######## dmem_access_arbiter_flat ########
===== src/rtl/dmem_access_arbiter_if.sv =====
// Bundles the pipeline (P), switch-engine (S) and data-memory buses.
// Latency: none, wires only.
// Backpressure: carried by the p_/s_/mem_ busywait signals.
interface dmem_access_arbiter_if #(
    parameter int ADDR_W = 32,
    parameter int DATA_W = 32
);
    // Pipeline (MEM stage) port
    logic              p_read;
    logic              p_write;
    logic [ADDR_W-1:0] p_addr;
    logic [DATA_W-1:0] p_wdata;
    logic [DATA_W-1:0] p_rdata;
    logic              p_busywait;

    // Cache-switch engine port
    logic              s_read;
    logic              s_write;
    logic [ADDR_W-1:0] s_addr;
    logic [DATA_W-1:0] s_wdata;
    logic [DATA_W-1:0] s_rdata;
    logic              s_busywait;

    // Data-memory side
    logic              mem_read;
    logic              mem_write;
    logic [ADDR_W-1:0] mem_addr;
    logic [DATA_W-1:0] mem_wdata;
    logic [DATA_W-1:0] mem_rdata;
    logic              mem_busywait;

    // Arbiter view: serves both requesters and drives the memory bus.
    modport master (
        input  p_read, p_write, p_addr, p_wdata,
        output p_rdata, p_busywait,
        input  s_read, s_write, s_addr, s_wdata,
        output s_rdata, s_busywait,
        output mem_read, mem_write, mem_addr, mem_wdata,
        input  mem_rdata, mem_busywait
    );

    // Environment view: the two requesters plus the memory itself.
    modport slave (
        output p_read, p_write, p_addr, p_wdata,
        input  p_rdata, p_busywait,
        output s_read, s_write, s_addr, s_wdata,
        input  s_rdata, s_busywait,
        input  mem_read, mem_write, mem_addr, mem_wdata,
        output mem_rdata, mem_busywait
    );
endinterface


===== src/rtl/dmem_access_arbiter.sv =====
// Shares one data memory between the MEM stage (P) and the cache-switch engine (S); optional stats via DMEM_ARB_STATS_EN.
// Latency: 3 cycles (IDLE->ISSUE->WAIT->DONE) plus memory busywait time per access.
// Backpressure: x_busywait stalls each requester until DONE of its own access; S forced through after STARVE_LIMIT P wins.
module dmem_access_arbiter #(
    parameter int ADDR_W       = 32,
    parameter int DATA_W       = 32,
    parameter int STARVE_LIMIT = 8,
    parameter int CNT_W        = 4
) (
    input  logic                  clk,
    input  logic                  reset,
    dmem_access_arbiter_if.master bus
`ifdef DMEM_ARB_STATS_EN
    ,
    output logic [31:0]           stat_p_grants,
    output logic [31:0]           stat_s_grants,
    output logic [31:0]           stat_p_stall
`endif
);

    typedef enum logic [1:0] {
        ST_IDLE  = 2'd0,
        ST_ISSUE = 2'd1,
        ST_WAIT  = 2'd2,
        ST_DONE  = 2'd3
    } state_t;

    localparam logic             OWN_P   = 1'b0;
    localparam logic             OWN_S   = 1'b1;
    localparam logic [CNT_W-1:0] LIMIT   = CNT_W'(STARVE_LIMIT);
    localparam logic [CNT_W-1:0] CNT_MAX = '1;

    state_t              state_q;
    logic                owner_q;
    logic [CNT_W-1:0]    starve_q;
    logic                mem_read_q;
    logic                mem_write_q;
    logic [ADDR_W-1:0]   mem_addr_q;
    logic [DATA_W-1:0]   mem_wdata_q;
    logic [DATA_W-1:0]   p_rdata_q;
    logic [DATA_W-1:0]   s_rdata_q;

    logic                p_req;
    logic                s_req;
    logic                any_req;
    logic                win_s_d;
    logic [CNT_W-1:0]    starve_d;
    logic                sel_read_d;
    logic                sel_write_d;
    logic [ADDR_W-1:0]   sel_addr_d;
    logic [DATA_W-1:0]   sel_wdata_d;

    // Arbitration and starvation bookkeeping for the next IDLE decision.
    always_comb begin
        p_req   = bus.p_read | bus.p_write;
        s_req   = bus.s_read | bus.s_write;
        any_req = p_req | s_req;
        // S wins when alone, or when P has starved it for LIMIT grants.
        win_s_d = s_req & (~p_req | (starve_q == LIMIT));

        starve_d = starve_q;
        if (win_s_d) begin
            starve_d = '0;
        end else if (s_req && (starve_q != CNT_MAX)) begin
            starve_d = starve_q + CNT_W'(1);
        end

        // Read and write together is a protocol error: the write takes precedence.
        if (win_s_d) begin
            sel_write_d = bus.s_write;
            sel_read_d  = bus.s_read & ~bus.s_write;
            sel_addr_d  = bus.s_addr;
            sel_wdata_d = bus.s_wdata;
        end else begin
            sel_write_d = bus.p_write;
            sel_read_d  = bus.p_read & ~bus.p_write;
            sel_addr_d  = bus.p_addr;
            sel_wdata_d = bus.p_wdata;
        end
    end

    // Access sequencer: latch the winner in IDLE, strobe in ISSUE, wait out memory, release in DONE.
    always_ff @(posedge clk or negedge reset) begin
        if (!reset) begin
            state_q     <= ST_IDLE;
            owner_q     <= OWN_P;
            starve_q    <= '0;
            mem_read_q  <= 1'b0;
            mem_write_q <= 1'b0;
            mem_addr_q  <= '0;
            mem_wdata_q <= '0;
            p_rdata_q   <= '0;
            s_rdata_q   <= '0;
        end else begin
            case (state_q)
                ST_IDLE: begin
                    if (any_req) begin
                        owner_q     <= win_s_d;
                        starve_q    <= starve_d;
                        // Strobes are registered here so they are visible throughout ISSUE.
                        mem_read_q  <= sel_read_d;
                        mem_write_q <= sel_write_d;
                        mem_addr_q  <= sel_addr_d;
                        mem_wdata_q <= sel_wdata_d;
                        state_q     <= ST_ISSUE;
                    end
                end
                ST_ISSUE: begin
                    state_q <= ST_WAIT;
                end
                ST_WAIT: begin
                    if (!bus.mem_busywait) begin
                        // Result is kept even if the requester already dropped its request.
                        if (mem_read_q) begin
                            if (owner_q == OWN_S) begin
                                s_rdata_q <= bus.mem_rdata;
                            end else begin
                                p_rdata_q <= bus.mem_rdata;
                            end
                        end
                        mem_read_q  <= 1'b0;
                        mem_write_q <= 1'b0;
                        state_q     <= ST_DONE;
                    end
                end
                ST_DONE: begin
                    state_q <= ST_IDLE;
                end
                default: begin
                    state_q <= ST_IDLE;
                end
            endcase
        end
    end

    // A requester is released only in the DONE cycle of its own access.
    assign bus.p_busywait = p_req & ~((state_q == ST_DONE) & (owner_q == OWN_P));
    assign bus.s_busywait = s_req & ~((state_q == ST_DONE) & (owner_q == OWN_S));

    assign bus.p_rdata   = p_rdata_q;
    assign bus.s_rdata   = s_rdata_q;
    assign bus.mem_read  = mem_read_q;
    assign bus.mem_write = mem_write_q;
    assign bus.mem_addr  = mem_addr_q;
    assign bus.mem_wdata = mem_wdata_q;

`ifdef DMEM_ARB_STATS_EN
    logic [31:0] stat_p_grants_q;
    logic [31:0] stat_s_grants_q;
    logic [31:0] stat_p_stall_q;
    logic        p_stalled_by_s;

    // P is charged a stall cycle only when S holds or is just taking the memory.
    assign p_stalled_by_s = bus.p_busywait &
                            (((state_q != ST_IDLE) & (owner_q == OWN_S)) |
                             ((state_q == ST_IDLE) & win_s_d));

    // Free-running grant and stall counters, wrapping at 2^32.
    always_ff @(posedge clk or negedge reset) begin
        if (!reset) begin
            stat_p_grants_q <= '0;
            stat_s_grants_q <= '0;
            stat_p_stall_q  <= '0;
        end else begin
            if ((state_q == ST_IDLE) && any_req) begin
                if (win_s_d) begin
                    stat_s_grants_q <= stat_s_grants_q + 32'd1;
                end else begin
                    stat_p_grants_q <= stat_p_grants_q + 32'd1;
                end
            end
            if (p_stalled_by_s) begin
                stat_p_stall_q <= stat_p_stall_q + 32'd1;
            end
        end
    end

    assign stat_p_grants = stat_p_grants_q;
    assign stat_s_grants = stat_s_grants_q;
    assign stat_p_stall  = stat_p_stall_q;
`endif

endmodule


===== src/flat_wrapper.sv =====
// flat-port wrapper written by rule: the top's interface ports become plain ports
module dmem_access_arbiter_flat 
#(
    parameter int ADDR_W       = 32,
    parameter int DATA_W       = 32,
    parameter int STARVE_LIMIT = 8,
    parameter int CNT_W        = 4
)
  (clk, reset, bus_p_read, bus_p_write, bus_p_addr, bus_p_wdata, bus_p_rdata, bus_p_busywait, bus_s_read, bus_s_write, bus_s_addr, bus_s_wdata, bus_s_rdata, bus_s_busywait, bus_mem_read, bus_mem_write, bus_mem_addr, bus_mem_wdata, bus_mem_rdata, bus_mem_busywait);
  dmem_access_arbiter_if #(.ADDR_W(ADDR_W), .DATA_W(DATA_W)) bus_i ();
  input  logic clk;
  input  logic reset;
  input wire logic [$bits(bus_i.p_read)-1:0] bus_p_read;
  input wire logic [$bits(bus_i.p_write)-1:0] bus_p_write;
  input wire logic [$bits(bus_i.p_addr)-1:0] bus_p_addr;
  input wire logic [$bits(bus_i.p_wdata)-1:0] bus_p_wdata;
  output wire logic [$bits(bus_i.p_rdata)-1:0] bus_p_rdata;
  output wire logic [$bits(bus_i.p_busywait)-1:0] bus_p_busywait;
  input wire logic [$bits(bus_i.s_read)-1:0] bus_s_read;
  input wire logic [$bits(bus_i.s_write)-1:0] bus_s_write;
  input wire logic [$bits(bus_i.s_addr)-1:0] bus_s_addr;
  input wire logic [$bits(bus_i.s_wdata)-1:0] bus_s_wdata;
  output wire logic [$bits(bus_i.s_rdata)-1:0] bus_s_rdata;
  output wire logic [$bits(bus_i.s_busywait)-1:0] bus_s_busywait;
  output wire logic [$bits(bus_i.mem_read)-1:0] bus_mem_read;
  output wire logic [$bits(bus_i.mem_write)-1:0] bus_mem_write;
  output wire logic [$bits(bus_i.mem_addr)-1:0] bus_mem_addr;
  output wire logic [$bits(bus_i.mem_wdata)-1:0] bus_mem_wdata;
  input wire logic [$bits(bus_i.mem_rdata)-1:0] bus_mem_rdata;
  input wire logic [$bits(bus_i.mem_busywait)-1:0] bus_mem_busywait;
  assign bus_i.p_read = bus_p_read;
  assign bus_i.p_write = bus_p_write;
  assign bus_i.p_addr = bus_p_addr;
  assign bus_i.p_wdata = bus_p_wdata;
  assign bus_p_rdata = bus_i.p_rdata;
  assign bus_p_busywait = bus_i.p_busywait;
  assign bus_i.s_read = bus_s_read;
  assign bus_i.s_write = bus_s_write;
  assign bus_i.s_addr = bus_s_addr;
  assign bus_i.s_wdata = bus_s_wdata;
  assign bus_s_rdata = bus_i.s_rdata;
  assign bus_s_busywait = bus_i.s_busywait;
  assign bus_mem_read = bus_i.mem_read;
  assign bus_mem_write = bus_i.mem_write;
  assign bus_mem_addr = bus_i.mem_addr;
  assign bus_mem_wdata = bus_i.mem_wdata;
  assign bus_i.mem_rdata = bus_mem_rdata;
  assign bus_i.mem_busywait = bus_mem_busywait;
  dmem_access_arbiter #(.ADDR_W(ADDR_W), .DATA_W(DATA_W), .STARVE_LIMIT(STARVE_LIMIT), .CNT_W(CNT_W)) u_core (.clk(clk), .reset(reset), .bus(bus_i));
endmodule

===== config.mk =====
export PLATFORM = sky130hd
export DESIGN_NAME = dmem_access_arbiter_flat
export DESIGN_NICKNAME = d
export VERILOG_FILES = /design/src/rtl/dmem_access_arbiter_if.sv /design/src/rtl/dmem_access_arbiter.sv /design/src/flat_wrapper.sv
export SDC_FILE = /design/constraint.sdc
export NUM_CORES = 1
export LEC_CHECK = 0
export CORE_ASPECT_RATIO = 0.6
export CORE_UTILIZATION = 40
export DETAILED_ROUTE_END_ITERATION = 7
export PLACE_DENSITY_LB_ADDON = 0.12
export SYNTH_ARGS = -nofsm -noshare
export SYNTH_HDL_FRONTEND = slang
export SYNTH_SLANG_ARGS = --single-unit

===== constraint.sdc =====
create_clock -name clk -period 3.8 [get_ports clk]
set_clock_uncertainty 0.05 [all_clocks]
set_input_delay 0.76 -clock clk [delete_from_list [all_inputs] [get_ports clk]]
set_output_delay 0.76 -clock clk [all_outputs]
set_load 0.005 [all_outputs]

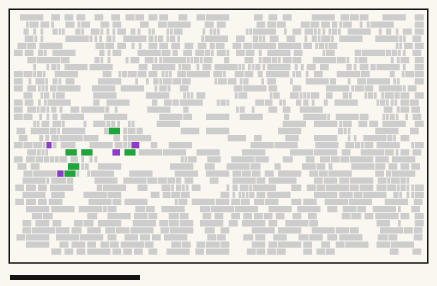
dmem_access_arbiter_flat/gate_families.png
Bar = 50 um.
Key: purple = AND and OR gates [cells 4, where west]; green = adder and majority cells [cells 6, most used ha_1, where west]
non-filler instance count after layout: 1,053
combinational fraction of the cell area: 0.242
Commonest Layout Cell: clkdlybuf4s50_1

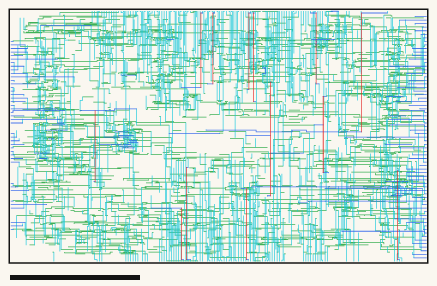
dmem_access_arbiter_flat/metal_stack.png
Bar = 50 um.
Key: blue = met3 [wire length 1,120 um]; red = met4 [wire length 408 um]; green = met1 [wire length 7,730 um]; cyan = met2 [wire length 8,760 um]

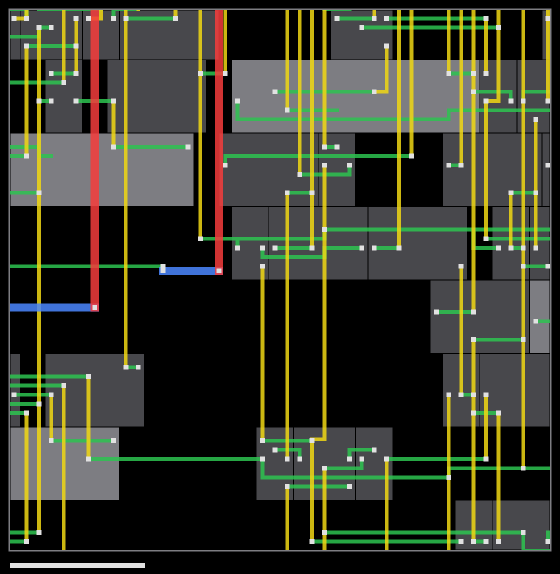
dmem_access_arbiter_flat/zoom.png
Bar = 5 um. Window x 70 to 90, y 58 to 78 um. Cells in gray, sequential cells in the stronger gray; small squares are vias.
Key: green = met1; yellow = met2; red = met4; blue = met3
Netlist names of flops here include u_core.bus.mem_wdata (2). Sequential cells in the window: 2. Most frequent: clkdlybuf4s50_1 (9), nand2_1 (8), a31oi_1 (4). 26 logic cells have their middle in the window.

==> results_slide.txt <==
Synthesis and Place & Route Summary

Layout
  – Fraction of area in registers: 0.354
  – Final core utilization: 0.666

Run status
  – Status: finished, final reports clean

Detailed routing
  – Initial drt markers: between 300 and 400
  – Vias per Instance: between 4 and 5

Clock tree
  – CTS sink cnt: around 140
  – H-tree lvl count: 4

Synth
  – Yosys Instances: between 500 and 600
  – Synth Cell Area: 0.00598 sq mm
  – And+or+nand+nor area frac: 0.141

Timing
  – Period Utilization, post-route: 0.856
  – Slew Limit Headroom: 0.266
  – Final slew viol count: 0
  – Setup TNS: 0 ns

Place
  – Gpl congestion: between 0.8 and 0.9

Global route
  – First-pass GRT wire length: 28.3 mm

Worst setup path
  – R2r endpoint: u_core.bus.s_rdata[23]$_DFFE_PN0P_
## worst max-delay path: stages
cell and delay (ns):
clkdlybuf4s50_1 0.54, nor2_1 0.55, a21oi_1 0.11, clkdlybuf4s50_1 0.48
## per-layer routing
layer / global-route usage / vias to the layer above / part of all wire
met5: 0 / - / 0
met3: 0.0583 / 29 / 0.062
li1: - / 2470 / -
met1: 0.294 / 2505 / 0.43
met4: 0.0850 / 0 / 0.023
met2: 0.394 / 209 / 0.49

######## sevenseg_mux_driver ########
sevenseg_mux_driver/registers.png
Bar = 20 um.
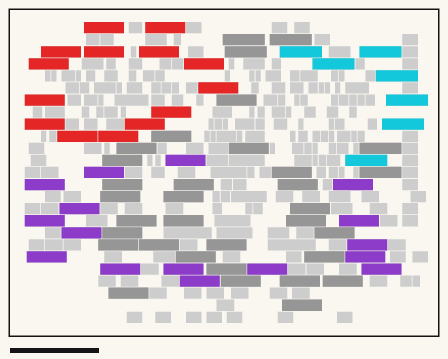
sevenseg_mux_driver/final_congestion.png
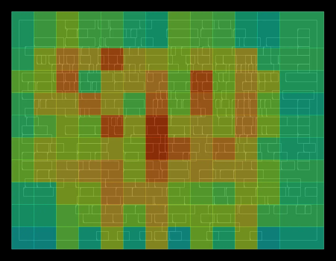
sevenseg_mux_driver/zoom.png
Bar = 5 um. Window x 38 to 58, y 41 to 61 um. Cells in gray, sequential cells in the stronger gray; small squares are vias.
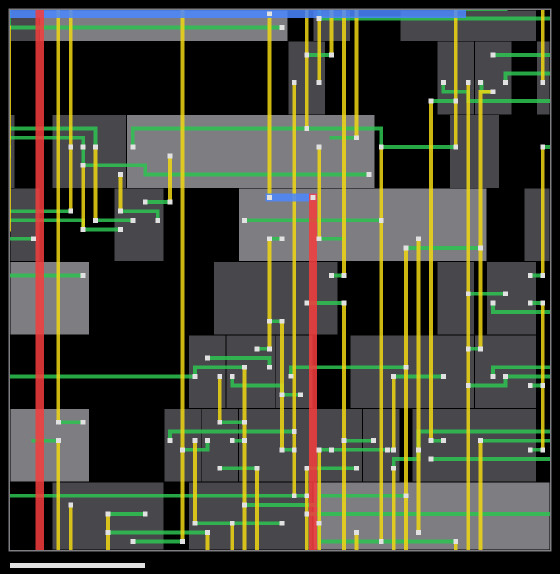
[src/rtl/sevenseg_pkg.sv]
// Shared types and active-low glyph constants for the seven-segment driver.
package sevenseg_pkg;

   typedef logic [6:0] seg_t;
   typedef logic [3:0] nibble_t;

   // {a,b,c,d,e,f,g}, a at MSB, 0 = segment lit
   localparam seg_t SEG_0     = 7'b0000001;
   localparam seg_t SEG_1     = 7'b1001111;
   localparam seg_t SEG_2     = 7'b0010010;
   localparam seg_t SEG_3     = 7'b0000110;
   localparam seg_t SEG_4     = 7'b1001100;
   localparam seg_t SEG_5     = 7'b0100100;
   localparam seg_t SEG_6     = 7'b0100000;
   localparam seg_t SEG_7     = 7'b0001111;
   localparam seg_t SEG_8     = 7'b0000000;
   localparam seg_t SEG_9     = 7'b0000100;
   localparam seg_t SEG_A     = 7'b0001000;
   localparam seg_t SEG_B     = 7'b1100000;
   localparam seg_t SEG_C     = 7'b0110001;
   localparam seg_t SEG_D     = 7'b1000010;
   localparam seg_t SEG_E     = 7'b0110000;
   localparam seg_t SEG_F     = 7'b0111000;
   localparam seg_t SEG_BLANK = 7'b1111111;

endpackage

[src/rtl/sevenseg_glyph.sv]
// Combinational nibble to active-low glyph decoder; codes 10..15 blank unless hex_mode.
module sevenseg_glyph
   import sevenseg_pkg::*;
(
   input  nibble_t nibble,
   input  logic    hex_mode,
   input  logic    blank,
   output seg_t    glyph_c
);

   always_comb begin
      glyph_c = SEG_BLANK;
      if (!blank) begin
         case (nibble)
            4'h0:    glyph_c = SEG_0;
            4'h1:    glyph_c = SEG_1;
            4'h2:    glyph_c = SEG_2;
            4'h3:    glyph_c = SEG_3;
            4'h4:    glyph_c = SEG_4;
            4'h5:    glyph_c = SEG_5;
            4'h6:    glyph_c = SEG_6;
            4'h7:    glyph_c = SEG_7;
            4'h8:    glyph_c = SEG_8;
            4'h9:    glyph_c = SEG_9;
            4'hA:    glyph_c = hex_mode ? SEG_A : SEG_BLANK;
            4'hB:    glyph_c = hex_mode ? SEG_B : SEG_BLANK;
            4'hC:    glyph_c = hex_mode ? SEG_C : SEG_BLANK;
            4'hD:    glyph_c = hex_mode ? SEG_D : SEG_BLANK;
            4'hE:    glyph_c = hex_mode ? SEG_E : SEG_BLANK;
            default: glyph_c = hex_mode ? SEG_F : SEG_BLANK;
         endcase
      end
   end

endmodule

[src/rtl/sevenseg_mux_driver.sv]
// Multiplexed common-anode seven-segment driver: shadow-loaded value committed
// at frame wrap, scanned one digit per REFRESH_DIV cycles, active-low outputs.
module sevenseg_mux_driver
   import sevenseg_pkg::*;
#(
   parameter int unsigned NUM_DIGITS    = 4,
   parameter int unsigned REFRESH_DIV   = 12500,
   parameter int unsigned HEX_MODE      = 0,
   parameter int unsigned BLANK_LEADING = 1
) (
   input  logic                    clk,
   input  logic                    rst_n,
   input  logic                    load,
   input  logic [4*NUM_DIGITS-1:0] value,
   input  logic [NUM_DIGITS-1:0]   dp_in,
   input  logic                    enable,
   output seg_t                    seg,
   output logic                    dp_n,
   output logic [NUM_DIGITS-1:0]   an,
   output logic                    frame_done
);

   localparam int unsigned VAL_W = 4 * NUM_DIGITS;
   localparam int unsigned CNT_W = (REFRESH_DIV > 1) ? $clog2(REFRESH_DIV) : 1;
   localparam int unsigned IDX_W = (NUM_DIGITS > 1) ? $clog2(NUM_DIGITS) : 1;
   localparam logic [CNT_W-1:0] CNT_LAST = CNT_W'(REFRESH_DIV - 1);
   localparam logic [IDX_W-1:0] IDX_LAST = IDX_W'(NUM_DIGITS - 1);

   if (NUM_DIGITS < 1 || NUM_DIGITS > 8) begin : g_bad_num_digits
      $error("sevenseg_mux_driver: NUM_DIGITS must be 1..8");
   end
   if (REFRESH_DIV < 2) begin : g_bad_refresh_div
      $error("sevenseg_mux_driver: REFRESH_DIV must be >= 2");
   end
   if (HEX_MODE > 1 || BLANK_LEADING > 1) begin : g_bad_mode
      $error("sevenseg_mux_driver: HEX_MODE and BLANK_LEADING must be 0 or 1");
   end

   logic [CNT_W-1:0]      cnt, cnt_nxt;
   logic [IDX_W-1:0]      idx, idx_nxt;
   logic [VAL_W-1:0]      shd_val, shd_val_nxt, disp_val, disp_val_nxt;
   logic [NUM_DIGITS-1:0] shd_dp, shd_dp_nxt, disp_dp, disp_dp_nxt;
   logic                  pending, pending_nxt;
   seg_t                  seg_nxt;
   logic                  dp_n_nxt;
   logic [NUM_DIGITS-1:0] an_nxt;
   logic                  frame_done_nxt;

   logic                  tick_c, commit_c;
   logic [NUM_DIGITS-1:0] lead_zero_c;
   nibble_t               nib_sel_c;
   logic                  blank_sel_c;
   seg_t                  glyph_c;

   assign tick_c   = (cnt == CNT_LAST);
   assign commit_c = tick_c && (idx == IDX_LAST);

   // lead_zero_c[i]: nibbles NUM_DIGITS-1 down to i are all zero
   always_comb begin
      logic run;
      run         = 1'b1;
      lead_zero_c = '0;
      for (int i = int'(NUM_DIGITS) - 1; i >= 0; i--) begin
         run            = run & (disp_val[4*i +: 4] == 4'h0);
         lead_zero_c[i] = run;
      end
   end

   assign nib_sel_c   = disp_val[4*idx +: 4];
   assign blank_sel_c = (BLANK_LEADING != 0) && (idx != '0) && lead_zero_c[idx];

   sevenseg_glyph u_glyph (
      .nibble   (nib_sel_c),
      .hex_mode (HEX_MODE != 0),
      .blank    (blank_sel_c),
      .glyph_c  (glyph_c)
   );

   // Next-state: scan counters, shadow/commit path, output decode
   always_comb begin
      cnt_nxt        = tick_c ? '0 : cnt + CNT_W'(1);
      idx_nxt        = idx;
      shd_val_nxt    = shd_val;
      shd_dp_nxt     = shd_dp;
      pending_nxt    = pending;
      disp_val_nxt   = disp_val;
      disp_dp_nxt    = disp_dp;
      frame_done_nxt = commit_c;
      an_nxt         = '1;
      seg_nxt        = SEG_BLANK;
      dp_n_nxt       = 1'b1;

      if (tick_c) begin
         idx_nxt = (idx == IDX_LAST) ? '0 : idx + IDX_W'(1);
      end

      if (load) begin
         shd_val_nxt = value;
         shd_dp_nxt  = dp_in;
         pending_nxt = 1'b1;
      end

      // A load coinciding with commit bypasses the shadow register
      if (commit_c) begin
         pending_nxt = 1'b0;
         if (load) begin
            disp_val_nxt = value;
            disp_dp_nxt  = dp_in;
         end else if (pending) begin
            disp_val_nxt = shd_val;
            disp_dp_nxt  = shd_dp;
         end
      end

      if (enable) begin
         an_nxt   = ~(NUM_DIGITS'(1) << idx);
         seg_nxt  = glyph_c;
         dp_n_nxt = ~disp_dp[idx];
      end
   end

   always_ff @(posedge clk or negedge rst_n) begin
      if (!rst_n) begin
         cnt        <= '0;
         idx        <= '0;
         shd_val    <= '0;
         shd_dp     <= '0;
         pending    <= 1'b0;
         disp_val   <= '0;
         disp_dp    <= '0;
         seg        <= SEG_BLANK;
         dp_n       <= 1'b1;
         an         <= '1;
         frame_done <= 1'b0;
      end else begin
         cnt        <= cnt_nxt;
         idx        <= idx_nxt;
         shd_val    <= shd_val_nxt;
         shd_dp     <= shd_dp_nxt;
         pending    <= pending_nxt;
         disp_val   <= disp_val_nxt;
         disp_dp    <= disp_dp_nxt;
         seg        <= seg_nxt;
         dp_n       <= dp_n_nxt;
         an         <= an_nxt;
         frame_done <= frame_done_nxt;
      end
   end

endmodule

[config.mk]
export PLATFORM = sky130hd
export DESIGN_NAME = sevenseg_mux_driver
export DESIGN_NICKNAME = d
export VERILOG_FILES = /design/src/rtl/sevenseg_pkg.sv /design/src/rtl/sevenseg_glyph.sv /design/src/rtl/sevenseg_mux_driver.sv
export SDC_FILE = /design/constraint.sdc
export NUM_CORES = 1
export LEC_CHECK = 0
export CORE_ASPECT_RATIO = 0.75
export CORE_MARGIN = 2
export CORE_UTILIZATION = 50
export DETAILED_ROUTE_END_ITERATION = 10
export MAX_ROUTING_LAYER = met4
export PLACE_DENSITY = 0.72
export SETUP_SLACK_MARGIN = 0.4
export SLEW_MARGIN = 10
export SYNTH_ARGS = -nofsm -noshare
export SYNTH_HDL_FRONTEND = slang
export SYNTH_HIERARCHICAL = 1
export SYNTH_SLANG_ARGS = --single-unit
[constraint.sdc]
create_clock -name clk -period 7 [get_ports clk]
set_input_delay 1.05 -clock clk [delete_from_list [all_inputs] [get_ports clk]]
set_output_delay 1.05 -clock clk [all_outputs]
set_load 0.005 [all_outputs]
==> results_slide.txt <==
Synthesis and Place & Route Summary

Worst setup path
  – Crit start category: primary input
  – Crit Path Class: primary input to flop
  – Crit end category: flop
  – Slowest cell on crit path: clkdlybuf4s50_1

Layout
  – Clkbuf count: 10
  – Combinational fraction of the cell area: 0.355
  – Layout area overhead: 19.9%

Clock tree
  – Clk slew on worst S/H paths: ~0.070 ns
  – Total setup buffers inserted after CTS: 0

Pwr
  – P_sw: ~170 uW
  – PwrDens: between 200 and 250 mW/mm^2

Min path
  – Hold Path End: pending$_DFFE_PN0P_
  – Hold Crit Depth: 2

Synth
  – Synth cell count leaders: dfrtp_1, mux2_2, nor2_1
  – Synth Cell Area: ~0.0032 sq mm
  – Avg Inst Size Synth: approximately 13 sq um
  – Mux area share: 0.179
  – Mapped Cells: between 200 and 250

Run status
  – Status: finished, final reports clean

Die
  – Num rows: 25
  – N_taps: 81
  – Die x size: about 96 um
  – Floorplan utilization: 0.512

Detailed routing
  – Met1 Wirelength: 2.75 mm
  – Top sig layer: met4

Timing
  – Fmax: 302 MHz
  – Clk_skew: between 0.009 and 0.01 ns

Flow run
  – Tool warning count: 29
## Picture notes: sevenseg_mux_driver/registers.png
Key: red = cnt [sequential cells 14]; cyan = seg [sequential cells 7, where north-east]; purple = shd_val [sequential cells 16]
sequential cell area: 0.00177 sq mm
sequential power: 423 uW
final core utilization: 0.614
fraction of area in registers: 0.460

## Picture notes: sevenseg_mux_driver/final_congestion.png
Global Route met2 Usage: 0.269
GRT busiest layer: met2
gr usage total: 0.192
grt met1 use: 0.262
routed len/inst: 14.8 um

## Picture notes: sevenseg_mux_driver/zoom.png
Key: green = met1; red = met4; blue = met3; yellow = met2
Most frequent: nand2_1 (4), ha_1 (4). Sequential cells in the window: 3. 24 logic cells have their middle in the window. Netlist names of flops here include idx (2), cnt (1).

## sequential cells by signal (all words and copies together), names as in the netlist
signal,count
disp_val,16
shd_val,16
cnt,14
seg,7
an,4
disp_dp,4
shd_dp,4
idx,2
dp_n,1
frame_done,1
pending,1
## power by group through the flow
stage	Clock, uW	Sequential, uW	Combinational, uW
CTS	366	423	47.4
global placement	0	430	46.9
floorplan	0	430	18.1
global route	388	424	52.4
detailed placement	0	430	47.2
finish	357	423	46.3

######## frame_anim_sequencer ########
### src/rtl/frame_anim_sequencer.sv
// Per-frame animation state for the VGA renderer: frame counter, starfield LFSR, bouncing text Y.
// Optional FRAME_PAUSE_EN: pause=1 at a frame boundary freezes the animation state.
module frame_anim_sequencer #(
  parameter int unsigned TOP_Y       = 20,
  parameter int unsigned FLOOR_Y     = 200,
  parameter int unsigned HOLD_FRAMES = 60,
  parameter int unsigned REST_FRAMES = 120,
  parameter int unsigned VMAX        = 15,
  parameter int unsigned MAX_BOUNCES = 3,
  parameter logic [15:0] LFSR_SEED   = 16'hACE1
) (
  input  logic        clk,
  input  logic        rst_n,
  input  logic        vsync,
  input  logic        pause,
  output logic        frame_tick,
  output logic [15:0] frame_cnt,
  output logic [15:0] star_lfsr,
  output logic [9:0]  text_y,
  output logic [1:0]  phase
);

  localparam logic [1:0] StHold = 2'd0;
  localparam logic [1:0] StFall = 2'd1;
  localparam logic [1:0] StRise = 2'd2;
  localparam logic [1:0] StRest = 2'd3;

  localparam logic [9:0] TopY       = 10'(TOP_Y);
  localparam logic [9:0] FloorY     = 10'(FLOOR_Y);
  localparam logic [5:0] VMax       = 6'(VMAX);
  localparam logic [7:0] HoldLast   = 8'(HOLD_FRAMES - 1);
  localparam logic [7:0] RestLast   = 8'(REST_FRAMES - 1);
  localparam logic [3:0] BounceLast = 4'(MAX_BOUNCES - 1);

  logic        r_vsync_q;
  logic        r_tick;
  logic [15:0] r_frame_cnt;
  logic [15:0] r_lfsr;
  logic [9:0]  r_text_y;
  logic [1:0]  r_phase;
  logic [5:0]  r_vel;
  logic [3:0]  r_bounces;
  logic [7:0]  r_dwell;

  logic        w_boundary;
  logic        w_advance;
  logic        w_lfsr_fb;
  logic [6:0]  w_vinc;
  logic [5:0]  w_vnew;
  logic [10:0] w_fall_sum;
  logic [10:0] w_rise_lim;
  logic [5:0]  w_vel_dec;

  logic [9:0]  w_text_y_d;
  logic [1:0]  w_phase_d;
  logic [5:0]  w_vel_d;
  logic [3:0]  w_bounces_d;
  logic [7:0]  w_dwell_d;

  // Boundary is the rising edge of active-low vsync (end of the sync pulse).
  assign w_boundary = vsync & ~r_vsync_q;

`ifdef FRAME_PAUSE_EN
  assign w_advance = w_boundary & ~pause;
`else
  logic w_unused_pause;
  assign w_unused_pause = pause;
  assign w_advance      = w_boundary;
`endif

  assign w_lfsr_fb  = r_lfsr[15] ^ r_lfsr[13] ^ r_lfsr[12] ^ r_lfsr[10];
  assign w_vinc     = {1'b0, r_vel} + 7'd1;
  assign w_vnew     = (w_vinc > {1'b0, VMax}) ? VMax : w_vinc[5:0];
  // 11-bit sums so the floor/top comparisons never see a 10-bit wrap.
  assign w_fall_sum = {1'b0, r_text_y} + {5'd0, w_vnew};
  assign w_rise_lim = {1'b0, TopY} + {5'd0, r_vel};
  assign w_vel_dec  = r_vel - 6'd1;

  always_comb begin
    w_text_y_d  = r_text_y;
    w_phase_d   = r_phase;
    w_vel_d     = r_vel;
    w_bounces_d = r_bounces;
    w_dwell_d   = r_dwell;
    unique case (r_phase)
      StHold: begin
        if (r_dwell == HoldLast) begin
          w_dwell_d = 8'd0;
          w_vel_d   = 6'd0;
          w_phase_d = StFall;
        end else begin
          w_dwell_d = r_dwell + 8'd1;
        end
      end
      StFall: begin
        if (w_fall_sum >= {1'b0, FloorY}) begin
          w_text_y_d  = FloorY;
          w_vel_d     = w_vnew >> 1;
          w_bounces_d = r_bounces + 4'd1;
          if ((w_vnew[5:1] == 5'd0) || (r_bounces == BounceLast)) begin
            w_phase_d = StRest;
          end else begin
            w_phase_d = StRise;
          end
        end else begin
          w_text_y_d = w_fall_sum[9:0];
          w_vel_d    = w_vnew;
        end
      end
      StRise: begin
        if ({1'b0, r_text_y} < w_rise_lim) begin
          w_text_y_d = TopY;
        end else begin
          w_text_y_d = r_text_y - {4'd0, r_vel};
        end
        w_vel_d = w_vel_dec;
        if (w_vel_dec == 6'd0) begin
          w_phase_d = StFall;
        end
      end
      StRest: begin
        if (r_dwell == RestLast) begin
          w_text_y_d  = TopY;
          w_vel_d     = 6'd0;
          w_bounces_d = 4'd0;
          w_dwell_d   = 8'd0;
          w_phase_d   = StHold;
        end else begin
          w_dwell_d = r_dwell + 8'd1;
        end
      end
      default: ;
    endcase
  end

  always_ff @(posedge clk) begin
    if (!rst_n) begin
      r_vsync_q   <= 1'b1;
      r_tick      <= 1'b0;
      r_frame_cnt <= 16'd0;
      r_lfsr      <= LFSR_SEED;
      r_text_y    <= TopY;
      r_phase     <= StHold;
      r_vel       <= 6'd0;
      r_bounces   <= 4'd0;
      r_dwell     <= 8'd0;
    end else begin
      r_vsync_q <= vsync;
      r_tick    <= w_boundary;
      r_lfsr    <= w_boundary ? LFSR_SEED : {r_lfsr[14:0], w_lfsr_fb};
      if (w_advance) begin
        r_frame_cnt <= r_frame_cnt + 16'd1;
        r_text_y    <= w_text_y_d;
        r_phase     <= w_phase_d;
        r_vel       <= w_vel_d;
        r_bounces   <= w_bounces_d;
        r_dwell     <= w_dwell_d;
      end
    end
  end

  assign frame_tick = r_tick;
  assign frame_cnt  = r_frame_cnt;
  assign star_lfsr  = r_lfsr;
  assign text_y     = r_text_y;
  assign phase      = r_phase;

endmodule
### config.mk
export PLATFORM = sky130hd
export DESIGN_NAME = frame_anim_sequencer
export DESIGN_NICKNAME = d
export VERILOG_FILES = /design/src/rtl/frame_anim_sequencer.sv
export SDC_FILE = /design/constraint.sdc
export NUM_CORES = 1
export LEC_CHECK = 0
export CAP_MARGIN = 0
export CORE_ASPECT_RATIO = 1.1
export CORE_UTILIZATION = 30
export DETAILED_ROUTE_END_ITERATION = 8
export SLEW_MARGIN = 20
export SYNTH_ARGS = -nofsm -noshare
export SYNTH_HDL_FRONTEND = slang
export SYNTH_SLANG_ARGS = --single-unit
### constraint.sdc
create_clock -name clk -period 4.94 [get_ports clk]
set_clock_uncertainty 0.2 [all_clocks]
set_input_delay 0.988 -clock clk [delete_from_list [all_inputs] [get_ports clk]]
set_output_delay 0.988 -clock clk [all_outputs]
set_load 0.005 [all_outputs]
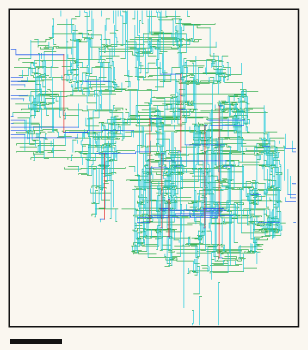
frame_anim_sequencer/metal_stack.png
Bar = 20 um.
Key: red = met4 [wire length 266 um]; green = met1 [wire length 4,310 um]; cyan = met2 [wire length 4,850 um]; blue = met3 [wire length 434 um]
final wirelength: 9.86 mm
gr usage total: 0.150
routed len/inst: 14.6 um
routed via count: 3,544

==> results_slide.txt <==
Synthesis and Place & Route Summary

Run status
  – Status: finished, final reports clean

Synth
  – Yosys aoi share: 0.207
  – YS chip area: about 0.004 sq mm
  – Yosys cell types: 63
  – XORs/XNORs by Area: 0.0760
  – Register share after synthesis: 0.328
  – Synth Cell Area: a little under 0.004 sq mm

Pwr
  – Sw Share: 0.236
  – Comb power frac: 0.057
  – Logic power comb: roughly 69 uW
  – P_sw: 282 uW

Layout
  – Fraction of area in registers: 0.266
  – Final nets: between 500 and 600
  – Commonest Layout Cell: dfxtp_1
  – Max-area cell class: logic gates
  – Flop count: between 60 and 70

Clock tree
  – CTS tree: yes

Detailed routing
  – # DRC: 0
  – Met1 Wirelength: between 4 and 5 mm

Min path
  – Hold Path Class: flop to flop

Timing
  – Slew at the pin closest to its max-slew limit: a little under 0.9 ns
  – Slew Limit Headroom: 0.414
  – Final Hold Fails: 0

Worst setup path
  – R2r setup slk: about 0.47 ns
  – Critical path buffers and inverters: 3
  – Crit path largest cell delay: about 0.51 ns

Place
  – DP HPWL: 7.19 mm
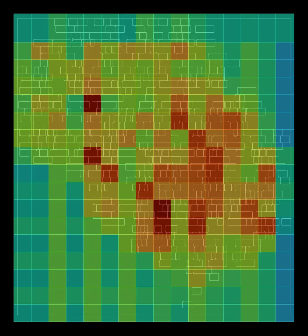
frame_anim_sequencer/final_congestion.png
grt met1 use: 0.179
final core utilization: 0.380
GRT busiest layer: met2
Global Route met2 Usage: 0.260
grt met3 use: 0.0214

## flip-flops by register name (all words and copies together), names as in the netlist
register    cells
star_lfsr      16
text_y         10
r_vsync_q       1
r_bounces       4
frame_tick      1
r_dwell         8
phase           2
frame_cnt      16
r_vel           6
## through the flow
stage               instances  power, uW  utilization  setup WS [ns]  hold slack (ns)
floorplan                 468        581            -           1.00            0.240
global placement          660        614        0.359          0.577            0.223
detailed placement        660        615        0.359          0.535            0.232
CTS                       675       1210        0.380          0.490            0.245
global route              675       1230        0.380         0.0998            0.259
finish                    675       1200        0.380          0.470            0.238

######## shift_sequencer ########
$ cat src/rtl/shift_sequencer.sv
// -----------------------------------------------------------------------------
// shift_sequencer
//
// Purpose:
//   This is a multi-cycle shifter with a start/busy/done handshake.
//   - On a start pulse in IDLE it captures an operand, a shift mode and a shift
//     count. Counts above MAX_SHIFT are reduced to MAX_SHIFT.
//   - It then applies one single-bit shift per clock until the count runs out.
//   - It loads the result into data_out and pulses done for one cycle.
//
// Ports:
//   clk        in   1       system clock, rising edge
//   rst_n      in   1       asynchronous active-low reset
//   start      in   1       operation request, sampled only in IDLE
//   data_in    in   DATA_W  operand, captured with start
//   mode       in   2       00 LSL, 01 LSR, 10 ASR, 11 ROL; captured with start
//   shift_cnt  in   CNT_W   number of single-bit shifts, captured with start
//   busy       out  1       high whenever the sequencer is not in IDLE
//   done       out  1       one-cycle pulse in the cycle data_out updates
//   data_out   out  DATA_W  result register; holds between operations
// -----------------------------------------------------------------------------
module shift_sequencer #(
  parameter int DATA_W    = 8,
  parameter int CNT_W     = 4,
  parameter int MAX_SHIFT = 8
) (
  input  logic              clk,
  input  logic              rst_n,
  input  logic              start,
  input  logic [DATA_W-1:0] data_in,
  input  logic [1:0]        mode,
  input  logic [CNT_W-1:0]  shift_cnt,
  output logic              busy,
  output logic              done,
  output logic [DATA_W-1:0] data_out
);

  localparam logic [1:0] ST_IDLE  = 2'd0;
  localparam logic [1:0] ST_SHIFT = 2'd1;
  localparam logic [1:0] ST_OUT   = 2'd2;

  localparam logic [1:0] MODE_LSL = 2'b00;
  localparam logic [1:0] MODE_LSR = 2'b01;
  localparam logic [1:0] MODE_ASR = 2'b10;
  localparam logic [1:0] MODE_ROL = 2'b11;

  // MAX_SHIFT is at most 2**CNT_W-1, so the reduced count fits in CNT_W bits.
  localparam logic [CNT_W-1:0] MAX_CNT = CNT_W'(MAX_SHIFT);

  logic [1:0]        state_q,    state_d;
  logic [DATA_W-1:0] op_q,       op_d;
  logic [1:0]        mode_q,     mode_d;
  logic [CNT_W-1:0]  rem_q,      rem_d;
  logic [DATA_W-1:0] data_out_q, data_out_d;
  logic              done_q,     done_d;

  logic [CNT_W-1:0]  cnt_clamped;
  logic [DATA_W-1:0] op_shifted;

  assign cnt_clamped = (shift_cnt > MAX_CNT) ? MAX_CNT : shift_cnt;

  // One single-bit step of the captured operand under the captured mode.
  always_comb begin
    op_shifted = op_q;
    case (mode_q)
      MODE_LSL: op_shifted = {op_q[DATA_W-2:0], 1'b0};
      MODE_LSR: op_shifted = {1'b0, op_q[DATA_W-1:1]};
      MODE_ASR: op_shifted = {op_q[DATA_W-1], op_q[DATA_W-1:1]};
      MODE_ROL: op_shifted = {op_q[DATA_W-2:0], op_q[DATA_W-1]};
      default:  op_shifted = op_q;
    endcase
  end

  always_comb begin
    state_d    = state_q;
    op_d       = op_q;
    mode_d     = mode_q;
    rem_d      = rem_q;
    data_out_d = data_out_q;
    done_d     = 1'b0;

    case (state_q)
      ST_IDLE: begin
        if (start) begin
          op_d    = data_in;
          mode_d  = mode;
          rem_d   = cnt_clamped;
          state_d = (cnt_clamped != '0) ? ST_SHIFT : ST_OUT;
        end
      end

      ST_SHIFT: begin
        op_d  = op_shifted;
        rem_d = rem_q - 1'b1;
        // The test uses <= instead of ==. A zero count can never be held here,
        // so this only prevents a wrap if the register somehow holds zero.
        if (rem_q <= CNT_W'(1)) begin
          state_d = ST_OUT;
        end
      end

      ST_OUT: begin
        data_out_d = op_q;
        done_d     = 1'b1;
        state_d    = ST_IDLE;
      end

      default: begin
        state_d = ST_IDLE;
      end
    endcase
  end

  // An asynchronous reset aborts any operation in flight.
  // It clears data_out, and no done pulse is produced for the aborted operation.
  always_ff @(posedge clk or negedge rst_n) begin
    if (!rst_n) begin
      state_q    <= ST_IDLE;
      op_q       <= '0;
      mode_q     <= '0;
      rem_q      <= '0;
      data_out_q <= '0;
      done_q     <= 1'b0;
    end else begin
      state_q    <= state_d;
      op_q       <= op_d;
      mode_q     <= mode_d;
      rem_q      <= rem_d;
      data_out_q <= data_out_d;
      done_q     <= done_d;
    end
  end

  // busy is decoded from registered state only. It is already low in the done
  // cycle, so a new start in that cycle is accepted.
  assign busy     = (state_q != ST_IDLE);
  assign done     = done_q;
  assign data_out = data_out_q;

endmodule

$ cat config.mk
export PLATFORM = sky130hd
export DESIGN_NAME = shift_sequencer
export DESIGN_NICKNAME = d
export VERILOG_FILES = /design/src/rtl/shift_sequencer.sv
export SDC_FILE = /design/constraint.sdc
export NUM_CORES = 1
export LEC_CHECK = 0
export CORE_MARGIN = 2
export CORE_UTILIZATION = 50
export CTS_CLUSTER_DIAMETER = 100
export DETAILED_ROUTE_END_ITERATION = 10
export GPL_ROUTABILITY_DRIVEN = 0
export PLACE_DENSITY = 0.82
export SYNTH_ARGS = -nofsm -noshare
export SYNTH_HDL_FRONTEND = slang
export SYNTH_SLANG_ARGS = --single-unit
$ cat constraint.sdc
create_clock -name clk -period 1.9 [get_ports clk]
set_clock_uncertainty 0.05 [all_clocks]
set_input_delay 0.38 -clock clk [delete_from_list [all_inputs] [get_ports clk]]
set_output_delay 0.38 -clock clk [all_outputs]
set_load 0.03 [all_outputs]
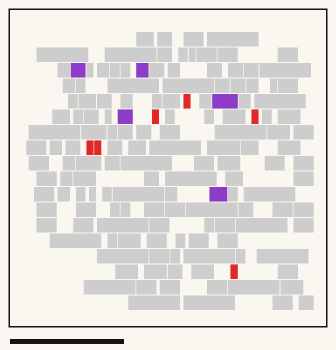
shift_sequencer/gate_families.png
Bar = 20 um.
Key: red = inverters [cells 6, most used inv_1]; purple = AND and OR gates [cells 5]

==> results_slide.txt <==
Synthesis and Place & Route Summary

Timing
  – Min Hold Slack: 0.345 ns
  – RSZ-0062 raised after global routing: no
  – Final slew viol count: 0
  – Setup TNS: 0 ns
  – Slew at the pin closest to its max-slew limit: 0.519 ns

Layout
  – Clock-cell share: 0.0167
  – Fraction of area in registers: 0.379
  – Non-clock buffer count: 32

Detailed routing
  – Routed Antenna Nets: 0
  – Initial drt markers: 9

Synth
  – YS chip area: around 0.0013 sq mm
  – Yosys Instances: between 100 and 150
  – Syn. warnings: 0
  – Cell type with the largest total area: dfrtp_1
  – Number of synthesized register bits: 25
  – Top non-seq family: AND-OR/OR-AND gates

Worst setup path
  – Critical Path RT: 1.47 ns
  – Critical path buffers and inverters: 1

Run status
  – Status: finished, final reports clean

Die
  – # IOs: 27

Pwr
  – P_int: 1610 uW
  – Clock network fraction of total power: 0.087

Flow run
  – Tool warning count: 27
sequential cells by signal, indices dropped and copies added, names as in the netlist:
register	cells
mode_q	2
done	1
state_q	2
data_out	8
op_q	8
rem_q	4
routing by layer:
layer / up-vias / wire length [um] / track usage
met1: 510 / 1240 / 0.257
met3: 5 / 115 / 0.0304
met2: 31 / 1470 / 0.332
li1: 502 / - / -
met4: 0 / 55 / 0.0941
met5: - / 0 / 0
what timing repair did:
action                     in CTS  in global routing
hold buffers                    0                  0
hold endpoints to repair        0                  0
resized                         1                  0
setup endpoints to repair       1                  0

######## sobel_window_gen_flat ########
sobel_window_gen_flat/final_congestion.png
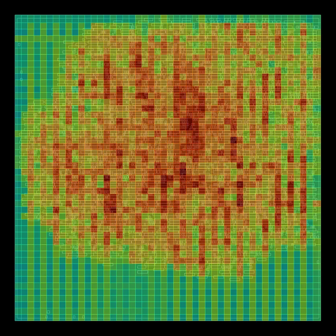
sobel_window_gen_flat/registers.png
Bar = 100 um.
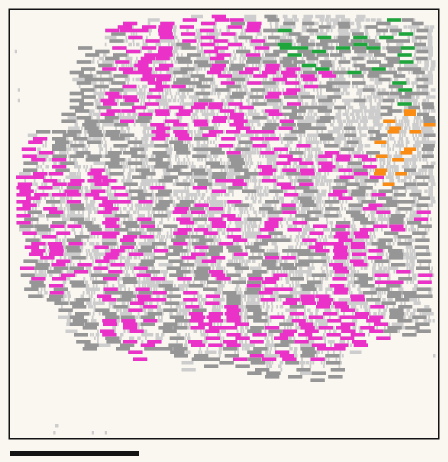
### src/rtl/sobel_window_gen_pkg.sv
// Shared types for the Sobel 3x3 window generator.
package sobel_pkg;

  localparam int SOBEL_COORD_W = 16;

  typedef logic signed [7:0]       pixel_t;
  typedef logic [SOBEL_COORD_W-1:0] coord_t;

  // Six non-centre-column taps of one 3x3 window, named pRC.
  typedef struct packed {
    pixel_t p00;
    pixel_t p02;
    pixel_t p10;
    pixel_t p12;
    pixel_t p20;
    pixel_t p22;
  } sobel_win_t;

endpackage

### src/rtl/sobel_window_gen_if.sv
// Pixel-in / window-out handshake bundle for sobel_window_gen.
// Optional SOBEL_WIN_SOF_EN adds the sof_i start-of-frame qualifier.
interface sobel_window_gen_if;
  import sobel_pkg::*;

  logic   pix_valid_i;
  logic   pix_ready_o;
  pixel_t pix_data_i;
`ifdef SOBEL_WIN_SOF_EN
  logic   sof_i;
`endif
  logic   win_valid_o;
  logic   win_ready_i;
  pixel_t p00_o, p02_o, p10_o, p12_o, p20_o, p22_o;
  coord_t win_row_o;
  coord_t win_col_o;
  logic   win_last_o;

  // Window generator side.
  modport slave (
`ifdef SOBEL_WIN_SOF_EN
    input  sof_i,
`endif
    input  pix_valid_i, pix_data_i, win_ready_i,
    output pix_ready_o, win_valid_o, p00_o, p02_o, p10_o, p12_o, p20_o, p22_o,
    output win_row_o, win_col_o, win_last_o
  );

  // Pixel source / window sink side.
  modport master (
`ifdef SOBEL_WIN_SOF_EN
    output sof_i,
`endif
    output pix_valid_i, pix_data_i, win_ready_i,
    input  pix_ready_o, win_valid_o, p00_o, p02_o, p10_o, p12_o, p20_o, p22_o,
    input  win_row_o, win_col_o, win_last_o
  );

endinterface

### src/rtl/sobel_window_gen_line_buf.sv
// One image row of pixels in flops. Read is combinational at idx_i and
// returns the old contents when a write hits the same index (read-before-write).
module sobel_line_buf
  import sobel_pkg::*;
#(
  parameter int DEPTH = 64,
  localparam int AW   = $clog2(DEPTH)
) (
  input  logic          clk_i,
  input  logic          we_i,
  input  logic [AW-1:0] idx_i,
  input  pixel_t        wdata_i,
  output pixel_t        rdata_o
);

  pixel_t mem_q [DEPTH];

  assign rdata_o = mem_q[idx_i];

  // Contents are don't-care after reset, so no reset on the array.
  always_ff @(posedge clk_i) begin
    if (we_i) mem_q[idx_i] <= wdata_i;
  end

endmodule

### src/rtl/sobel_window_gen.sv
// Streaming 3x3 window generator feeding the Sobel detector.
// Buffers two previous rows, emits one registered window per interior pixel.
// Optional macro SOBEL_WIN_SOF_EN: sof_i forces the accepted pixel to (0,0).
module sobel_window_gen
  import sobel_pkg::*;
#(
  parameter int IMG_WIDTH  = 64,
  parameter int IMG_HEIGHT = 64
) (
  input  logic             clk_i,
  input  logic             rst_ni,
  sobel_window_gen_if.slave bus
);

  localparam int     AW      = $clog2(IMG_WIDTH);
  localparam coord_t COL_MAX = coord_t'(IMG_WIDTH - 1);
  localparam coord_t ROW_MAX = coord_t'(IMG_HEIGHT - 1);

  coord_t col_q, col_d, row_q, row_d;
  coord_t cur_col, cur_row;
  logic   accept, sof, interior;
  pixel_t rd0, rd1;              // img[r-2][c], img[r-1][c]
  pixel_t [2:0] c1_q, c2_q;      // columns c-1 and c-2; index 0 = row r-2
  sobel_win_t win_q, win_d;
  coord_t wrow_q, wrow_d, wcol_q, wcol_d;
  logic   vld_q, vld_d, last_q, last_d;

  // Ready depends only on the output register, never on pix_valid_i.
  assign bus.pix_ready_o = !vld_q || bus.win_ready_i;
  assign accept          = bus.pix_valid_i && bus.pix_ready_o;

`ifdef SOBEL_WIN_SOF_EN
  assign sof = bus.sof_i;
`else
  assign sof = 1'b0;
`endif

  // A start-of-frame pixel is placed at (0,0) regardless of the counters.
  assign cur_col  = sof ? '0 : col_q;
  assign cur_row  = sof ? '0 : row_q;
  assign interior = (cur_row >= coord_t'(2)) && (cur_col >= coord_t'(2));

  // Row r-2 is refilled from row r-1, row r-1 from the incoming pixel.
  sobel_line_buf #(.DEPTH(IMG_WIDTH)) u_lb0 (
    .clk_i  (clk_i),
    .we_i   (accept),
    .idx_i  (cur_col[AW-1:0]),
    .wdata_i(rd1),
    .rdata_o(rd0)
  );

  sobel_line_buf #(.DEPTH(IMG_WIDTH)) u_lb1 (
    .clk_i  (clk_i),
    .we_i   (accept),
    .idx_i  (cur_col[AW-1:0]),
    .wdata_i(bus.pix_data_i),
    .rdata_o(rd1)
  );

  // Raster counters: column wraps at row end, both wrap at frame end.
  always_comb begin
    col_d = col_q;
    row_d = row_q;
    if (accept) begin
      if (cur_col == COL_MAX) begin
        col_d = '0;
        row_d = (cur_row == ROW_MAX) ? '0 : cur_row + coord_t'(1);
      end else begin
        col_d = cur_col + coord_t'(1);
        row_d = cur_row;
      end
    end
  end

  // Counter state.
  always_ff @(posedge clk_i or negedge rst_ni) begin
    if (!rst_ni) begin
      col_q <= '0;
      row_q <= '0;
    end else begin
      col_q <= col_d;
      row_q <= row_d;
    end
  end

  // Two-deep column history per window row; garbage near borders is never emitted.
  always_ff @(posedge clk_i) begin
    if (accept) begin
      c1_q <= {bus.pix_data_i, rd1, rd0};
      c2_q <= c1_q;
    end
  end

  // Output register: load on interior accept, clear on border accept or consume.
  always_comb begin
    win_d  = win_q;
    wrow_d = wrow_q;
    wcol_d = wcol_q;
    vld_d  = vld_q;
    last_d = last_q;
    if (accept) begin
      vld_d = interior;
      if (interior) begin
        win_d.p00 = c2_q[0];
        win_d.p02 = rd0;
        win_d.p10 = c2_q[1];
        win_d.p12 = rd1;
        win_d.p20 = c2_q[2];
        win_d.p22 = bus.pix_data_i;
        wrow_d    = cur_row - coord_t'(1);
        wcol_d    = cur_col - coord_t'(1);
        last_d    = (cur_row == ROW_MAX) && (cur_col == COL_MAX);
      end else begin
        last_d = 1'b0;
      end
    end else if (bus.win_ready_i) begin
      vld_d  = 1'b0;
      last_d = 1'b0;
    end
  end

  // Output register state.
  always_ff @(posedge clk_i or negedge rst_ni) begin
    if (!rst_ni) begin
      win_q  <= '0;
      wrow_q <= '0;
      wcol_q <= '0;
      vld_q  <= 1'b0;
      last_q <= 1'b0;
    end else begin
      win_q  <= win_d;
      wrow_q <= wrow_d;
      wcol_q <= wcol_d;
      vld_q  <= vld_d;
      last_q <= last_d;
    end
  end

  assign bus.win_valid_o = vld_q;
  assign bus.win_last_o  = last_q;
  assign bus.win_row_o   = wrow_q;
  assign bus.win_col_o   = wcol_q;
  assign bus.p00_o       = win_q.p00;
  assign bus.p02_o       = win_q.p02;
  assign bus.p10_o       = win_q.p10;
  assign bus.p12_o       = win_q.p12;
  assign bus.p20_o       = win_q.p20;
  assign bus.p22_o       = win_q.p22;

endmodule

### src/flat_wrapper.sv
// flat-port wrapper written by rule: the top's interface ports become plain ports
module sobel_window_gen_flat import sobel_pkg::*;
#(
  parameter int IMG_WIDTH  = 64,
  parameter int IMG_HEIGHT = 64
)
  (clk_i, rst_ni, bus_pix_valid_i, bus_pix_data_i, bus_win_ready_i, bus_pix_ready_o, bus_win_valid_o, bus_p00_o, bus_p02_o, bus_p10_o, bus_p12_o, bus_p20_o, bus_p22_o, bus_win_row_o, bus_win_col_o, bus_win_last_o);
  sobel_window_gen_if bus_i ();
  input  logic clk_i;
  input  logic rst_ni;
  input wire logic [$bits(bus_i.pix_valid_i)-1:0] bus_pix_valid_i;
  input wire logic [$bits(bus_i.pix_data_i)-1:0] bus_pix_data_i;
  input wire logic [$bits(bus_i.win_ready_i)-1:0] bus_win_ready_i;
  output wire logic [$bits(bus_i.pix_ready_o)-1:0] bus_pix_ready_o;
  output wire logic [$bits(bus_i.win_valid_o)-1:0] bus_win_valid_o;
  output wire logic [$bits(bus_i.p00_o)-1:0] bus_p00_o;
  output wire logic [$bits(bus_i.p02_o)-1:0] bus_p02_o;
  output wire logic [$bits(bus_i.p10_o)-1:0] bus_p10_o;
  output wire logic [$bits(bus_i.p12_o)-1:0] bus_p12_o;
  output wire logic [$bits(bus_i.p20_o)-1:0] bus_p20_o;
  output wire logic [$bits(bus_i.p22_o)-1:0] bus_p22_o;
  output wire logic [$bits(bus_i.win_row_o)-1:0] bus_win_row_o;
  output wire logic [$bits(bus_i.win_col_o)-1:0] bus_win_col_o;
  output wire logic [$bits(bus_i.win_last_o)-1:0] bus_win_last_o;
  assign bus_i.pix_valid_i = bus_pix_valid_i;
  assign bus_i.pix_data_i = bus_pix_data_i;
  assign bus_i.win_ready_i = bus_win_ready_i;
  assign bus_pix_ready_o = bus_i.pix_ready_o;
  assign bus_win_valid_o = bus_i.win_valid_o;
  assign bus_p00_o = bus_i.p00_o;
  assign bus_p02_o = bus_i.p02_o;
  assign bus_p10_o = bus_i.p10_o;
  assign bus_p12_o = bus_i.p12_o;
  assign bus_p20_o = bus_i.p20_o;
  assign bus_p22_o = bus_i.p22_o;
  assign bus_win_row_o = bus_i.win_row_o;
  assign bus_win_col_o = bus_i.win_col_o;
  assign bus_win_last_o = bus_i.win_last_o;
  sobel_window_gen #(.IMG_WIDTH(IMG_WIDTH), .IMG_HEIGHT(IMG_HEIGHT)) u_core (.clk_i(clk_i), .rst_ni(rst_ni), .bus(bus_i));
endmodule
### config.mk
export PLATFORM = sky130hd
export DESIGN_NAME = sobel_window_gen_flat
export DESIGN_NICKNAME = d
export VERILOG_FILES = /design/src/rtl/sobel_window_gen_pkg.sv /design/src/rtl/sobel_window_gen_if.sv /design/src/rtl/sobel_window_gen_line_buf.sv /design/src/rtl/sobel_window_gen.sv /design/src/flat_wrapper.sv
export SDC_FILE = /design/constraint.sdc
export NUM_CORES = 1
export LEC_CHECK = 0
export ABC_AREA = 1
export CORE_MARGIN = 2
export CORE_UTILIZATION = 46
export CTS_CLUSTER_DIAMETER = 200
export DETAILED_ROUTE_END_ITERATION = 8
export GPL_TIMING_DRIVEN = 1
export PLACE_DENSITY = 0.7
export SYNTH_ARGS = -nofsm -noshare
export SYNTH_HDL_FRONTEND = slang
export SYNTH_SLANG_ARGS = --single-unit
### constraint.sdc
create_clock -name clk_i -period 4.47 [get_ports clk_i]
set_input_delay 1.1175 -clock clk_i [delete_from_list [all_inputs] [get_ports clk_i]]
set_output_delay 1.1175 -clock clk_i [all_outputs]
set_load 0.02 [all_outputs]
==> results_slide.txt <==
Synthesis and Place & Route Summary

Timing
  – Final Hold Fails: 0
  – Period Utilization, post-route: 0.802
  – Slew at the pin closest to its max-slew limit: 1.11 ns

Synth
  – And+or+nand+nor area frac: 0.255
  – Yosys cell types: 36
  – Yosys Instances: 4,912
  – Yosys aoi share: 0.00702
  – Count of library flops with an enable pin: roughly 1.1k
  – Async S/R FF share, synth: 0.0961

Pwr
  – P_int: ~23,000 uW
  – Static leakage: 0.0241 uW
  – Comb power frac: 0.312

Layout
  – Inverter count: between 60 and 70
  – Final core utilization: 0.530
  – Clkbuf count: 156
  – Max-area cell class: flip-flops and latches
  – Gate Area: between 0.01 and 0.015 sq mm
  – Fraction of area in registers: 0.617
  – Clock-cell share: 0.0656

Worst setup path
  – Crit Path Class: flop to flop
  – Crit end category: flop

Detailed routing
  – Met1 Wirelength: ~54 mm
  – Final wirelength: around 130 mm

Flow run
  – Max cap viols: 0

Min path
  – Hold Crit Depth: 0
  – Hold Path End: u_core.c2_q[15]$_DFFE_PP_

Clock tree
  – Total setup buffers inserted after CTS: 0
  – Clk latency late pin: slightly above 0.7 ns

Run status
  – Status: finished, final reports clean

Die
  – N_taps: approximately 1.4k
## Picture notes: sobel_window_gen_flat/final_congestion.png
gr usage total: 0.238
Global Route met2 Usage: 0.381
routed len/inst: 20.3 um
grt met3 use: 0.0438

## Picture notes: sobel_window_gen_flat/registers.png
Key: green = u_core.c2_q [sequential cells 24, where north-east]; orange = u_core.cur_row [sequential cells 16]; magenta = u_core.u_lb0.mem_q [sequential cells 512, where spread over the die]

## synthesized netlist by cell type, types with 23 or more instances
master    instances  area, sq um
buf_1            23         86.3
buf_2            98          490
clkbuf_1        105          394
dfrtp_1         114         2850
edfxtp_1       1072        32200
inv_1            51          191
nand2_1        3076        11500
nand3_1          31          155
nor2_1          162          608
o21ai_1          36          180
xor2_1           34          298
## worst max-delay path, delay by kind of cell, from the launching register on
| family | cells | cell delay, ns |
|---|---|---|
| and+or+nand+nor | 10 | 1.12 |
| buffers and inverters | 3 | 1.36 |
| DFF | 1 | 0.62 |

######## thread_issue_sched_flat ########
thread_issue_sched_flat/gate_families.png
Bar = 20 um.
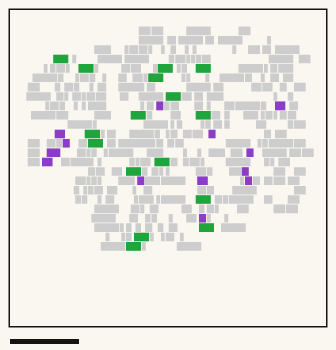
$ cat config.mk
export PLATFORM = sky130hd
export DESIGN_NAME = thread_issue_sched_flat
export DESIGN_NICKNAME = d
export VERILOG_FILES = /design/src/rtl/thread_issue_sched_if.sv /design/src/rtl/thread_issue_sched.sv /design/src/flat_wrapper.sv
export SDC_FILE = /design/constraint.sdc
export NUM_CORES = 1
export LEC_CHECK = 0
export CORE_MARGIN = 3
export CORE_UTILIZATION = 30
export CTS_CLUSTER_DIAMETER = 150
export DETAILED_ROUTE_END_ITERATION = 10
export HOLD_SLACK_MARGIN = 0.06
export SETUP_SLACK_MARGIN = 0.15
export SYNTH_ARGS = -nofsm -noshare
export SYNTH_HDL_FRONTEND = slang
export SYNTH_SLANG_ARGS = --single-unit
export TNS_END_PERCENT = 1
$ cat constraint.sdc
create_clock -name clk -period 2.3 [get_ports clk]
set_input_delay 0.345 -clock clk [delete_from_list [all_inputs] [get_ports clk]]
set_output_delay 0.345 -clock clk [all_outputs]
set_load 0.01 [all_outputs]
$ cat src/rtl/thread_issue_sched_if.sv
// Issue-scheduler port bundle: control inputs from the pipeline, issue decision back.
// master drives the requests; slave is the scheduler.
interface thread_issue_sched_if #(
  parameter int THREAD_BITS = 2,
  parameter int NUM_THREADS = 4,
  parameter int WAIT_BITS   = 4
);
  logic                   en;
  logic [NUM_THREADS-1:0] thread_mask;
  logic                   block_req;
  logic [THREAD_BITS-1:0] block_thread;
  logic [WAIT_BITS-1:0]   block_cycles;
  logic                   wake_req;
  logic [THREAD_BITS-1:0] wake_thread;
  logic                   issue_valid;
  logic [THREAD_BITS-1:0] issue_thread;
  logic [NUM_THREADS-1:0] thread_ready;
  logic                   all_idle;

  modport master (
    output en, thread_mask, block_req, block_thread, block_cycles, wake_req, wake_thread,
    input  issue_valid, issue_thread, thread_ready, all_idle
  );

  modport slave (
    input  en, thread_mask, block_req, block_thread, block_cycles, wake_req, wake_thread,
    output issue_valid, issue_thread, thread_ready, all_idle
  );
endinterface

$ cat src/rtl/thread_issue_sched.sv
// Fine-grained multithreading issue scheduler: per-thread run/wait tracking
// with timed and event waits, round-robin selection with one-cycle latency.
module thread_issue_sched #(
  parameter int THREAD_BITS = 2,
  parameter int NUM_THREADS = 4,
  parameter int WAIT_BITS   = 4
) (
  input logic                  clk,
  input logic                  reset,
  thread_issue_sched_if.slave  sched_io
);

  // OFF is never stored; it is derived from thread_mask at readiness time.
  typedef enum logic [1:0] {
    ST_RUN    = 2'd0,
    ST_WAIT_T = 2'd1,
    ST_WAIT_E = 2'd2,
    ST_OFF    = 2'd3
  } state_e;

  state_e                 state_q [NUM_THREADS];
  state_e                 state_d [NUM_THREADS];
  logic [WAIT_BITS-1:0]   cnt_q   [NUM_THREADS];
  logic [WAIT_BITS-1:0]   cnt_d   [NUM_THREADS];
  logic [THREAD_BITS-1:0] last_q, last_d;
  logic                   issue_valid_q, issue_valid_d;
  logic [THREAD_BITS-1:0] issue_thread_q, issue_thread_d;
  logic [NUM_THREADS-1:0] ready_q, ready_d;
  logic                   all_idle_q, all_idle_d;
  logic                   found_s;
  logic [THREAD_BITS-1:0] sel_s;
  logic [THREAD_BITS-1:0] idx_s;

  // State register
  always_ff @(posedge clk) begin
    if (reset) begin
      for (int i = 0; i < NUM_THREADS; i++) begin
        state_q[i] <= ST_RUN;
        cnt_q[i]   <= {WAIT_BITS{1'b0}};
      end
      last_q         <= THREAD_BITS'(NUM_THREADS - 1);
      issue_valid_q  <= 1'b0;
      issue_thread_q <= {THREAD_BITS{1'b0}};
      ready_q        <= {NUM_THREADS{1'b0}};
      all_idle_q     <= 1'b0;
    end else begin
      for (int i = 0; i < NUM_THREADS; i++) begin
        state_q[i] <= state_d[i];
        cnt_q[i]   <= cnt_d[i];
      end
      last_q         <= last_d;
      issue_valid_q  <= issue_valid_d;
      issue_thread_q <= issue_thread_d;
      ready_q        <= ready_d;
      all_idle_q     <= all_idle_d;
    end
  end

  // Next-state: countdown and wake first, then block overrides both
  always_comb begin
    for (int i = 0; i < NUM_THREADS; i++) begin
      state_d[i] = state_q[i];
      cnt_d[i]   = cnt_q[i];
      if (sched_io.en) begin
        case (state_q[i])
          ST_WAIT_T: begin
            if (cnt_q[i] <= WAIT_BITS'(1)) begin
              state_d[i] = ST_RUN;
              cnt_d[i]   = {WAIT_BITS{1'b0}};
            end else begin
              cnt_d[i]   = cnt_q[i] - WAIT_BITS'(1);
            end
          end
          ST_WAIT_E: begin
            if (sched_io.wake_req && (sched_io.wake_thread == THREAD_BITS'(i))) begin
              state_d[i] = ST_RUN;
            end else begin
              state_d[i] = ST_WAIT_E;
            end
          end
          default: state_d[i] = state_q[i];
        endcase
        if (sched_io.block_req && (sched_io.block_thread == THREAD_BITS'(i))) begin
          if (sched_io.block_cycles != {WAIT_BITS{1'b0}}) begin
            state_d[i] = ST_WAIT_T;
            cnt_d[i]   = sched_io.block_cycles;
          end else begin
            state_d[i] = ST_WAIT_E;
            cnt_d[i]   = {WAIT_BITS{1'b0}};
          end
        end else begin
          cnt_d[i] = cnt_d[i];
        end
      end else begin
        state_d[i] = state_q[i];
      end
    end
  end

  // Output: readiness from next-state, round-robin pick from current readiness
  always_comb begin
    found_s = 1'b0;
    sel_s   = last_q;
    idx_s   = last_q;
    for (int k = 1; k <= NUM_THREADS; k++) begin
      idx_s = last_q + THREAD_BITS'(k);
      if (!found_s && ready_q[idx_s]) begin
        found_s = 1'b1;
        sel_s   = idx_s;
      end else begin
        found_s = found_s;
      end
    end
    ready_d        = ready_q;
    issue_valid_d  = issue_valid_q;
    issue_thread_d = issue_thread_q;
    last_d         = last_q;
    all_idle_d     = all_idle_q;
    if (sched_io.en) begin
      for (int i = 0; i < NUM_THREADS; i++) begin
        ready_d[i] = sched_io.thread_mask[i] && (state_d[i] == ST_RUN);
      end
      issue_valid_d  = found_s;
      issue_thread_d = found_s ? sel_s : issue_thread_q;
      last_d         = found_s ? sel_s : last_q;
      all_idle_d     = !found_s;
    end else begin
      ready_d = ready_q;
    end
  end

  assign sched_io.issue_valid  = issue_valid_q;
  assign sched_io.issue_thread = issue_thread_q;
  assign sched_io.thread_ready = ready_q;
  assign sched_io.all_idle     = all_idle_q;

endmodule

$ cat src/flat_wrapper.sv
// flat-port wrapper written by rule: the top's interface ports become plain ports
module thread_issue_sched_flat 
#(
  parameter int THREAD_BITS = 2,
  parameter int NUM_THREADS = 4,
  parameter int WAIT_BITS   = 4
)
  (clk, reset, sched_io_en, sched_io_thread_mask, sched_io_block_req, sched_io_block_thread, sched_io_block_cycles, sched_io_wake_req, sched_io_wake_thread, sched_io_issue_valid, sched_io_issue_thread, sched_io_thread_ready, sched_io_all_idle);
  thread_issue_sched_if #(.THREAD_BITS(THREAD_BITS), .NUM_THREADS(NUM_THREADS), .WAIT_BITS(WAIT_BITS)) sched_io_i ();
  input logic clk;
  input logic reset;
  input wire logic [$bits(sched_io_i.en)-1:0] sched_io_en;
  input wire logic [$bits(sched_io_i.thread_mask)-1:0] sched_io_thread_mask;
  input wire logic [$bits(sched_io_i.block_req)-1:0] sched_io_block_req;
  input wire logic [$bits(sched_io_i.block_thread)-1:0] sched_io_block_thread;
  input wire logic [$bits(sched_io_i.block_cycles)-1:0] sched_io_block_cycles;
  input wire logic [$bits(sched_io_i.wake_req)-1:0] sched_io_wake_req;
  input wire logic [$bits(sched_io_i.wake_thread)-1:0] sched_io_wake_thread;
  output wire logic [$bits(sched_io_i.issue_valid)-1:0] sched_io_issue_valid;
  output wire logic [$bits(sched_io_i.issue_thread)-1:0] sched_io_issue_thread;
  output wire logic [$bits(sched_io_i.thread_ready)-1:0] sched_io_thread_ready;
  output wire logic [$bits(sched_io_i.all_idle)-1:0] sched_io_all_idle;
  assign sched_io_i.en = sched_io_en;
  assign sched_io_i.thread_mask = sched_io_thread_mask;
  assign sched_io_i.block_req = sched_io_block_req;
  assign sched_io_i.block_thread = sched_io_block_thread;
  assign sched_io_i.block_cycles = sched_io_block_cycles;
  assign sched_io_i.wake_req = sched_io_wake_req;
  assign sched_io_i.wake_thread = sched_io_wake_thread;
  assign sched_io_issue_valid = sched_io_i.issue_valid;
  assign sched_io_issue_thread = sched_io_i.issue_thread;
  assign sched_io_thread_ready = sched_io_i.thread_ready;
  assign sched_io_all_idle = sched_io_i.all_idle;
  thread_issue_sched #(.THREAD_BITS(THREAD_BITS), .NUM_THREADS(NUM_THREADS), .WAIT_BITS(WAIT_BITS)) u_core (.clk(clk), .reset(reset), .sched_io(sched_io_i));
endmodule
==> results_slide.txt <==
Synthesis and Place & Route Summary

Die
  – Core box area: 0.00694 sq mm
  – Chip height: 91.8 um

Synth
  – Yosys aoi share: 0.307
  – Syn Nets: between 300 and 400
  – Synth cell count leaders: dfxtp_1, nor2_1, inv_1
  – Yosys top cell by instances: dfxtp_1
  – Avg Inst Size Synth: just over 8 sq um
  – Mux area share: 0.00454
  – XORs/XNORs by Area: 0.00794

Timing
  – RSZ-0062 raised after global routing: no

Worst setup path
  – CP max FO: 8
  – FF-to-FF Start: u_core.cnt_q[0][0]$_SDFFE_PP0P_
  – Slowest cell on crit path: clkdlybuf4s50_1

Detailed routing
  – Initial drt markers: around 110
  – 1st-pass router iterations: 4

Global route
  – First-pass GRT wire length: between 9 and 10 mm
  – Gr ovfl total: 0

Run status
  – Status: finished, final reports clean

Layout
  – Final nets: ~330

Min path
  – Hold Crit Depth: 2
  – Hold Startpoint: u_core.sched_io.issue_thread[1]$_SDFFE_PP0P_

Pwr
  – Clock group total power: between 500 and 600 uW
About thread_issue_sched_flat/gate_families.png:
Key: purple = AND and OR gates [cells 13]; green = adder and majority cells [cells 16, most used ha_1]
Commonest Layout Cell: dfxtp_1
combinational fraction of the cell area: 0.515

flip-flops by register name, summed over array words and instances, names as in the netlist:
register	count
u_core.cnt_q	16
u_core.state_q	8
u_core.sched_io.thread_ready	4
u_core.last_q	2
u_core.sched_io.issue_thread	2
u_core.sched_io.all_idle	1
u_core.sched_io.issue_valid	1
metal layers:
layer / global-route usage / routed length, um / vias to the layer above
met4: 0.0297 / 51 / 0
li1: - / - / 1044
met5: 0 / 0 / -
met1: 0.191 / 2900 / 963
met3: 0.0304 / 261 / 7
met2: 0.205 / 2280 / 47

######## prog_sequence_generator ########
==> src/rtl/prog_sequence_generator.sv <==
// Programmable pattern sequencer: a DEPTH x DATA_W pattern RAM played back in one-shot, loop or
// ping-pong order as a registered valid/ready stream with per-pass out_last marking.
module prog_sequence_generator #(
  parameter int unsigned DATA_W = 8,
  parameter int unsigned DEPTH  = 16,
  parameter int unsigned REP_W  = 8,
  localparam int unsigned ADDR_W = (DEPTH > 1) ? $clog2(DEPTH) : 1
) (
  input  logic              clk,
  input  logic              rst,
  input  logic              cfg_we,
  input  logic [ADDR_W-1:0] cfg_addr,
  input  logic [DATA_W-1:0] cfg_wdata,
  input  logic [ADDR_W-1:0] seq_len,
  input  logic [1:0]        mode,
  input  logic [REP_W-1:0]  passes,
  input  logic              start,
  input  logic              stop,
  output logic              out_valid,
  input  logic              out_ready,
  output logic [DATA_W-1:0] out_data,
  output logic              out_last,
  output logic              busy,
  output logic              done
);

  localparam logic [1:0] M_ONESHOT  = 2'b00;
  localparam logic [1:0] M_LOOP     = 2'b01;
  localparam logic [1:0] M_PINGPONG = 2'b10;

  typedef enum logic [1:0] {
    S_IDLE     = 2'b00,
    S_RUN      = 2'b01,
    S_STOPPING = 2'b10
  } state_t;

  logic [DATA_W-1:0] mem [DEPTH];

  state_t            state_q, state_d;
  logic [ADDR_W-1:0] idx_q, idx_d;
  logic              up_q, up_d;
  logic [REP_W-1:0]  pass_q, pass_d;
  logic [ADDR_W-1:0] len_q, len_d;
  logic [1:0]        mode_q, mode_d;
  logic [REP_W-1:0]  passes_q, passes_d;
  logic              valid_q, valid_d;
  logic [DATA_W-1:0] data_q, data_d;
  logic              last_q, last_d;
  logic              busy_q, busy_d;
  logic              done_q, done_d;

  logic              xfer;
  logic              start_go;
  logic              final_beat;
  logic [ADDR_W-1:0] len_cap;
  logic [ADDR_W-1:0] idx_step;
  logic              up_step;
  logic              last_step;

  // Pattern RAM: no reset; a same-edge read of a written address sees the old word.
  always_ff @(posedge clk) begin
    if (cfg_we) begin
      mem[cfg_addr] <= cfg_wdata;
    end
  end

  assign xfer     = valid_q & out_ready;
  assign start_go = start & ~stop;

  // Clamp compared one bit wider so non-power-of-two depths clamp correctly.
  always_comb begin
    len_cap = seq_len;
    if ((ADDR_W + 1)'(seq_len) > (ADDR_W + 1)'(DEPTH - 1)) begin
      len_cap = ADDR_W'(DEPTH - 1);
    end
  end

  // A pass ends on this beat and the requested pass count is then satisfied.
  always_comb begin
    final_beat = 1'b0;
    if (last_q) begin
      if (mode_q == M_ONESHOT) begin
        final_beat = 1'b1;
      end else if ((passes_q != '0) && (pass_q == passes_q - REP_W'(1))) begin
        final_beat = 1'b1;
      end
    end
  end

  // Successor index/direction; len=0 ping-pong parks at index 0 going up.
  always_comb begin
    idx_step = idx_q;
    up_step  = up_q;
    if (mode_q == M_PINGPONG) begin
      if (up_q) begin
        if (idx_q == len_q) begin
          if (len_q != '0) begin
            idx_step = idx_q - ADDR_W'(1);
            up_step  = 1'b0;
          end
        end else begin
          idx_step = idx_q + ADDR_W'(1);
        end
      end else begin
        if (idx_q == '0) begin
          if (len_q != '0) begin
            idx_step = ADDR_W'(1);
            up_step  = 1'b1;
          end
        end else begin
          idx_step = idx_q - ADDR_W'(1);
        end
      end
    end else begin
      idx_step = (idx_q == len_q) ? '0 : idx_q + ADDR_W'(1);
    end
    if ((mode_q == M_PINGPONG) && !up_step) begin
      last_step = (idx_step == '0);
    end else begin
      last_step = (idx_step == len_q);
    end
  end

  // State register.
  always_ff @(posedge clk or posedge rst) begin
    if (rst) begin
      state_q <= S_IDLE;
    end else begin
      state_q <= state_d;
    end
  end

  // Next-state logic.
  always_comb begin
    state_d = state_q;
    case (state_q)
      S_IDLE: begin
        if (start_go) begin
          state_d = S_RUN;
        end
      end
      S_RUN: begin
        if (xfer && (stop || final_beat)) begin
          state_d = S_IDLE;
        end else if (stop) begin
          state_d = S_STOPPING;
        end
      end
      S_STOPPING: begin
        if (xfer) begin
          state_d = S_IDLE;
        end
      end
      default: state_d = S_IDLE;
    endcase
  end

  // Next values for the registered outputs and playback context.
  always_comb begin
    idx_d    = idx_q;
    up_d     = up_q;
    pass_d   = pass_q;
    len_d    = len_q;
    mode_d   = mode_q;
    passes_d = passes_q;
    valid_d  = valid_q;
    data_d   = data_q;
    last_d   = last_q;
    busy_d   = busy_q;
    done_d   = 1'b0;
    case (state_q)
      S_IDLE: begin
        if (start_go) begin
          len_d    = len_cap;
          mode_d   = (mode == 2'b11) ? M_ONESHOT : mode;
          passes_d = passes;
          idx_d    = '0;
          up_d     = 1'b1;
          pass_d   = '0;
          valid_d  = 1'b1;
          data_d   = mem[0];
          last_d   = (len_cap == '0);
          busy_d   = 1'b1;
        end
      end
      S_RUN: begin
        if (xfer) begin
          if (stop || final_beat) begin
            valid_d = 1'b0;
            last_d  = 1'b0;
            busy_d  = 1'b0;
            done_d  = 1'b1;
          end else begin
            idx_d  = idx_step;
            up_d   = up_step;
            data_d = mem[idx_step];
            last_d = last_step;
            if (last_q && (pass_q != '1)) begin
              pass_d = pass_q + REP_W'(1);
            end
          end
        end
      end
      S_STOPPING: begin
        if (xfer) begin
          valid_d = 1'b0;
          last_d  = 1'b0;
          busy_d  = 1'b0;
          done_d  = 1'b1;
        end
      end
      default: begin
        valid_d = 1'b0;
        last_d  = 1'b0;
        busy_d  = 1'b0;
      end
    endcase
  end

  // Datapath and output registers.
  always_ff @(posedge clk or posedge rst) begin
    if (rst) begin
      idx_q    <= '0;
      up_q     <= 1'b1;
      pass_q   <= '0;
      len_q    <= '0;
      mode_q   <= M_ONESHOT;
      passes_q <= '0;
      valid_q  <= 1'b0;
      data_q   <= '0;
      last_q   <= 1'b0;
      busy_q   <= 1'b0;
      done_q   <= 1'b0;
    end else begin
      idx_q    <= idx_d;
      up_q     <= up_d;
      pass_q   <= pass_d;
      len_q    <= len_d;
      mode_q   <= mode_d;
      passes_q <= passes_d;
      valid_q  <= valid_d;
      data_q   <= data_d;
      last_q   <= last_d;
      busy_q   <= busy_d;
      done_q   <= done_d;
    end
  end

  assign out_valid = valid_q;
  assign out_data  = data_q;
  assign out_last  = last_q;
  assign busy      = busy_q;
  assign done      = done_q;

endmodule
==> config.mk <==
export PLATFORM = sky130hd
export DESIGN_NAME = prog_sequence_generator
export DESIGN_NICKNAME = d
export VERILOG_FILES = /design/src/rtl/prog_sequence_generator.sv
export SDC_FILE = /design/constraint.sdc
export NUM_CORES = 1
export LEC_CHECK = 0
export CORE_UTILIZATION = 60
export CTS_CLUSTER_DIAMETER = 30
export CTS_CLUSTER_SIZE = 40
export DETAILED_ROUTE_END_ITERATION = 8
export PLACE_DENSITY_LB_ADDON = 0.25
export SETUP_SLACK_MARGIN = 0.15
export SYNTH_ARGS = -nofsm -noshare
export SYNTH_HDL_FRONTEND = slang
export SYNTH_SLANG_ARGS = --single-unit
==> constraint.sdc <==
create_clock -name clk -period 4.1 [get_ports clk]
set_clock_uncertainty 0.05 [all_clocks]
set_input_delay 0.82 -clock clk [delete_from_list [all_inputs] [get_ports clk]]
set_output_delay 0.82 -clock clk [all_outputs]
set_load 0.02 [all_outputs]
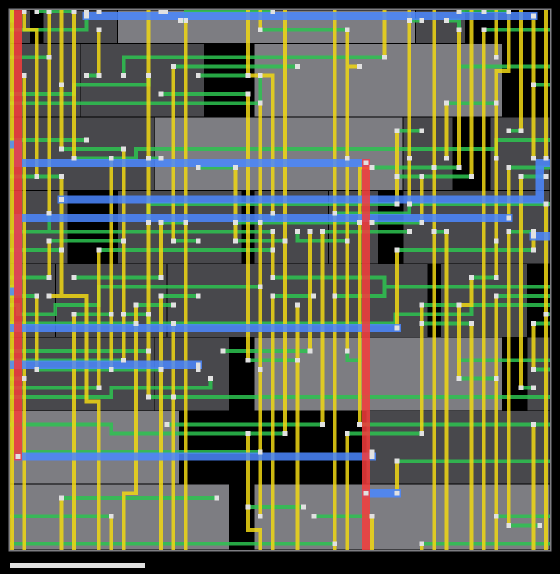
prog_sequence_generator/zoom.png
Bar = 5 um. Window x 48 to 68, y 71 to 91 um. Cells in gray, sequential cells in the stronger gray; small squares are vias.
Key: blue = met3; green = met1; yellow = met2; red = met4
Netlist names of flops here include mem (3), out_data (3). 21 logic cells have their middle in the window. Sequential cells in the window: 6. Most frequent: o211ai_1 (3), edfxtp_1 (3), dfrtp_1 (3).

==> results_slide.txt <==
Synthesis and Place & Route Summary

Global route
  – Grt met1 use: 0.351

Synth
  – Synth cell count leaders: edfxtp_1, dfrtp_1, nor2_1
  – Mapped Cells: between 500 and 600
  – Count of library flops with an enable pin: 128
  – Yosys cell types: between 60 and 70
  – And+or+nand+nor area frac: 0.0833

Die
  – Die area: ~0.014 sq mm
  – Floorplan utilization: 0.619

Layout
  – Fill count: roughly 830
  – Layout cells sized above 1: 0.163
  – Gate Area: 0.00271 sq mm

Timing
  – Final slew viol count: 0
  – Min cycle time layout: 3.53 ns
  – Setup TNS: 0 ns

Detailed routing
  – 1st-pass router iterations: 7
  – Routed len/inst: roughly 22 um
  – Met1 Wirelength: just under 7 mm

Worst setup path
  – R2R depth: 12
  – Crit start category: flop

Pwr
  – PwrDens: between 700 and 800 mW/mm^2

Clock tree
  – CTS tree: yes
  – Total setup buffers inserted after CTS: 0
  – Clk buf depth: 2
  – Clk latency late pin: between 0.4 and 0.5 ns

Run status
  – Status: finished, final reports clean

Place
  – Placed cell count: 714
  – DP HPWL: approximately 11 mm

Min path
  – Hold Crit Depth: 2
  – Hold Startpoint: mem[0][7]$_DFFE_PP_
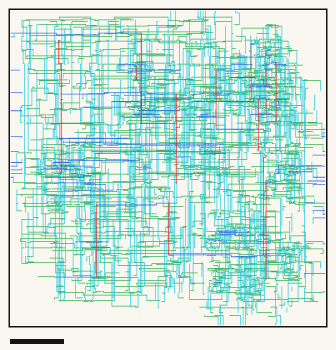
prog_sequence_generator/metal_stack.png
Bar = 20 um.
Key: red = met4 [wire length 333 um]; blue = met3 [wire length 1,040 um]; green = met1 [wire length 6,750 um]; cyan = met2 [wire length 8,530 um]
final wirelength: 16.7 mm
routed via count: 4,785

==> area by class of cell <==
class                           instances  area share
Clock inverter                         12      0.0128
Sequential cell                       168       0.534
Multi-Input combinational cell        297       0.299
Clock buffer                           20      0.0493
Timing Repair Buffer                   67      0.0728
Tap cell                              172      0.0237
Inverter                               20     0.00828
==> critical path: cells and delay by family (launching register included) <==
kind	cells	cell delay, ns
muxes	3	1.01
AOI/OAI and AO/OA	3	0.73
and+or+nand+nor	2	0.49
DFF	1	0.45
buffers and inverters	3	0.43
adders and majority gates	1	0.24

######## uart_line_editor ########
$ cat src/rtl/uart_line_pkg.sv
// Shared character codes and state encodings for the uart line editor.
package uart_line_pkg;

  localparam logic [7:0] CH_BS  = 8'h08;
  localparam logic [7:0] CH_DEL = 8'h7F;
  localparam logic [7:0] CH_CR  = 8'h0D;
  localparam logic [7:0] CH_LF  = 8'h0A;
  localparam logic [7:0] CH_BEL = 8'h07;
  localparam logic [7:0] CH_SP  = 8'h20;

  typedef enum logic {S_EDIT, S_HELD} ed_state_t;
  typedef enum logic {T_IDLE, T_WAIT} tx_state_t;

  function automatic logic is_print(input logic [7:0] b);
    return (b >= 8'h20) && (b <= 8'h7E);
  endfunction

endpackage

$ cat src/rtl/uart_tx_seq.sv
// Three-byte echo queue drained through the uart tx_en/tx_rdy handshake.
module uart_tx_seq
  import uart_line_pkg::*;
(
  input  logic       clk_50m,
  input  logic       rst,
  input  logic       load,
  input  logic [1:0] cnt,
  input  logic [7:0] b0,
  input  logic [7:0] b1,
  input  logic [7:0] b2,
  input  logic       tx_rdy,
  output logic       tx_en,
  output logic [7:0] tx_data,
  output logic       empty
);

  logic [2:0][7:0] q;
  logic [1:0]      q_cnt;
  tx_state_t       st, st_n;
  logic            tx_en_n;
  logic [7:0]      tx_data_n;
  logic            pop;

  assign empty = (q_cnt == 2'd0);

  always_comb begin
    st_n      = st;
    tx_en_n   = tx_en;
    tx_data_n = tx_data;
    pop       = 1'b0;
    case (st)
      T_IDLE: if (!empty && tx_rdy) begin
        tx_en_n   = 1'b1;
        tx_data_n = q[0];
        st_n      = T_WAIT;
      end
      T_WAIT: if (!tx_rdy) begin
        // uart has taken the byte; the idle cycle guarantees a tx_en gap
        tx_en_n = 1'b0;
        pop     = 1'b1;
        st_n    = T_IDLE;
      end
      default: st_n = T_IDLE;
    endcase
  end

  always_ff @(posedge clk_50m or posedge rst) begin
    if (rst) begin
      st      <= T_IDLE;
      tx_en   <= 1'b0;
      tx_data <= 8'h00;
      q       <= '0;
      q_cnt   <= 2'd0;
    end else begin
      st      <= st_n;
      tx_en   <= tx_en_n;
      tx_data <= tx_data_n;
      if (load) begin
        q     <= {b2, b1, b0};
        q_cnt <= cnt;
      end else if (pop) begin
        q     <= {8'h00, q[2], q[1]};
        q_cnt <= q_cnt - 2'd1;
      end
    end
  end

endmodule

$ cat src/rtl/uart_line_editor.sv
// Line editor: buffers received bytes, echoes edits, hands completed lines to a consumer.
module uart_line_editor
  import uart_line_pkg::*;
#(
  parameter int LINE_LEN = 32,
  parameter int AW       = 5
) (
  input  logic          clk_50m,
  input  logic          rst,
  input  logic          rx_rdy,
  input  logic [7:0]    rx_data,
  input  logic          tx_rdy,
  output logic          tx_en,
  output logic [7:0]    tx_data,
  output logic          line_valid,
  output logic [AW:0]   line_len,
  input  logic [AW-1:0] rd_addr,
  output logic [7:0]    rd_data,
  input  logic          line_ack,
  output logic          overflow
);

  localparam logic [AW:0] FULL = (AW+1)'(LINE_LEN);

  logic [7:0]  mem [LINE_LEN];
  logic [AW:0] count, count_n;
  ed_state_t   state, state_n;
  logic        prev_rdy, ev;
  logic        pend_vld;
  logic [7:0]  pend;
  logic        q_empty;
  logic        proc, wr, ld, ovf_set;
  logic [1:0]  ld_cnt;
  logic [7:0]  e0, e1, e2;

  assign ev      = rx_rdy & ~prev_rdy;
  // every byte passes through the slot, which gives the one-cycle processing latency
  assign proc    = (state == S_EDIT) && pend_vld && q_empty;
  assign rd_data = mem[rd_addr];

  always_comb begin
    state_n = state;
    count_n = count;
    wr      = 1'b0;
    ld      = 1'b0;
    ld_cnt  = 2'd1;
    e0      = 8'h00;
    e1      = 8'h00;
    e2      = 8'h00;
    ovf_set = 1'b0;
    if (state == S_HELD) begin
      if (line_ack) begin
        state_n = S_EDIT;
        count_n = '0;
      end
    end else if (proc) begin
      if (is_print(pend)) begin
        ld = 1'b1;
        if (count < FULL) begin
          wr      = 1'b1;
          count_n = count + 1'b1;
          e0      = pend;
        end else begin
          ovf_set = 1'b1;
          e0      = CH_BEL;
        end
      end else if (pend == CH_BS || pend == CH_DEL) begin
        ld = 1'b1;
        if (count != '0) begin
          count_n = count - 1'b1;
          ld_cnt  = 2'd3;
          e0      = CH_BS;
          e1      = CH_SP;
          e2      = CH_BS;
        end else begin
          e0 = CH_BEL;
        end
      end else if (pend == CH_CR) begin
        ld      = 1'b1;
        ld_cnt  = 2'd2;
        e0      = CH_CR;
        e1      = CH_LF;
        state_n = S_HELD;
      end
    end
  end

  always_ff @(posedge clk_50m or posedge rst) begin
    if (rst) begin
      state      <= S_EDIT;
      count      <= '0;
      prev_rdy   <= 1'b0;
      pend_vld   <= 1'b0;
      pend       <= 8'h00;
      line_valid <= 1'b0;
      line_len   <= '0;
      overflow   <= 1'b0;
    end else begin
      state    <= state_n;
      count    <= count_n;
      prev_rdy <= rx_rdy;
      if (state == S_HELD) begin
        pend_vld <= 1'b0;
        if (line_ack) begin
          line_valid <= 1'b0;
          overflow   <= 1'b0;
        end
      end else begin
        if (proc) begin
          pend_vld <= ev;
          if (ev) pend <= rx_data;
        end else if (ev) begin
          if (!pend_vld) begin
            pend_vld <= 1'b1;
            pend     <= rx_data;
          end else begin
            overflow <= 1'b1;
          end
        end
        if (ovf_set) overflow <= 1'b1;
        if (state_n == S_HELD) begin
          line_valid <= 1'b1;
          line_len   <= count;
        end
      end
    end
  end

  always_ff @(posedge clk_50m) begin
    if (wr) mem[count[AW-1:0]] <= pend;
  end

  uart_tx_seq u_tx_seq (
    .clk_50m (clk_50m),
    .rst     (rst),
    .load    (ld),
    .cnt     (ld_cnt),
    .b0      (e0),
    .b1      (e1),
    .b2      (e2),
    .tx_rdy  (tx_rdy),
    .tx_en   (tx_en),
    .tx_data (tx_data),
    .empty   (q_empty)
  );

endmodule

$ cat config.mk
export PLATFORM = sky130hd
export DESIGN_NAME = uart_line_editor
export DESIGN_NICKNAME = d
export VERILOG_FILES = /design/src/rtl/uart_line_pkg.sv /design/src/rtl/uart_tx_seq.sv /design/src/rtl/uart_line_editor.sv
export SDC_FILE = /design/constraint.sdc
export NUM_CORES = 1
export LEC_CHECK = 0
export ABC_AREA = 0
export CAP_MARGIN = 20
export CORE_MARGIN = 2
export CORE_UTILIZATION = 30
export CTS_CLUSTER_SIZE = 20
export DETAILED_ROUTE_END_ITERATION = 10
export HOLD_SLACK_MARGIN = 0.02
export PLACE_DENSITY = 0.44
export REMOVE_ABC_BUFFERS = 1
export SYNTH_ARGS = -nofsm -noshare
export SYNTH_HDL_FRONTEND = slang
export SYNTH_SLANG_ARGS = --single-unit
export TNS_END_PERCENT = 5
$ cat constraint.sdc
create_clock -name clk_50m -period 4.61 [get_ports clk_50m]
set_input_delay 0.461 -clock clk_50m [delete_from_list [all_inputs] [get_ports clk_50m]]
set_output_delay 0.461 -clock clk_50m [all_outputs]
set_load 0.05 [all_outputs]
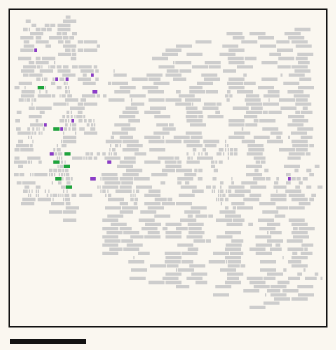
uart_line_editor/gate_families.png
Bar = 50 um.
Key: purple = AND and OR gates [cells 12]; green = adder and majority cells [cells 7, most used ha_1, where west]
Commonest Layout Cell: edfxtp_1
combinational fraction of the cell area: 0.223
non-filler instance count after layout: 1,323

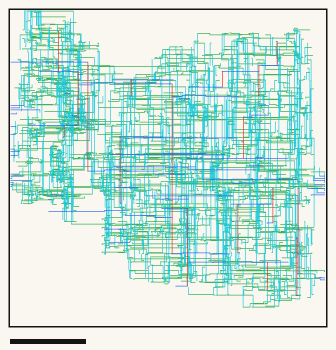
uart_line_editor/metal_stack.png
Bar = 50 um.
Key: green = met1 [wire length 12,700 um]; red = met4 [wire length 595 um]; cyan = met2 [wire length 14,500 um]; blue = met3 [wire length 1,400 um]
gr usage total: 0.140
final wirelength: 29.2 mm

==> results_slide.txt <==
Synthesis and Place & Route Summary

Pwr
  – P_int: 5610 uW
  – PwrDens: around 550 mW/mm^2

Die
  – N_taps: 532
  – Num rows: 74
  – Chip height: roughly 210 um

Detailed routing
  – 1st-pass router iterations: 4
  – Routed len/inst: ~22 um
  – Vias per Instance: around 4.8

Synth
  – Main area contributors: edfxtp_1, mux4_2, dfrtp_1
  – Yosys top cell by instances: edfxtp_1
  – Synth cell count leaders: edfxtp_1, mux4_2, nor2_1
  – XORs/XNORs by Area: 0.00283

Timing
  – Final Hold Fails: 0
  – Fmax: around 280 MHz
  – Final slew viol count: 0
  – Period Utilization, post-route: 0.762

Worst setup path
  – CP max FO: between 50 and 60

Clock tree
  – Hold_buf cts: 0
  – Root buf cell: clkbuf_16

Global route
  – Global Route met2 Usage: 0.235
  – GRT busiest layer: met2

Layout
  – Final instance area: roughly 0.015 sq mm
  – Inverter count: 12

Run status
  – Status: finished, final reports clean
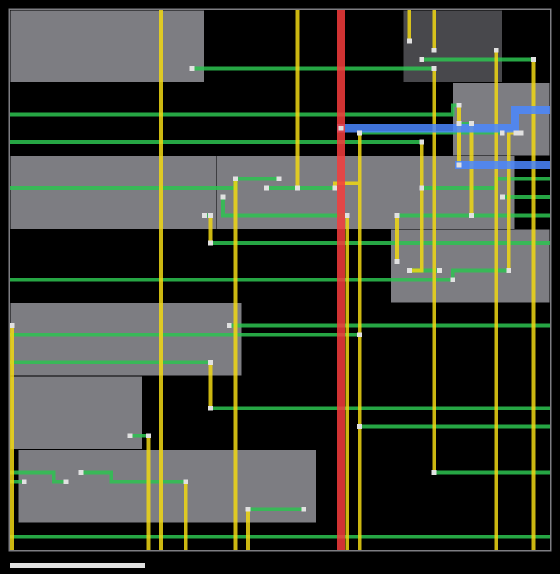
uart_line_editor/zoom.png
Bar = 5 um. Window x 94 to 114, y 135 to 155 um. Cells in gray, sequential cells in the stronger gray; small squares are vias.
Key: red = met4; blue = met3; yellow = met2; green = met1
Most frequent: edfxtp_1 (6), mux2i_1 (1). 7 logic cells have their middle in the window. Sequential cells in the window: 6. Netlist names of flops here include mem (6).

how the worst max path moves through the flow:
stage	to	slack, ns	cells after the start
global route	rd_data[1]	0.96	7
detailed placement	mem[8][3]$_DFFE_PP_	0.73	6
finish	rd_data[1]	1.10	7
global placement	mem[8][7]$_DFFE_PP_	0.87	6
floorplan	rd_data[0]	1.91	4
CTS	mem[8][5]$_DFFE_PP_	0.67	6
metrics by stage:
stage	hold WS [ns]	instances
2_1_floorplan	0.447	641
3_5_place_dp	0.470	1260
6_report	0.213	1323
3_3_place_gp	0.463	1260
4_1_cts	0.383	1320
5_1_grt	0.224	1322

######## accelerator_softmax_arbiter ########
accelerator_softmax_arbiter/met3.png
Bar = 100 um.
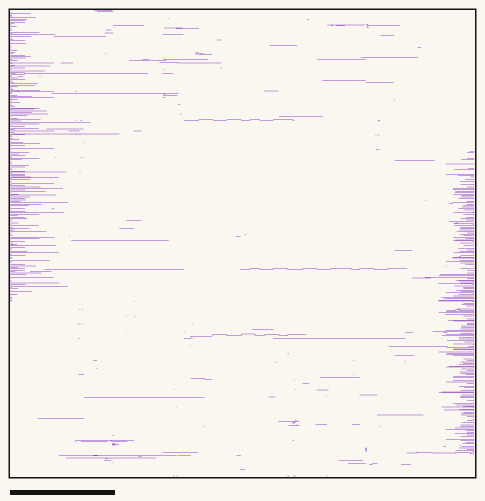
accelerator_softmax_arbiter/metal_stack.png
Bar = 100 um.
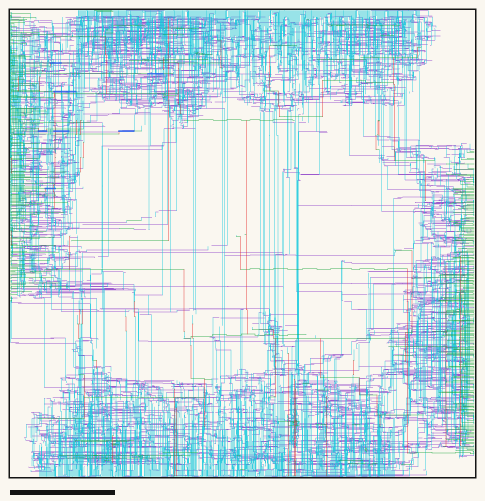
accelerator_softmax_arbiter/port_nets.png
Bar = 100 um.
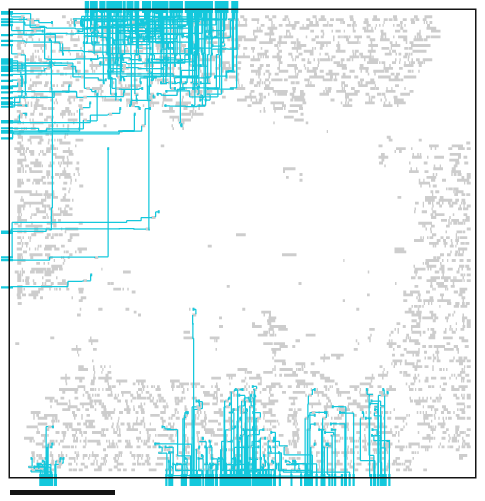
===== config.mk =====
export PLATFORM = sky130hd
export DESIGN_NAME = accelerator_softmax_arbiter
export DESIGN_NICKNAME = d
export VERILOG_FILES = /design/src/rtl/accelerator_softmax_arbiter_pkg.sv /design/src/rtl/accelerator_round_robin_picker.sv /design/src/rtl/accelerator_softmax_arbiter.sv
export SDC_FILE = /design/constraint.sdc
export NUM_CORES = 1
export LEC_CHECK = 0
export ABC_AREA = 1
export CORE_AREA = 4 4 437 439
export CTS_BUF_LIST = sky130_fd_sc_hd__clkbuf_8 sky130_fd_sc_hd__clkbuf_16
export DETAILED_ROUTE_END_ITERATION = 12
export DIE_AREA = 0 0 441 443
export PLACE_DENSITY = 0.33
export SETUP_SLACK_MARGIN = 0.4
export SYNTH_ARGS = -nofsm -noshare
export SYNTH_HDL_FRONTEND = slang
export SYNTH_HIERARCHICAL = 1
export SYNTH_SLANG_ARGS = --single-unit
export TNS_END_PERCENT = 50

===== constraint.sdc =====
create_clock -name CLK -period 14.6 [get_ports CLK]
set_input_delay 4.38 -clock CLK [delete_from_list [all_inputs] [get_ports CLK]]
set_output_delay 4.38 -clock CLK [all_outputs]
set_load 0.02 [all_outputs]

===== src/rtl/accelerator_softmax_arbiter_pkg.sv =====
// accelerator_softmax_arbiter_pkg: shared FSM state type and bit constants for the softmax arbiter
package accelerator_softmax_arbiter_pkg;
  typedef enum logic [1:0] {
    IDLE_STATE,
    START_STATE,
    STREAM_STATE,
    RELEASE_STATE
  } state_t;
  localparam logic ZERO = 1'b0;
  localparam logic ONE = 1'b1;
endpackage


===== src/rtl/accelerator_round_robin_picker.sv =====
// accelerator_round_robin_picker: combinational round-robin winner search starting after the last grant
//   req_i     : request vector, one bit per client
//   ptr_i     : index of the previous winner
//   winner_o  : first requesting index after ptr_i, with wrap-around
//   valid_o   : high when any request is set
module accelerator_round_robin_picker
  import accelerator_softmax_arbiter_pkg::*;
#(
  parameter int REQUESTERS = 4,
  parameter int IW = $clog2(REQUESTERS)
) (
  input  logic [REQUESTERS-1:0] req_i,
  input  logic [IW-1:0]         ptr_i,
  output logic [IW-1:0]         winner_o,
  output logic                  valid_o
);
  logic [IW:0] k;
  // Scan from farthest to nearest so the nearest requester after ptr_i is written last and wins.
  always_comb begin
    winner_o = '0;
    valid_o = ZERO;
    k = '0;
    for (int i = REQUESTERS; i >= 1; i--) begin
      k = {1'b0, ptr_i} + (IW+1)'(i);
      k = k >= (IW+1)'(REQUESTERS) ? k - (IW+1)'(REQUESTERS) : k;
      if (req_i[k[IW-1:0]]) begin
        winner_o = k[IW-1:0];
        valid_o = ONE;
      end
    end
  end
endmodule


===== src/rtl/accelerator_softmax_arbiter.sv =====
// accelerator_softmax_arbiter: round-robin sharing of one softmax engine among REQUESTERS clients
//   CLK/RST                      : clock, asynchronous active-high reset
//   REQ/GRANT/DONE               : per-client request level, owner grant, end-of-transaction pulse
//   ERROR                        : watchdog abort pulse (only with ACCELERATOR_SOFTMAX_ARBITER_TIMEOUT_EN)
//   SIZE_IN/LENGTH_IN/DATA_IN    : packed per-client operands, client k in slice k
//   DATA_IN_*_ENABLE             : per-client input strobes
//   DATA_OUT/DATA_OUT_*_ENABLE   : broadcast result word, owner-only result strobes
//   ENGINE_*                     : engine control and registered data path
// Optional macro ACCELERATOR_SOFTMAX_ARBITER_TIMEOUT_EN adds a TIMEOUT_CYCLES streaming watchdog.
module accelerator_softmax_arbiter
  import accelerator_softmax_arbiter_pkg::*;
#(
  parameter int DATA_SIZE = 64,
  parameter int CONTROL_SIZE = 4,
  parameter int REQUESTERS = 4,
  parameter int TIMEOUT_CYCLES = 1024
) (
  input  logic                            CLK,
  input  logic                            RST,
  input  logic [REQUESTERS-1:0]           REQ,
  output logic [REQUESTERS-1:0]           GRANT,
  output logic [REQUESTERS-1:0]           DONE,
  output logic                            ERROR,
  input  logic [REQUESTERS*DATA_SIZE-1:0] SIZE_IN,
  input  logic [REQUESTERS*DATA_SIZE-1:0] LENGTH_IN,
  input  logic [REQUESTERS*DATA_SIZE-1:0] DATA_IN,
  input  logic [REQUESTERS-1:0]           DATA_IN_VECTOR_ENABLE,
  input  logic [REQUESTERS-1:0]           DATA_IN_SCALAR_ENABLE,
  output logic [DATA_SIZE-1:0]            DATA_OUT,
  output logic [REQUESTERS-1:0]           DATA_OUT_VECTOR_ENABLE,
  output logic [REQUESTERS-1:0]           DATA_OUT_SCALAR_ENABLE,
  output logic                            ENGINE_START,
  input  logic                            ENGINE_READY,
  output logic                            ENGINE_DATA_IN_VECTOR_ENABLE,
  output logic                            ENGINE_DATA_IN_SCALAR_ENABLE,
  output logic [DATA_SIZE-1:0]            ENGINE_SIZE_IN,
  output logic [DATA_SIZE-1:0]            ENGINE_LENGTH_IN,
  output logic [DATA_SIZE-1:0]            ENGINE_DATA_IN,
  input  logic                            ENGINE_DATA_OUT_VECTOR_ENABLE,
  input  logic                            ENGINE_DATA_OUT_SCALAR_ENABLE,
  input  logic [DATA_SIZE-1:0]            ENGINE_DATA_OUT
);
  localparam int IW = $clog2(REQUESTERS);
  if (REQUESTERS < 2 || CONTROL_SIZE < 1 || TIMEOUT_CYCLES < 1) begin : g_bad_cfg
    $error("accelerator_softmax_arbiter: invalid parameters");
  end
  state_t state_q, state_d;
  logic [IW-1:0] ptr_q, ptr_d, win_q, win_d, pick;
  logic pick_valid, timeout;
  logic [REQUESTERS-1:0] grant_q, grant_d, done_q, done_d, dov_q, dov_d, dos_q, dos_d;
  logic start_q, start_d, eiv_q, eiv_d, eis_q, eis_d;
  logic [DATA_SIZE-1:0] esize_q, esize_d, elen_q, elen_d, edata_q, edata_d, dout_q, dout_d;
  logic [DATA_SIZE-1:0] size_a [REQUESTERS];
  logic [DATA_SIZE-1:0] len_a [REQUESTERS];
  logic [DATA_SIZE-1:0] data_a [REQUESTERS];
  for (genvar g = 0; g < REQUESTERS; g++) begin : g_slice
    assign size_a[g] = SIZE_IN[g*DATA_SIZE +: DATA_SIZE];
    assign len_a[g] = LENGTH_IN[g*DATA_SIZE +: DATA_SIZE];
    assign data_a[g] = DATA_IN[g*DATA_SIZE +: DATA_SIZE];
  end
  accelerator_round_robin_picker #(.REQUESTERS(REQUESTERS), .IW(IW)) u_picker (
    .req_i(REQ),
    .ptr_i(ptr_q),
    .winner_o(pick),
    .valid_o(pick_valid)
  );
`ifdef ACCELERATOR_SOFTMAX_ARBITER_TIMEOUT_EN
  localparam int TW = $clog2(TIMEOUT_CYCLES + 1);
  logic [TW-1:0] cnt_q, cnt_d;
  logic error_q, error_d;
  // The counter only advances on cycles without READY, so reaching TIMEOUT_CYCLES in RELEASE means abort.
  assign cnt_d = state_q == STREAM_STATE ? cnt_q + TW'(!ENGINE_READY) : '0;
  assign timeout = state_q == STREAM_STATE && !ENGINE_READY && cnt_q == TW'(TIMEOUT_CYCLES - 1);
  assign error_d = state_q == RELEASE_STATE && cnt_q == TW'(TIMEOUT_CYCLES);
  always_ff @(posedge CLK or posedge RST)
    if (RST) begin
      cnt_q <= '0;
      error_q <= ZERO;
    end else begin
      cnt_q <= cnt_d;
      error_q <= error_d;
    end
  assign ERROR = error_q;
`else
  assign timeout = ZERO;
  assign ERROR = ZERO;
`endif
  always_comb begin
    state_d = state_q;
    ptr_d = ptr_q;
    win_d = win_q;
    grant_d = grant_q;
    esize_d = esize_q;
    elen_d = elen_q;
    edata_d = edata_q;
    dout_d = dout_q;
    done_d = '0;
    dov_d = '0;
    dos_d = '0;
    start_d = ZERO;
    eiv_d = ZERO;
    eis_d = ZERO;
    case (state_q)
      IDLE_STATE: if (pick_valid) begin
        win_d = pick;
        esize_d = size_a[pick];
        elen_d = len_a[pick];
        state_d = START_STATE;
      end
      START_STATE: begin
        grant_d = REQUESTERS'(1) << win_q;
        start_d = ONE;
        state_d = STREAM_STATE;
      end
      STREAM_STATE: begin
        edata_d = data_a[win_q];
        eiv_d = DATA_IN_VECTOR_ENABLE[win_q];
        eis_d = DATA_IN_SCALAR_ENABLE[win_q];
        dov_d[win_q] = ENGINE_DATA_OUT_VECTOR_ENABLE;
        dos_d[win_q] = ENGINE_DATA_OUT_SCALAR_ENABLE;
        dout_d = ENGINE_DATA_OUT;
        state_d = ENGINE_READY || timeout ? RELEASE_STATE : STREAM_STATE;
      end
      default: begin
        grant_d = '0;
        done_d = REQUESTERS'(1) << win_q;
        ptr_d = win_q;
        state_d = IDLE_STATE;
      end
    endcase
  end
  always_ff @(posedge CLK or posedge RST)
    if (RST) begin
      state_q <= IDLE_STATE;
      ptr_q <= IW'(REQUESTERS - 1);
      win_q <= '0;
      grant_q <= '0;
      done_q <= '0;
      dov_q <= '0;
      dos_q <= '0;
      start_q <= ZERO;
      eiv_q <= ZERO;
      eis_q <= ZERO;
      esize_q <= '0;
      elen_q <= '0;
      edata_q <= '0;
      dout_q <= '0;
    end else begin
      state_q <= state_d;
      ptr_q <= ptr_d;
      win_q <= win_d;
      grant_q <= grant_d;
      done_q <= done_d;
      dov_q <= dov_d;
      dos_q <= dos_d;
      start_q <= start_d;
      eiv_q <= eiv_d;
      eis_q <= eis_d;
      esize_q <= esize_d;
      elen_q <= elen_d;
      edata_q <= edata_d;
      dout_q <= dout_d;
    end
  assign GRANT = grant_q;
  assign DONE = done_q;
  assign DATA_OUT = dout_q;
  assign DATA_OUT_VECTOR_ENABLE = dov_q;
  assign DATA_OUT_SCALAR_ENABLE = dos_q;
  assign ENGINE_START = start_q;
  assign ENGINE_DATA_IN_VECTOR_ENABLE = eiv_q;
  assign ENGINE_DATA_IN_SCALAR_ENABLE = eis_q;
  assign ENGINE_SIZE_IN = esize_q;
  assign ENGINE_LENGTH_IN = elen_q;
  assign ENGINE_DATA_IN = edata_q;
endmodule


==> results_slide.txt <==
Synthesis and Place & Route Summary

Run status
  – Status: finished, final reports clean

Synth
  – Ys flop type: dfrtp_1
  – Avg Inst Size Synth: 5.90 sq um

Pwr
  – Top power group: combinational logic
  – Final Total Pwr: about 7500 uW

Global route
  – Initial antenna violation count: 38
  – Gr usage total: 0.135

Layout
  – Fraction of area in registers: 0.211
  – Sequential cell area: slightly above 0.007 sq mm
  – Fill count: 21.5k

Worst setup path
  – Crit Path Class: primary input to flop
  – R2r setup slk: 10.69 ns
  – Crit path largest cell delay: approximately 0.74 ns
  – Crit end category: flop

Die
  – Num rows: about 160
  – N_taps: approximately 2.5k

Timing
  – Fmax: 134 MHz
  – Slew Limit Headroom: 0.300
  – RSZ-0062 raised after global routing: no

Min path
  – Hold Crit Depth: 2
  – Hold Startpoint: DATA_OUT[16]$_DFFE_PP0N_

Clock tree
  – H-tree lvl count: 2
  – CTS tree: yes
Notes on accelerator_softmax_arbiter/met3.png above:
The layer carries 8,590 um of wire. 497 nets have wire on it. The wires run mostly horizontal. The longest straight run is 132 um.

Notes on accelerator_softmax_arbiter/metal_stack.png above:
Key: green = met3 [wire length 8,590 um]; purple = met1 [wire length 51.5 mm]; blue = met5 [wire length 88.3 um]; red = met4 [wire length 2,750 um]; cyan = met2 [wire length 74.7 mm]

Notes on accelerator_softmax_arbiter/port_nets.png above:
Key: cyan = LENGTH_IN [bits 256, direction input, edge 113 south, 107 north, 36 west, end cells 256, buffers 256, wire 16,300 um]

-- kinds of logic after synthesis --
kind of cell	after synthesis	synth area share
flip-flops	281	0.387
adder cells (fa/ha/maj)	4	0.00275
AND/OR/NAND/NOR	2334	0.498
other	1	0.000206
AND-OR/OR-AND	9	0.00268
buffers and inverters	454	0.110
-- metal layers --
metal  GRT usage  wire [um]  vias to the layer above
met3      0.0344       8590                      142
met5           0         88                        -
li1            -          -                    11134
met1       0.145      51500                    10371
met2       0.262      74700                      660
met4      0.0262       2750                       14

######## sn74xx_scan_mux ########
sn74xx_scan_mux/zoom.png
Bar = 5 um. Window x 18 to 38, y 29 to 49 um. Cells in gray, sequential cells in the stronger gray; small squares are vias.
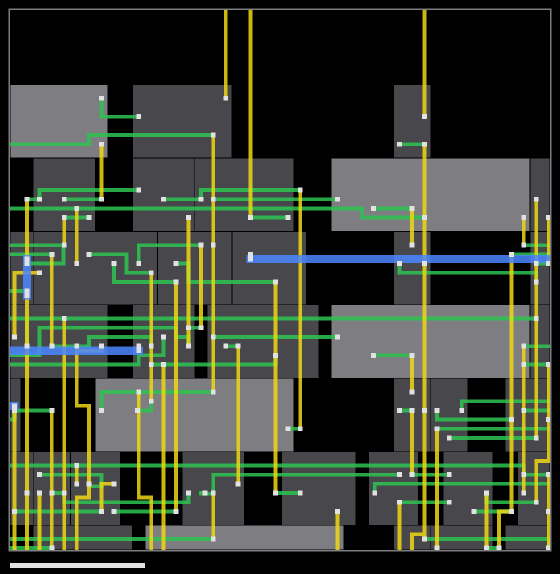
==> src/rtl/sn74xx_scan_mux_pkg.sv <==
// Shared definitions for the sn74xx strobed/registered multiplexer models:
// mode encoding, a constant clog2 and the strobe inactive-level helper.
package sn74xx_scan_mux_pkg;

  typedef enum logic {
    MODE_MANUAL = 1'b0,
    MODE_SCAN   = 1'b1
  } mode_e;

  // Ceiling log2, usable in parameter/localparam expressions.
  function automatic int clog2(input int value);
    int res;
    res = 0;
    for (int i = 0; i < 31; i++) begin
      if ((32'sd1 <<< i) < value) begin
        res = i + 1;
      end else begin
        res = res;
      end
    end
    return res;
  endfunction

  // Inactive output bit level: 1 for inverting parts, 0 for true-output parts.
  function automatic logic inact_bit(input int invert);
    return (invert != 0) ? 1'b1 : 1'b0;
  endfunction

endpackage

==> src/rtl/sn74xx_dwell_counter.sv <==
// Dwell counter for scan mode: counts clocks spent on the current channel
// and flags the step to the next channel, plus the wrap back to channel 0.
module sn74xx_dwell_counter
  import sn74xx_scan_mux_pkg::*;
#(
  parameter int DWELL    = 4,
  parameter int CHANNELS = 4,
  localparam int SELW    = clog2(CHANNELS)
) (
  input  logic            clk,
  input  logic            rst,
  input  logic            en,
  input  logic            restart,
  input  logic [SELW-1:0] ch,
  output logic            step,
  output logic            wrap
);

  localparam int CNTW = (DWELL > 1) ? clog2(DWELL) : 1;
  localparam logic [CNTW-1:0] CNT_LAST = CNTW'(DWELL - 1);
  localparam logic [SELW-1:0] CH_LAST  = SELW'(CHANNELS - 1);

  logic [CNTW-1:0] cnt_r;

  // Step when the dwell on this channel ends; wrap only when leaving the last real channel.
  always_comb begin
    step = 1'b0;
    wrap = 1'b0;
    if (en && (cnt_r == CNT_LAST)) begin
      step = 1'b1;
      wrap = (ch == CH_LAST) ? 1'b1 : 1'b0;
    end else begin
      step = 1'b0;
      wrap = 1'b0;
    end
  end

  // Dwell position: advances in scan, clears in manual, frozen while held.
  always_ff @(posedge clk) begin
    if (rst) begin
      cnt_r <= {CNTW{1'b0}};
    end else if (en) begin
      cnt_r <= (cnt_r == CNT_LAST) ? {CNTW{1'b0}} : cnt_r + 1'b1;
    end else if (restart) begin
      cnt_r <= {CNTW{1'b0}};
    end else begin
      cnt_r <= cnt_r;
    end
  end

endmodule

==> src/rtl/sn74xx_scan_mux.sv <==
// Registered N-channel, W-bit multiplexer with strobe, optional output
// inversion and an auto-scan mode with programmable dwell per channel.
module sn74xx_scan_mux
  import sn74xx_scan_mux_pkg::*;
#(
  parameter int WIDTH    = 4,
  parameter int CHANNELS = 4,
  parameter int DWELL    = 4,
  parameter int INVERT   = 0,
  localparam int SELW    = clog2(CHANNELS)
) (
  input  logic                      clk,
  input  logic                      rst,
  input  logic [CHANNELS*WIDTH-1:0] din,
  input  logic [SELW-1:0]           sel,
  input  logic                      str,
  input  logic                      mode,
  input  logic                      hold,
  output logic [WIDTH-1:0]          out,
  output logic [SELW-1:0]           ch,
  output logic                      wrap
);

  localparam logic [WIDTH-1:0] INACT   = {WIDTH{inact_bit(INVERT)}};
  localparam logic [SELW-1:0]  CH_LAST = SELW'(CHANNELS - 1);

  logic             scan_s;
  logic             en_s;
  logic             restart_s;
  logic             step_s;
  logic             wrap_s;
  logic [SELW-1:0]  nch_s;
  logic [WIDTH-1:0] data_s;
  logic             found_s;
  logic [WIDTH-1:0] next_out_s;

  assign scan_s    = (mode == MODE_SCAN) ? 1'b1 : 1'b0;
  assign en_s      = scan_s & ~hold;
  assign restart_s = ~scan_s & ~hold;

  sn74xx_dwell_counter #(
    .DWELL    (DWELL),
    .CHANNELS (CHANNELS)
  ) u_dwell (
    .clk     (clk),
    .rst     (rst),
    .en      (en_s),
    .restart (restart_s),
    .ch      (ch),
    .step    (step_s),
    .wrap    (wrap_s)
  );

  // Next channel: sel in manual mode; in scan, advance on step and fold any
  // out-of-range leftover channel back to 0.
  always_comb begin
    nch_s = ch;
    if (scan_s) begin
      if (step_s) begin
        nch_s = (ch >= CH_LAST) ? {SELW{1'b0}} : ch + 1'b1;
      end else begin
        nch_s = ch;
      end
    end else begin
      nch_s = sel;
    end
  end

  // Channel data select; a channel number with no input yields the inactive level.
  always_comb begin
    data_s  = INACT;
    found_s = 1'b0;
    for (int k = 0; k < CHANNELS; k++) begin
      if (nch_s == SELW'(k)) begin
        data_s  = din[k*WIDTH +: WIDTH];
        found_s = 1'b1;
      end else begin
        data_s  = data_s;
        found_s = found_s;
      end
    end
  end

  // Strobe and inversion applied ahead of the output register.
  always_comb begin
    next_out_s = INACT;
    if (str || !found_s) begin
      next_out_s = INACT;
    end else if (INVERT != 0) begin
      next_out_s = ~data_s;
    end else begin
      next_out_s = data_s;
    end
  end

  // Output register: out and ch always load together so they stay consistent.
  always_ff @(posedge clk) begin
    if (rst) begin
      out  <= INACT;
      ch   <= {SELW{1'b0}};
      wrap <= 1'b0;
    end else if (hold) begin
      out  <= out;
      ch   <= ch;
      wrap <= 1'b0;
    end else begin
      out  <= next_out_s;
      ch   <= nch_s;
      wrap <= wrap_s;
    end
  end

endmodule

==> config.mk <==
export PLATFORM = sky130hd
export DESIGN_NAME = sn74xx_scan_mux
export DESIGN_NICKNAME = d
export VERILOG_FILES = /design/src/rtl/sn74xx_scan_mux_pkg.sv /design/src/rtl/sn74xx_dwell_counter.sv /design/src/rtl/sn74xx_scan_mux.sv
export SDC_FILE = /design/constraint.sdc
export NUM_CORES = 1
export LEC_CHECK = 0
export CAP_MARGIN = 20
export CORE_MARGIN = 8
export CORE_UTILIZATION = 42
export CTS_BUF_LIST = sky130_fd_sc_hd__clkbuf_4 sky130_fd_sc_hd__clkbuf_8
export DETAILED_ROUTE_END_ITERATION = 8
export GPL_TIMING_DRIVEN = 0
export PLACE_DENSITY = 0.82
export SLEW_MARGIN = 20
export SYNTH_ARGS = -nofsm -noshare
export SYNTH_HDL_FRONTEND = slang
export SYNTH_SLANG_ARGS = --single-unit
==> constraint.sdc <==
create_clock -name clk -period 2.3 [get_ports clk]
set_input_delay 0.23 -clock clk [delete_from_list [all_inputs] [get_ports clk]]
set_output_delay 0.23 -clock clk [all_outputs]
set_load 0.05 [all_outputs]
==> results_slide.txt <==
Synthesis and Place & Route Summary

Run status
  – Status: finished, final reports clean

Timing
  – Slew at the pin closest to its max-slew limit: about 0.50 ns
  – Clk_skew: between 0.003 and 0.004 ns

Global route
  – Grt met3 use: 0.0561
  – Initial antenna violation count: 0

Pwr
  – Static leakage: roughly 0.00038 uW
  – Peak VDD IR: 0.266 mV

Synth
  – Top non-seq family: AND-OR/OR-AND gates
  – Adder-cell share of the synthesized area: 0.0389
  – YS chip area: 643 sq um
  – Syn Nets: 101

Min path
  – Hold Startpoint: rst

Die
  – Core box area: about 0.0015 sq mm
  – Die x size: 55.1 um

Detailed routing
  – WL met2: approximately 770 um

Worst setup path
  – CP Capture Point: out[1]$_SDFFE_PP0N_
  – FF-to-FF Start: ch[0]$_SDFFE_PP0N_
## Picture notes: sn74xx_scan_mux/zoom.png
Key: yellow = met2; blue = met3; green = met1
26 logic cells have their middle in the window. Netlist names of flops here include u_dwell.cnt_r (2), out (1). Most frequent: nor2_1 (5), clkbuf_4 (3), dfxtp_1 (3). Sequential cells in the window: 3.

-- sequential cells by signal (all words and copies together), names as in the netlist --
| register | flops |
|---|---|
| u_dwell.cnt_r | 2 |
| out | 4 |
| wrap | 1 |
| ch | 2 |
-- report_power, final --
group / internal (uW) / switching [uW]
Sequential: 164 / 6.10
Combinational: 74.0 / 77.8
Clock: 78.6 / 55.5
-- cell type report --
type                    instances  area, sq um  area share
clock buffers                   4         30.0      0.0308
multi-input cells              62          434       0.446
flip-flops and latches          9          180       0.185
plain buffers                   4         25.0      0.0257
repair buffers                 28          280       0.288
inverters                       1         3.75     0.00386
well taps                      16         20.0      0.0206

######## program_loader ########
program_loader/gate_families.png
Bar = 20 um.
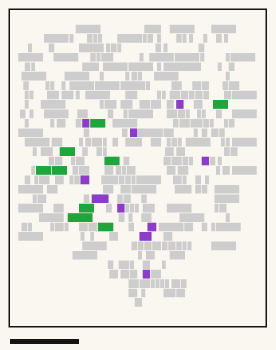
program_loader/final_congestion.png
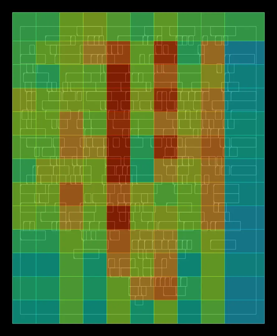
`src/rtl/program_loader.sv`:
```
// program_loader
//   Boot-time loader placed in front of top_cpu. It receives a framed byte
//   stream (length L, L data bytes, checksum C = sum of data mod 256) over a
//   valid/ready handshake and writes the data bytes into the byte-wide
//   instruction memory from address 0. The CPU is held in reset until a
//   frame with a matching checksum has been fully written.
//
// Ports
//   clk        : clock, all state changes on the rising edge
//   reset      : synchronous active-low reset
//   rx_valid   : upstream byte valid
//   rx_data    : upstream byte
//   rx_ready   : loader can accept a byte (combinational from state/reset)
//   restart    : request a new load, honoured only in RUN or ERR
//   mem_we     : registered instruction-memory write strobe
//   mem_addr   : registered write address
//   mem_wdata  : registered write data
//   cpu_hold   : active-high reset for top_cpu
//   load_done  : good program loaded, CPU running
//   load_err   : frame rejected, CPU held
//   byte_count : data bytes accepted in the current frame
module program_loader #(
  parameter int ADDR_W = 8
) (
  input  logic              clk,
  input  logic              reset,
  input  logic              rx_valid,
  input  logic [7:0]        rx_data,
  output logic              rx_ready,
  input  logic              restart,
  output logic              mem_we,
  output logic [ADDR_W-1:0] mem_addr,
  output logic [7:0]        mem_wdata,
  output logic              cpu_hold,
  output logic              load_done,
  output logic              load_err,
  output logic [ADDR_W-1:0] byte_count
);

  typedef enum logic [2:0] {
    WAIT_LEN = 3'd0,
    LOAD     = 3'd1,
    CHECK    = 3'd2,
    RUN      = 3'd3,
    ERR      = 3'd4
  } state_t;

  state_t            state_reg, state_next;
  logic [7:0]        len_reg, len_next;
  logic [7:0]        sum_reg, sum_next;
  logic [ADDR_W-1:0] byte_count_reg, byte_count_next;
  logic              mem_we_reg, mem_we_next;
  logic [ADDR_W-1:0] mem_addr_reg, mem_addr_next;
  logic [7:0]        mem_wdata_reg, mem_wdata_next;
  logic              cpu_hold_reg, cpu_hold_next;
  logic              load_done_reg, load_done_next;
  logic              load_err_reg, load_err_next;

  logic              transfer;
  logic [ADDR_W-1:0] byte_count_inc;
  logic [ADDR_W-1:0] len_ext;

  // Ready is forced low while reset is asserted so no byte is consumed then.
  assign rx_ready = reset && (state_reg == WAIT_LEN || state_reg == LOAD ||
                              state_reg == CHECK);
  assign transfer = rx_valid && rx_ready;

  // Within a frame the write address always equals the number of data bytes
  // already accepted, so byte_count doubles as the write address.
  assign byte_count_inc = byte_count_reg + ADDR_W'(1);
  assign len_ext        = ADDR_W'(len_reg);

  always_ff @(posedge clk) begin
    if (!reset) begin
      state_reg      <= WAIT_LEN;
      len_reg        <= '0;
      sum_reg        <= '0;
      byte_count_reg <= '0;
      mem_we_reg     <= 1'b0;
      mem_addr_reg   <= '0;
      mem_wdata_reg  <= '0;
      cpu_hold_reg   <= 1'b1;
      load_done_reg  <= 1'b0;
      load_err_reg   <= 1'b0;
    end else begin
      state_reg      <= state_next;
      len_reg        <= len_next;
      sum_reg        <= sum_next;
      byte_count_reg <= byte_count_next;
      mem_we_reg     <= mem_we_next;
      mem_addr_reg   <= mem_addr_next;
      mem_wdata_reg  <= mem_wdata_next;
      cpu_hold_reg   <= cpu_hold_next;
      load_done_reg  <= load_done_next;
      load_err_reg   <= load_err_next;
    end
  end

  always_comb begin
    state_next      = state_reg;
    len_next        = len_reg;
    sum_next        = sum_reg;
    byte_count_next = byte_count_reg;
    mem_we_next     = 1'b0;
    mem_addr_next   = mem_addr_reg;
    mem_wdata_next  = mem_wdata_reg;
    cpu_hold_next   = cpu_hold_reg;
    load_done_next  = load_done_reg;
    load_err_next   = load_err_reg;

    case (state_reg)
      WAIT_LEN: begin
        if (transfer) begin
          // Instructions are two bytes, so empty or odd lengths are invalid.
          if (rx_data == 8'd0 || rx_data[0]) begin
            state_next    = ERR;
            load_err_next = 1'b1;
          end else begin
            len_next        = rx_data;
            sum_next        = '0;
            byte_count_next = '0;
            state_next      = LOAD;
          end
        end
      end
      LOAD: begin
        if (transfer) begin
          mem_we_next     = 1'b1;
          mem_addr_next   = byte_count_reg;
          mem_wdata_next  = rx_data;
          byte_count_next = byte_count_inc;
          sum_next        = sum_reg + rx_data;
          if (byte_count_inc == len_ext) begin
            state_next = CHECK;
          end
        end
      end
      CHECK: begin
        // The last data write is already registered when C arrives, so it
        // commits no later than the edge that releases the CPU.
        if (transfer) begin
          if (rx_data == sum_reg) begin
            state_next     = RUN;
            cpu_hold_next  = 1'b0;
            load_done_next = 1'b1;
          end else begin
            state_next    = ERR;
            load_err_next = 1'b1;
          end
        end
      end
      RUN, ERR: begin
        if (restart) begin
          state_next      = WAIT_LEN;
          cpu_hold_next   = 1'b1;
          load_done_next  = 1'b0;
          load_err_next   = 1'b0;
          byte_count_next = '0;
        end
      end
      default: begin
        state_next = WAIT_LEN;
      end
    endcase
  end

  assign mem_we     = mem_we_reg;
  assign mem_addr   = mem_addr_reg;
  assign mem_wdata  = mem_wdata_reg;
  assign cpu_hold   = cpu_hold_reg;
  assign load_done  = load_done_reg;
  assign load_err   = load_err_reg;
  assign byte_count = byte_count_reg;

endmodule

```
`config.mk`:
```
export PLATFORM = sky130hd
export DESIGN_NAME = program_loader
export DESIGN_NICKNAME = d
export VERILOG_FILES = /design/src/rtl/program_loader.sv
export SDC_FILE = /design/constraint.sdc
export NUM_CORES = 1
export LEC_CHECK = 0
export ABC_CLOCK_PERIOD_IN_PS = 6580
export CORE_ASPECT_RATIO = 1.25
export CORE_MARGIN = 2
export CORE_UTILIZATION = 40
export DETAILED_ROUTE_END_ITERATION = 6
export DONT_BUFFER_PORTS = 1
export PLACE_DENSITY = 0.59
export SLEW_MARGIN = 20
export SYNTH_ARGS = -nofsm -noshare
export SYNTH_HDL_FRONTEND = slang
export SYNTH_SLANG_ARGS = --single-unit
```
`constraint.sdc`:
```
create_clock -name clk -period 6.58 [get_ports clk]
set_clock_uncertainty 0.15 [all_clocks]
set_input_delay 1.316 -clock clk [delete_from_list [all_inputs] [get_ports clk]]
set_output_delay 1.316 -clock clk [all_outputs]
set_load 0.03 [all_outputs]
```
==> results_slide.txt <==
Synthesis and Place & Route Summary

Run status
  – Status: finished, final reports clean

Timing
  – Fmax: slightly above 300 MHz
  – Slew Limit Headroom: 0.335

Worst setup path
  – CP max FO: 18
  – Critical-path cell list: nor2b_1 -> and2_1
  – Crit path largest cell delay: ~0.36 ns

Synth
  – YS chip area: 0.00243 sq mm
  – Top non-seq family: simple AND/OR/NAND/NOR gates
  – Yosys aoi share: 0.213
  – Syn. warnings: 0
  – Ys flop type: dfxtp_1

Die
  – # IOs: roughly 40

Clock tree
  – Hold_buf cts: 0

Place
  – DP HPWL: around 4.3 mm
  – I/O Buffers: 0
  – Placed cell count: ~360

Layout
  – Number of inserted diodes: 0
  – Layout area overhead: 6.02%
  – Max-area cell class: logic gates
  – Inverter count: 7
  – Clkbuf count: 5

Global route
  – Vias in the first global route: slightly above 2k
  – Global Route met2 Usage: 0.307

Pwr
  – Sw Share: 0.244

Flow run
  – Tool warning count: 26

Min path
  – Hold Path Class: flop to flop
About program_loader/gate_families.png:
Key: purple = AND and OR gates [cells 10, most used or3_1]; green = adder and majority cells [cells 9, most used ha_1]

About program_loader/final_congestion.png:
gr usage total: 0.194
GRT busiest layer: met2
grt met1 use: 0.252

-- worst paths after layout --
check / endpoint / start / depth (start not counted) / slack [ns]
worst max-delay path: rx_ready / reset / 2 / 3.30
worst max register to register: byte_count[7]$_SDFFE_PN0P_ / state_reg[0]$_SDFFE_PN0P_ / 6 / 3.83
worst min register to register: sum_reg[6]$_SDFFE_PN0P_ / sum_reg[6]$_SDFFE_PN0P_ / 2 / 0.33
worst min-delay path: sum_reg[6]$_SDFFE_PN0P_ / sum_reg[6]$_SDFFE_PN0P_ / 2 / 0.33


==> layout pictures side by side <==
Selected gate families.
Bar = 20 um.
image #1
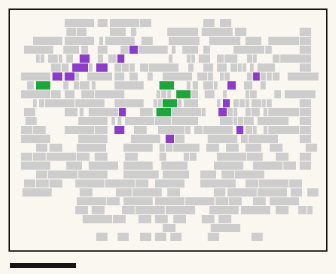
image #2
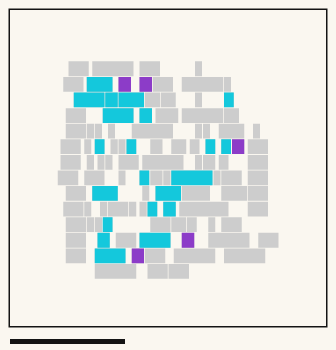
image #3
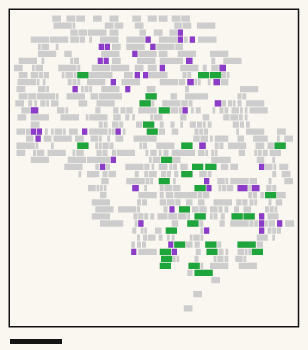
image #4
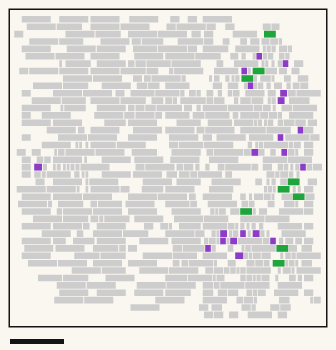
The one with the smallest die is image #2.
image #3: frame_anim_sequencer
image #2: sn74xx_scan_mux
image #1: sevenseg_mux_driver
image #4: prog_sequence_generator

Key to image #3:
Key: purple = AND and OR gates [cells 47, most used or3_1]; green = adder and majority cells [cells 34, most used ha_1]


==> layout pictures side by side <==
Close-up of the layout.
shot_01.png
Bar = 5 um. Window x 27 to 47, y 54 to 74 um. Cells in gray, sequential cells in the stronger gray; small squares are vias.
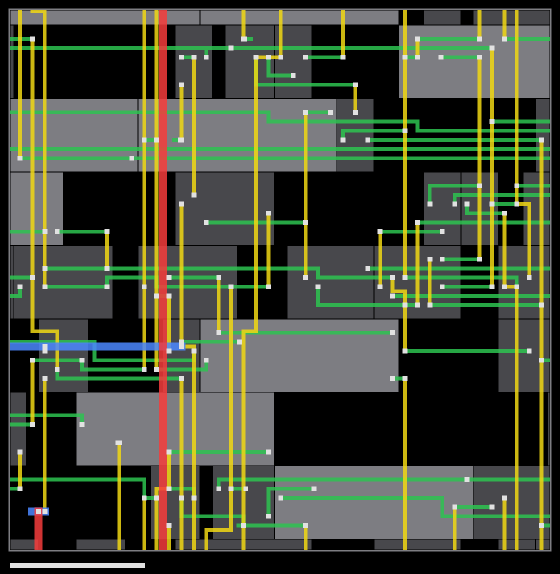
shot_02.png
Bar = 5 um. Window x 36 to 56, y 54 to 74 um. Cells in gray, sequential cells in the stronger gray; small squares are vias.
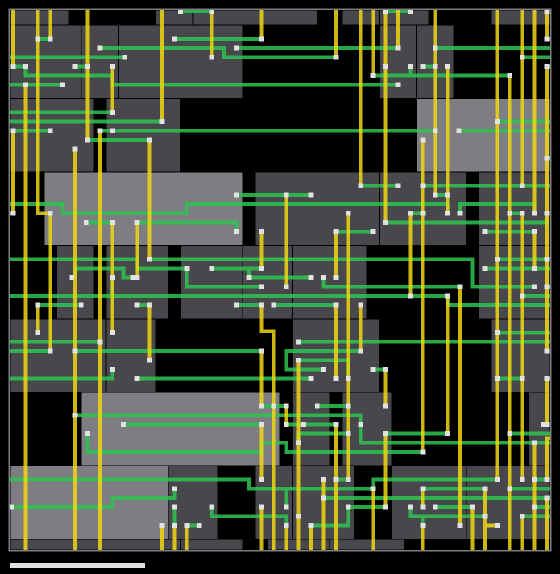
shot_03.png
Bar = 5 um. Window x 156 to 176, y 223 to 243 um. Cells in gray, sequential cells in the stronger gray; small squares are vias.
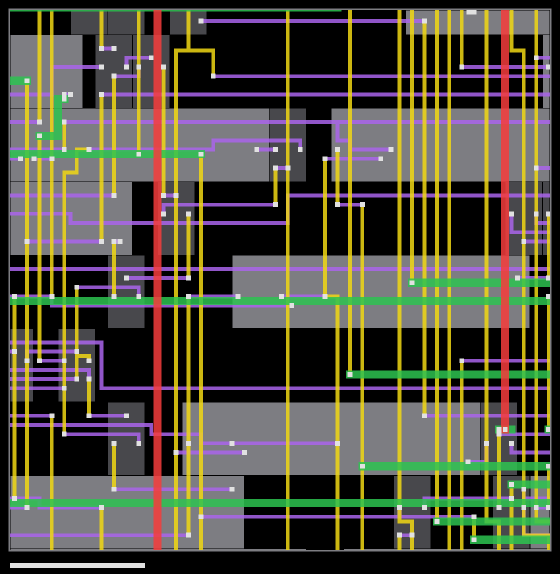
shot_04.png
Bar = 5 um. Window x 18 to 38, y 29 to 49 um. Cells in gray, sequential cells in the stronger gray; small squares are vias.
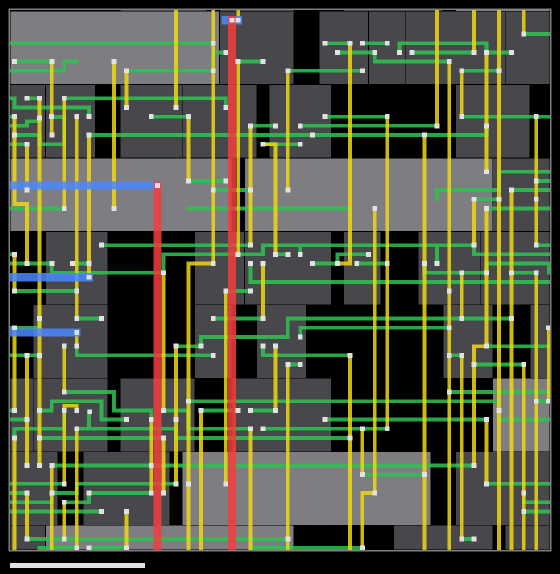
shot_05.png
Bar = 5 um. Window x 45 to 65, y 75 to 95 um. Cells in gray, sequential cells in the stronger gray; small squares are vias.
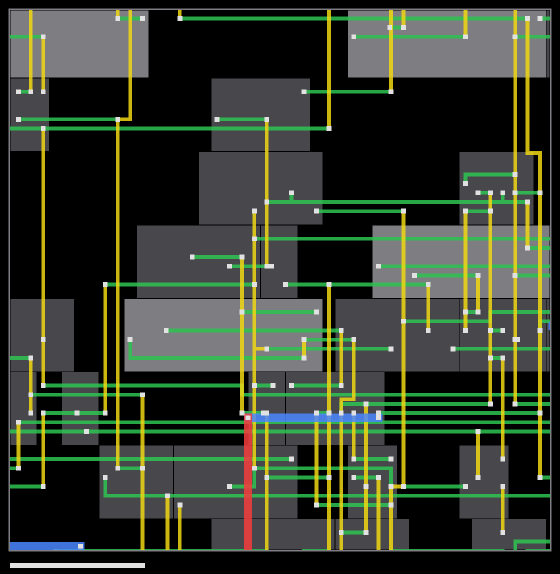
shot_03.png -> sobel_window_gen_flat
shot_02.png -> thread_issue_sched_flat
shot_04.png -> shift_sequencer
shot_05.png -> frame_anim_sequencer
shot_01.png -> program_loader
The one with the largest die is shot_03.png.
The one with the smallest die is shot_04.png.

Power and IR drop assume default switching activity.
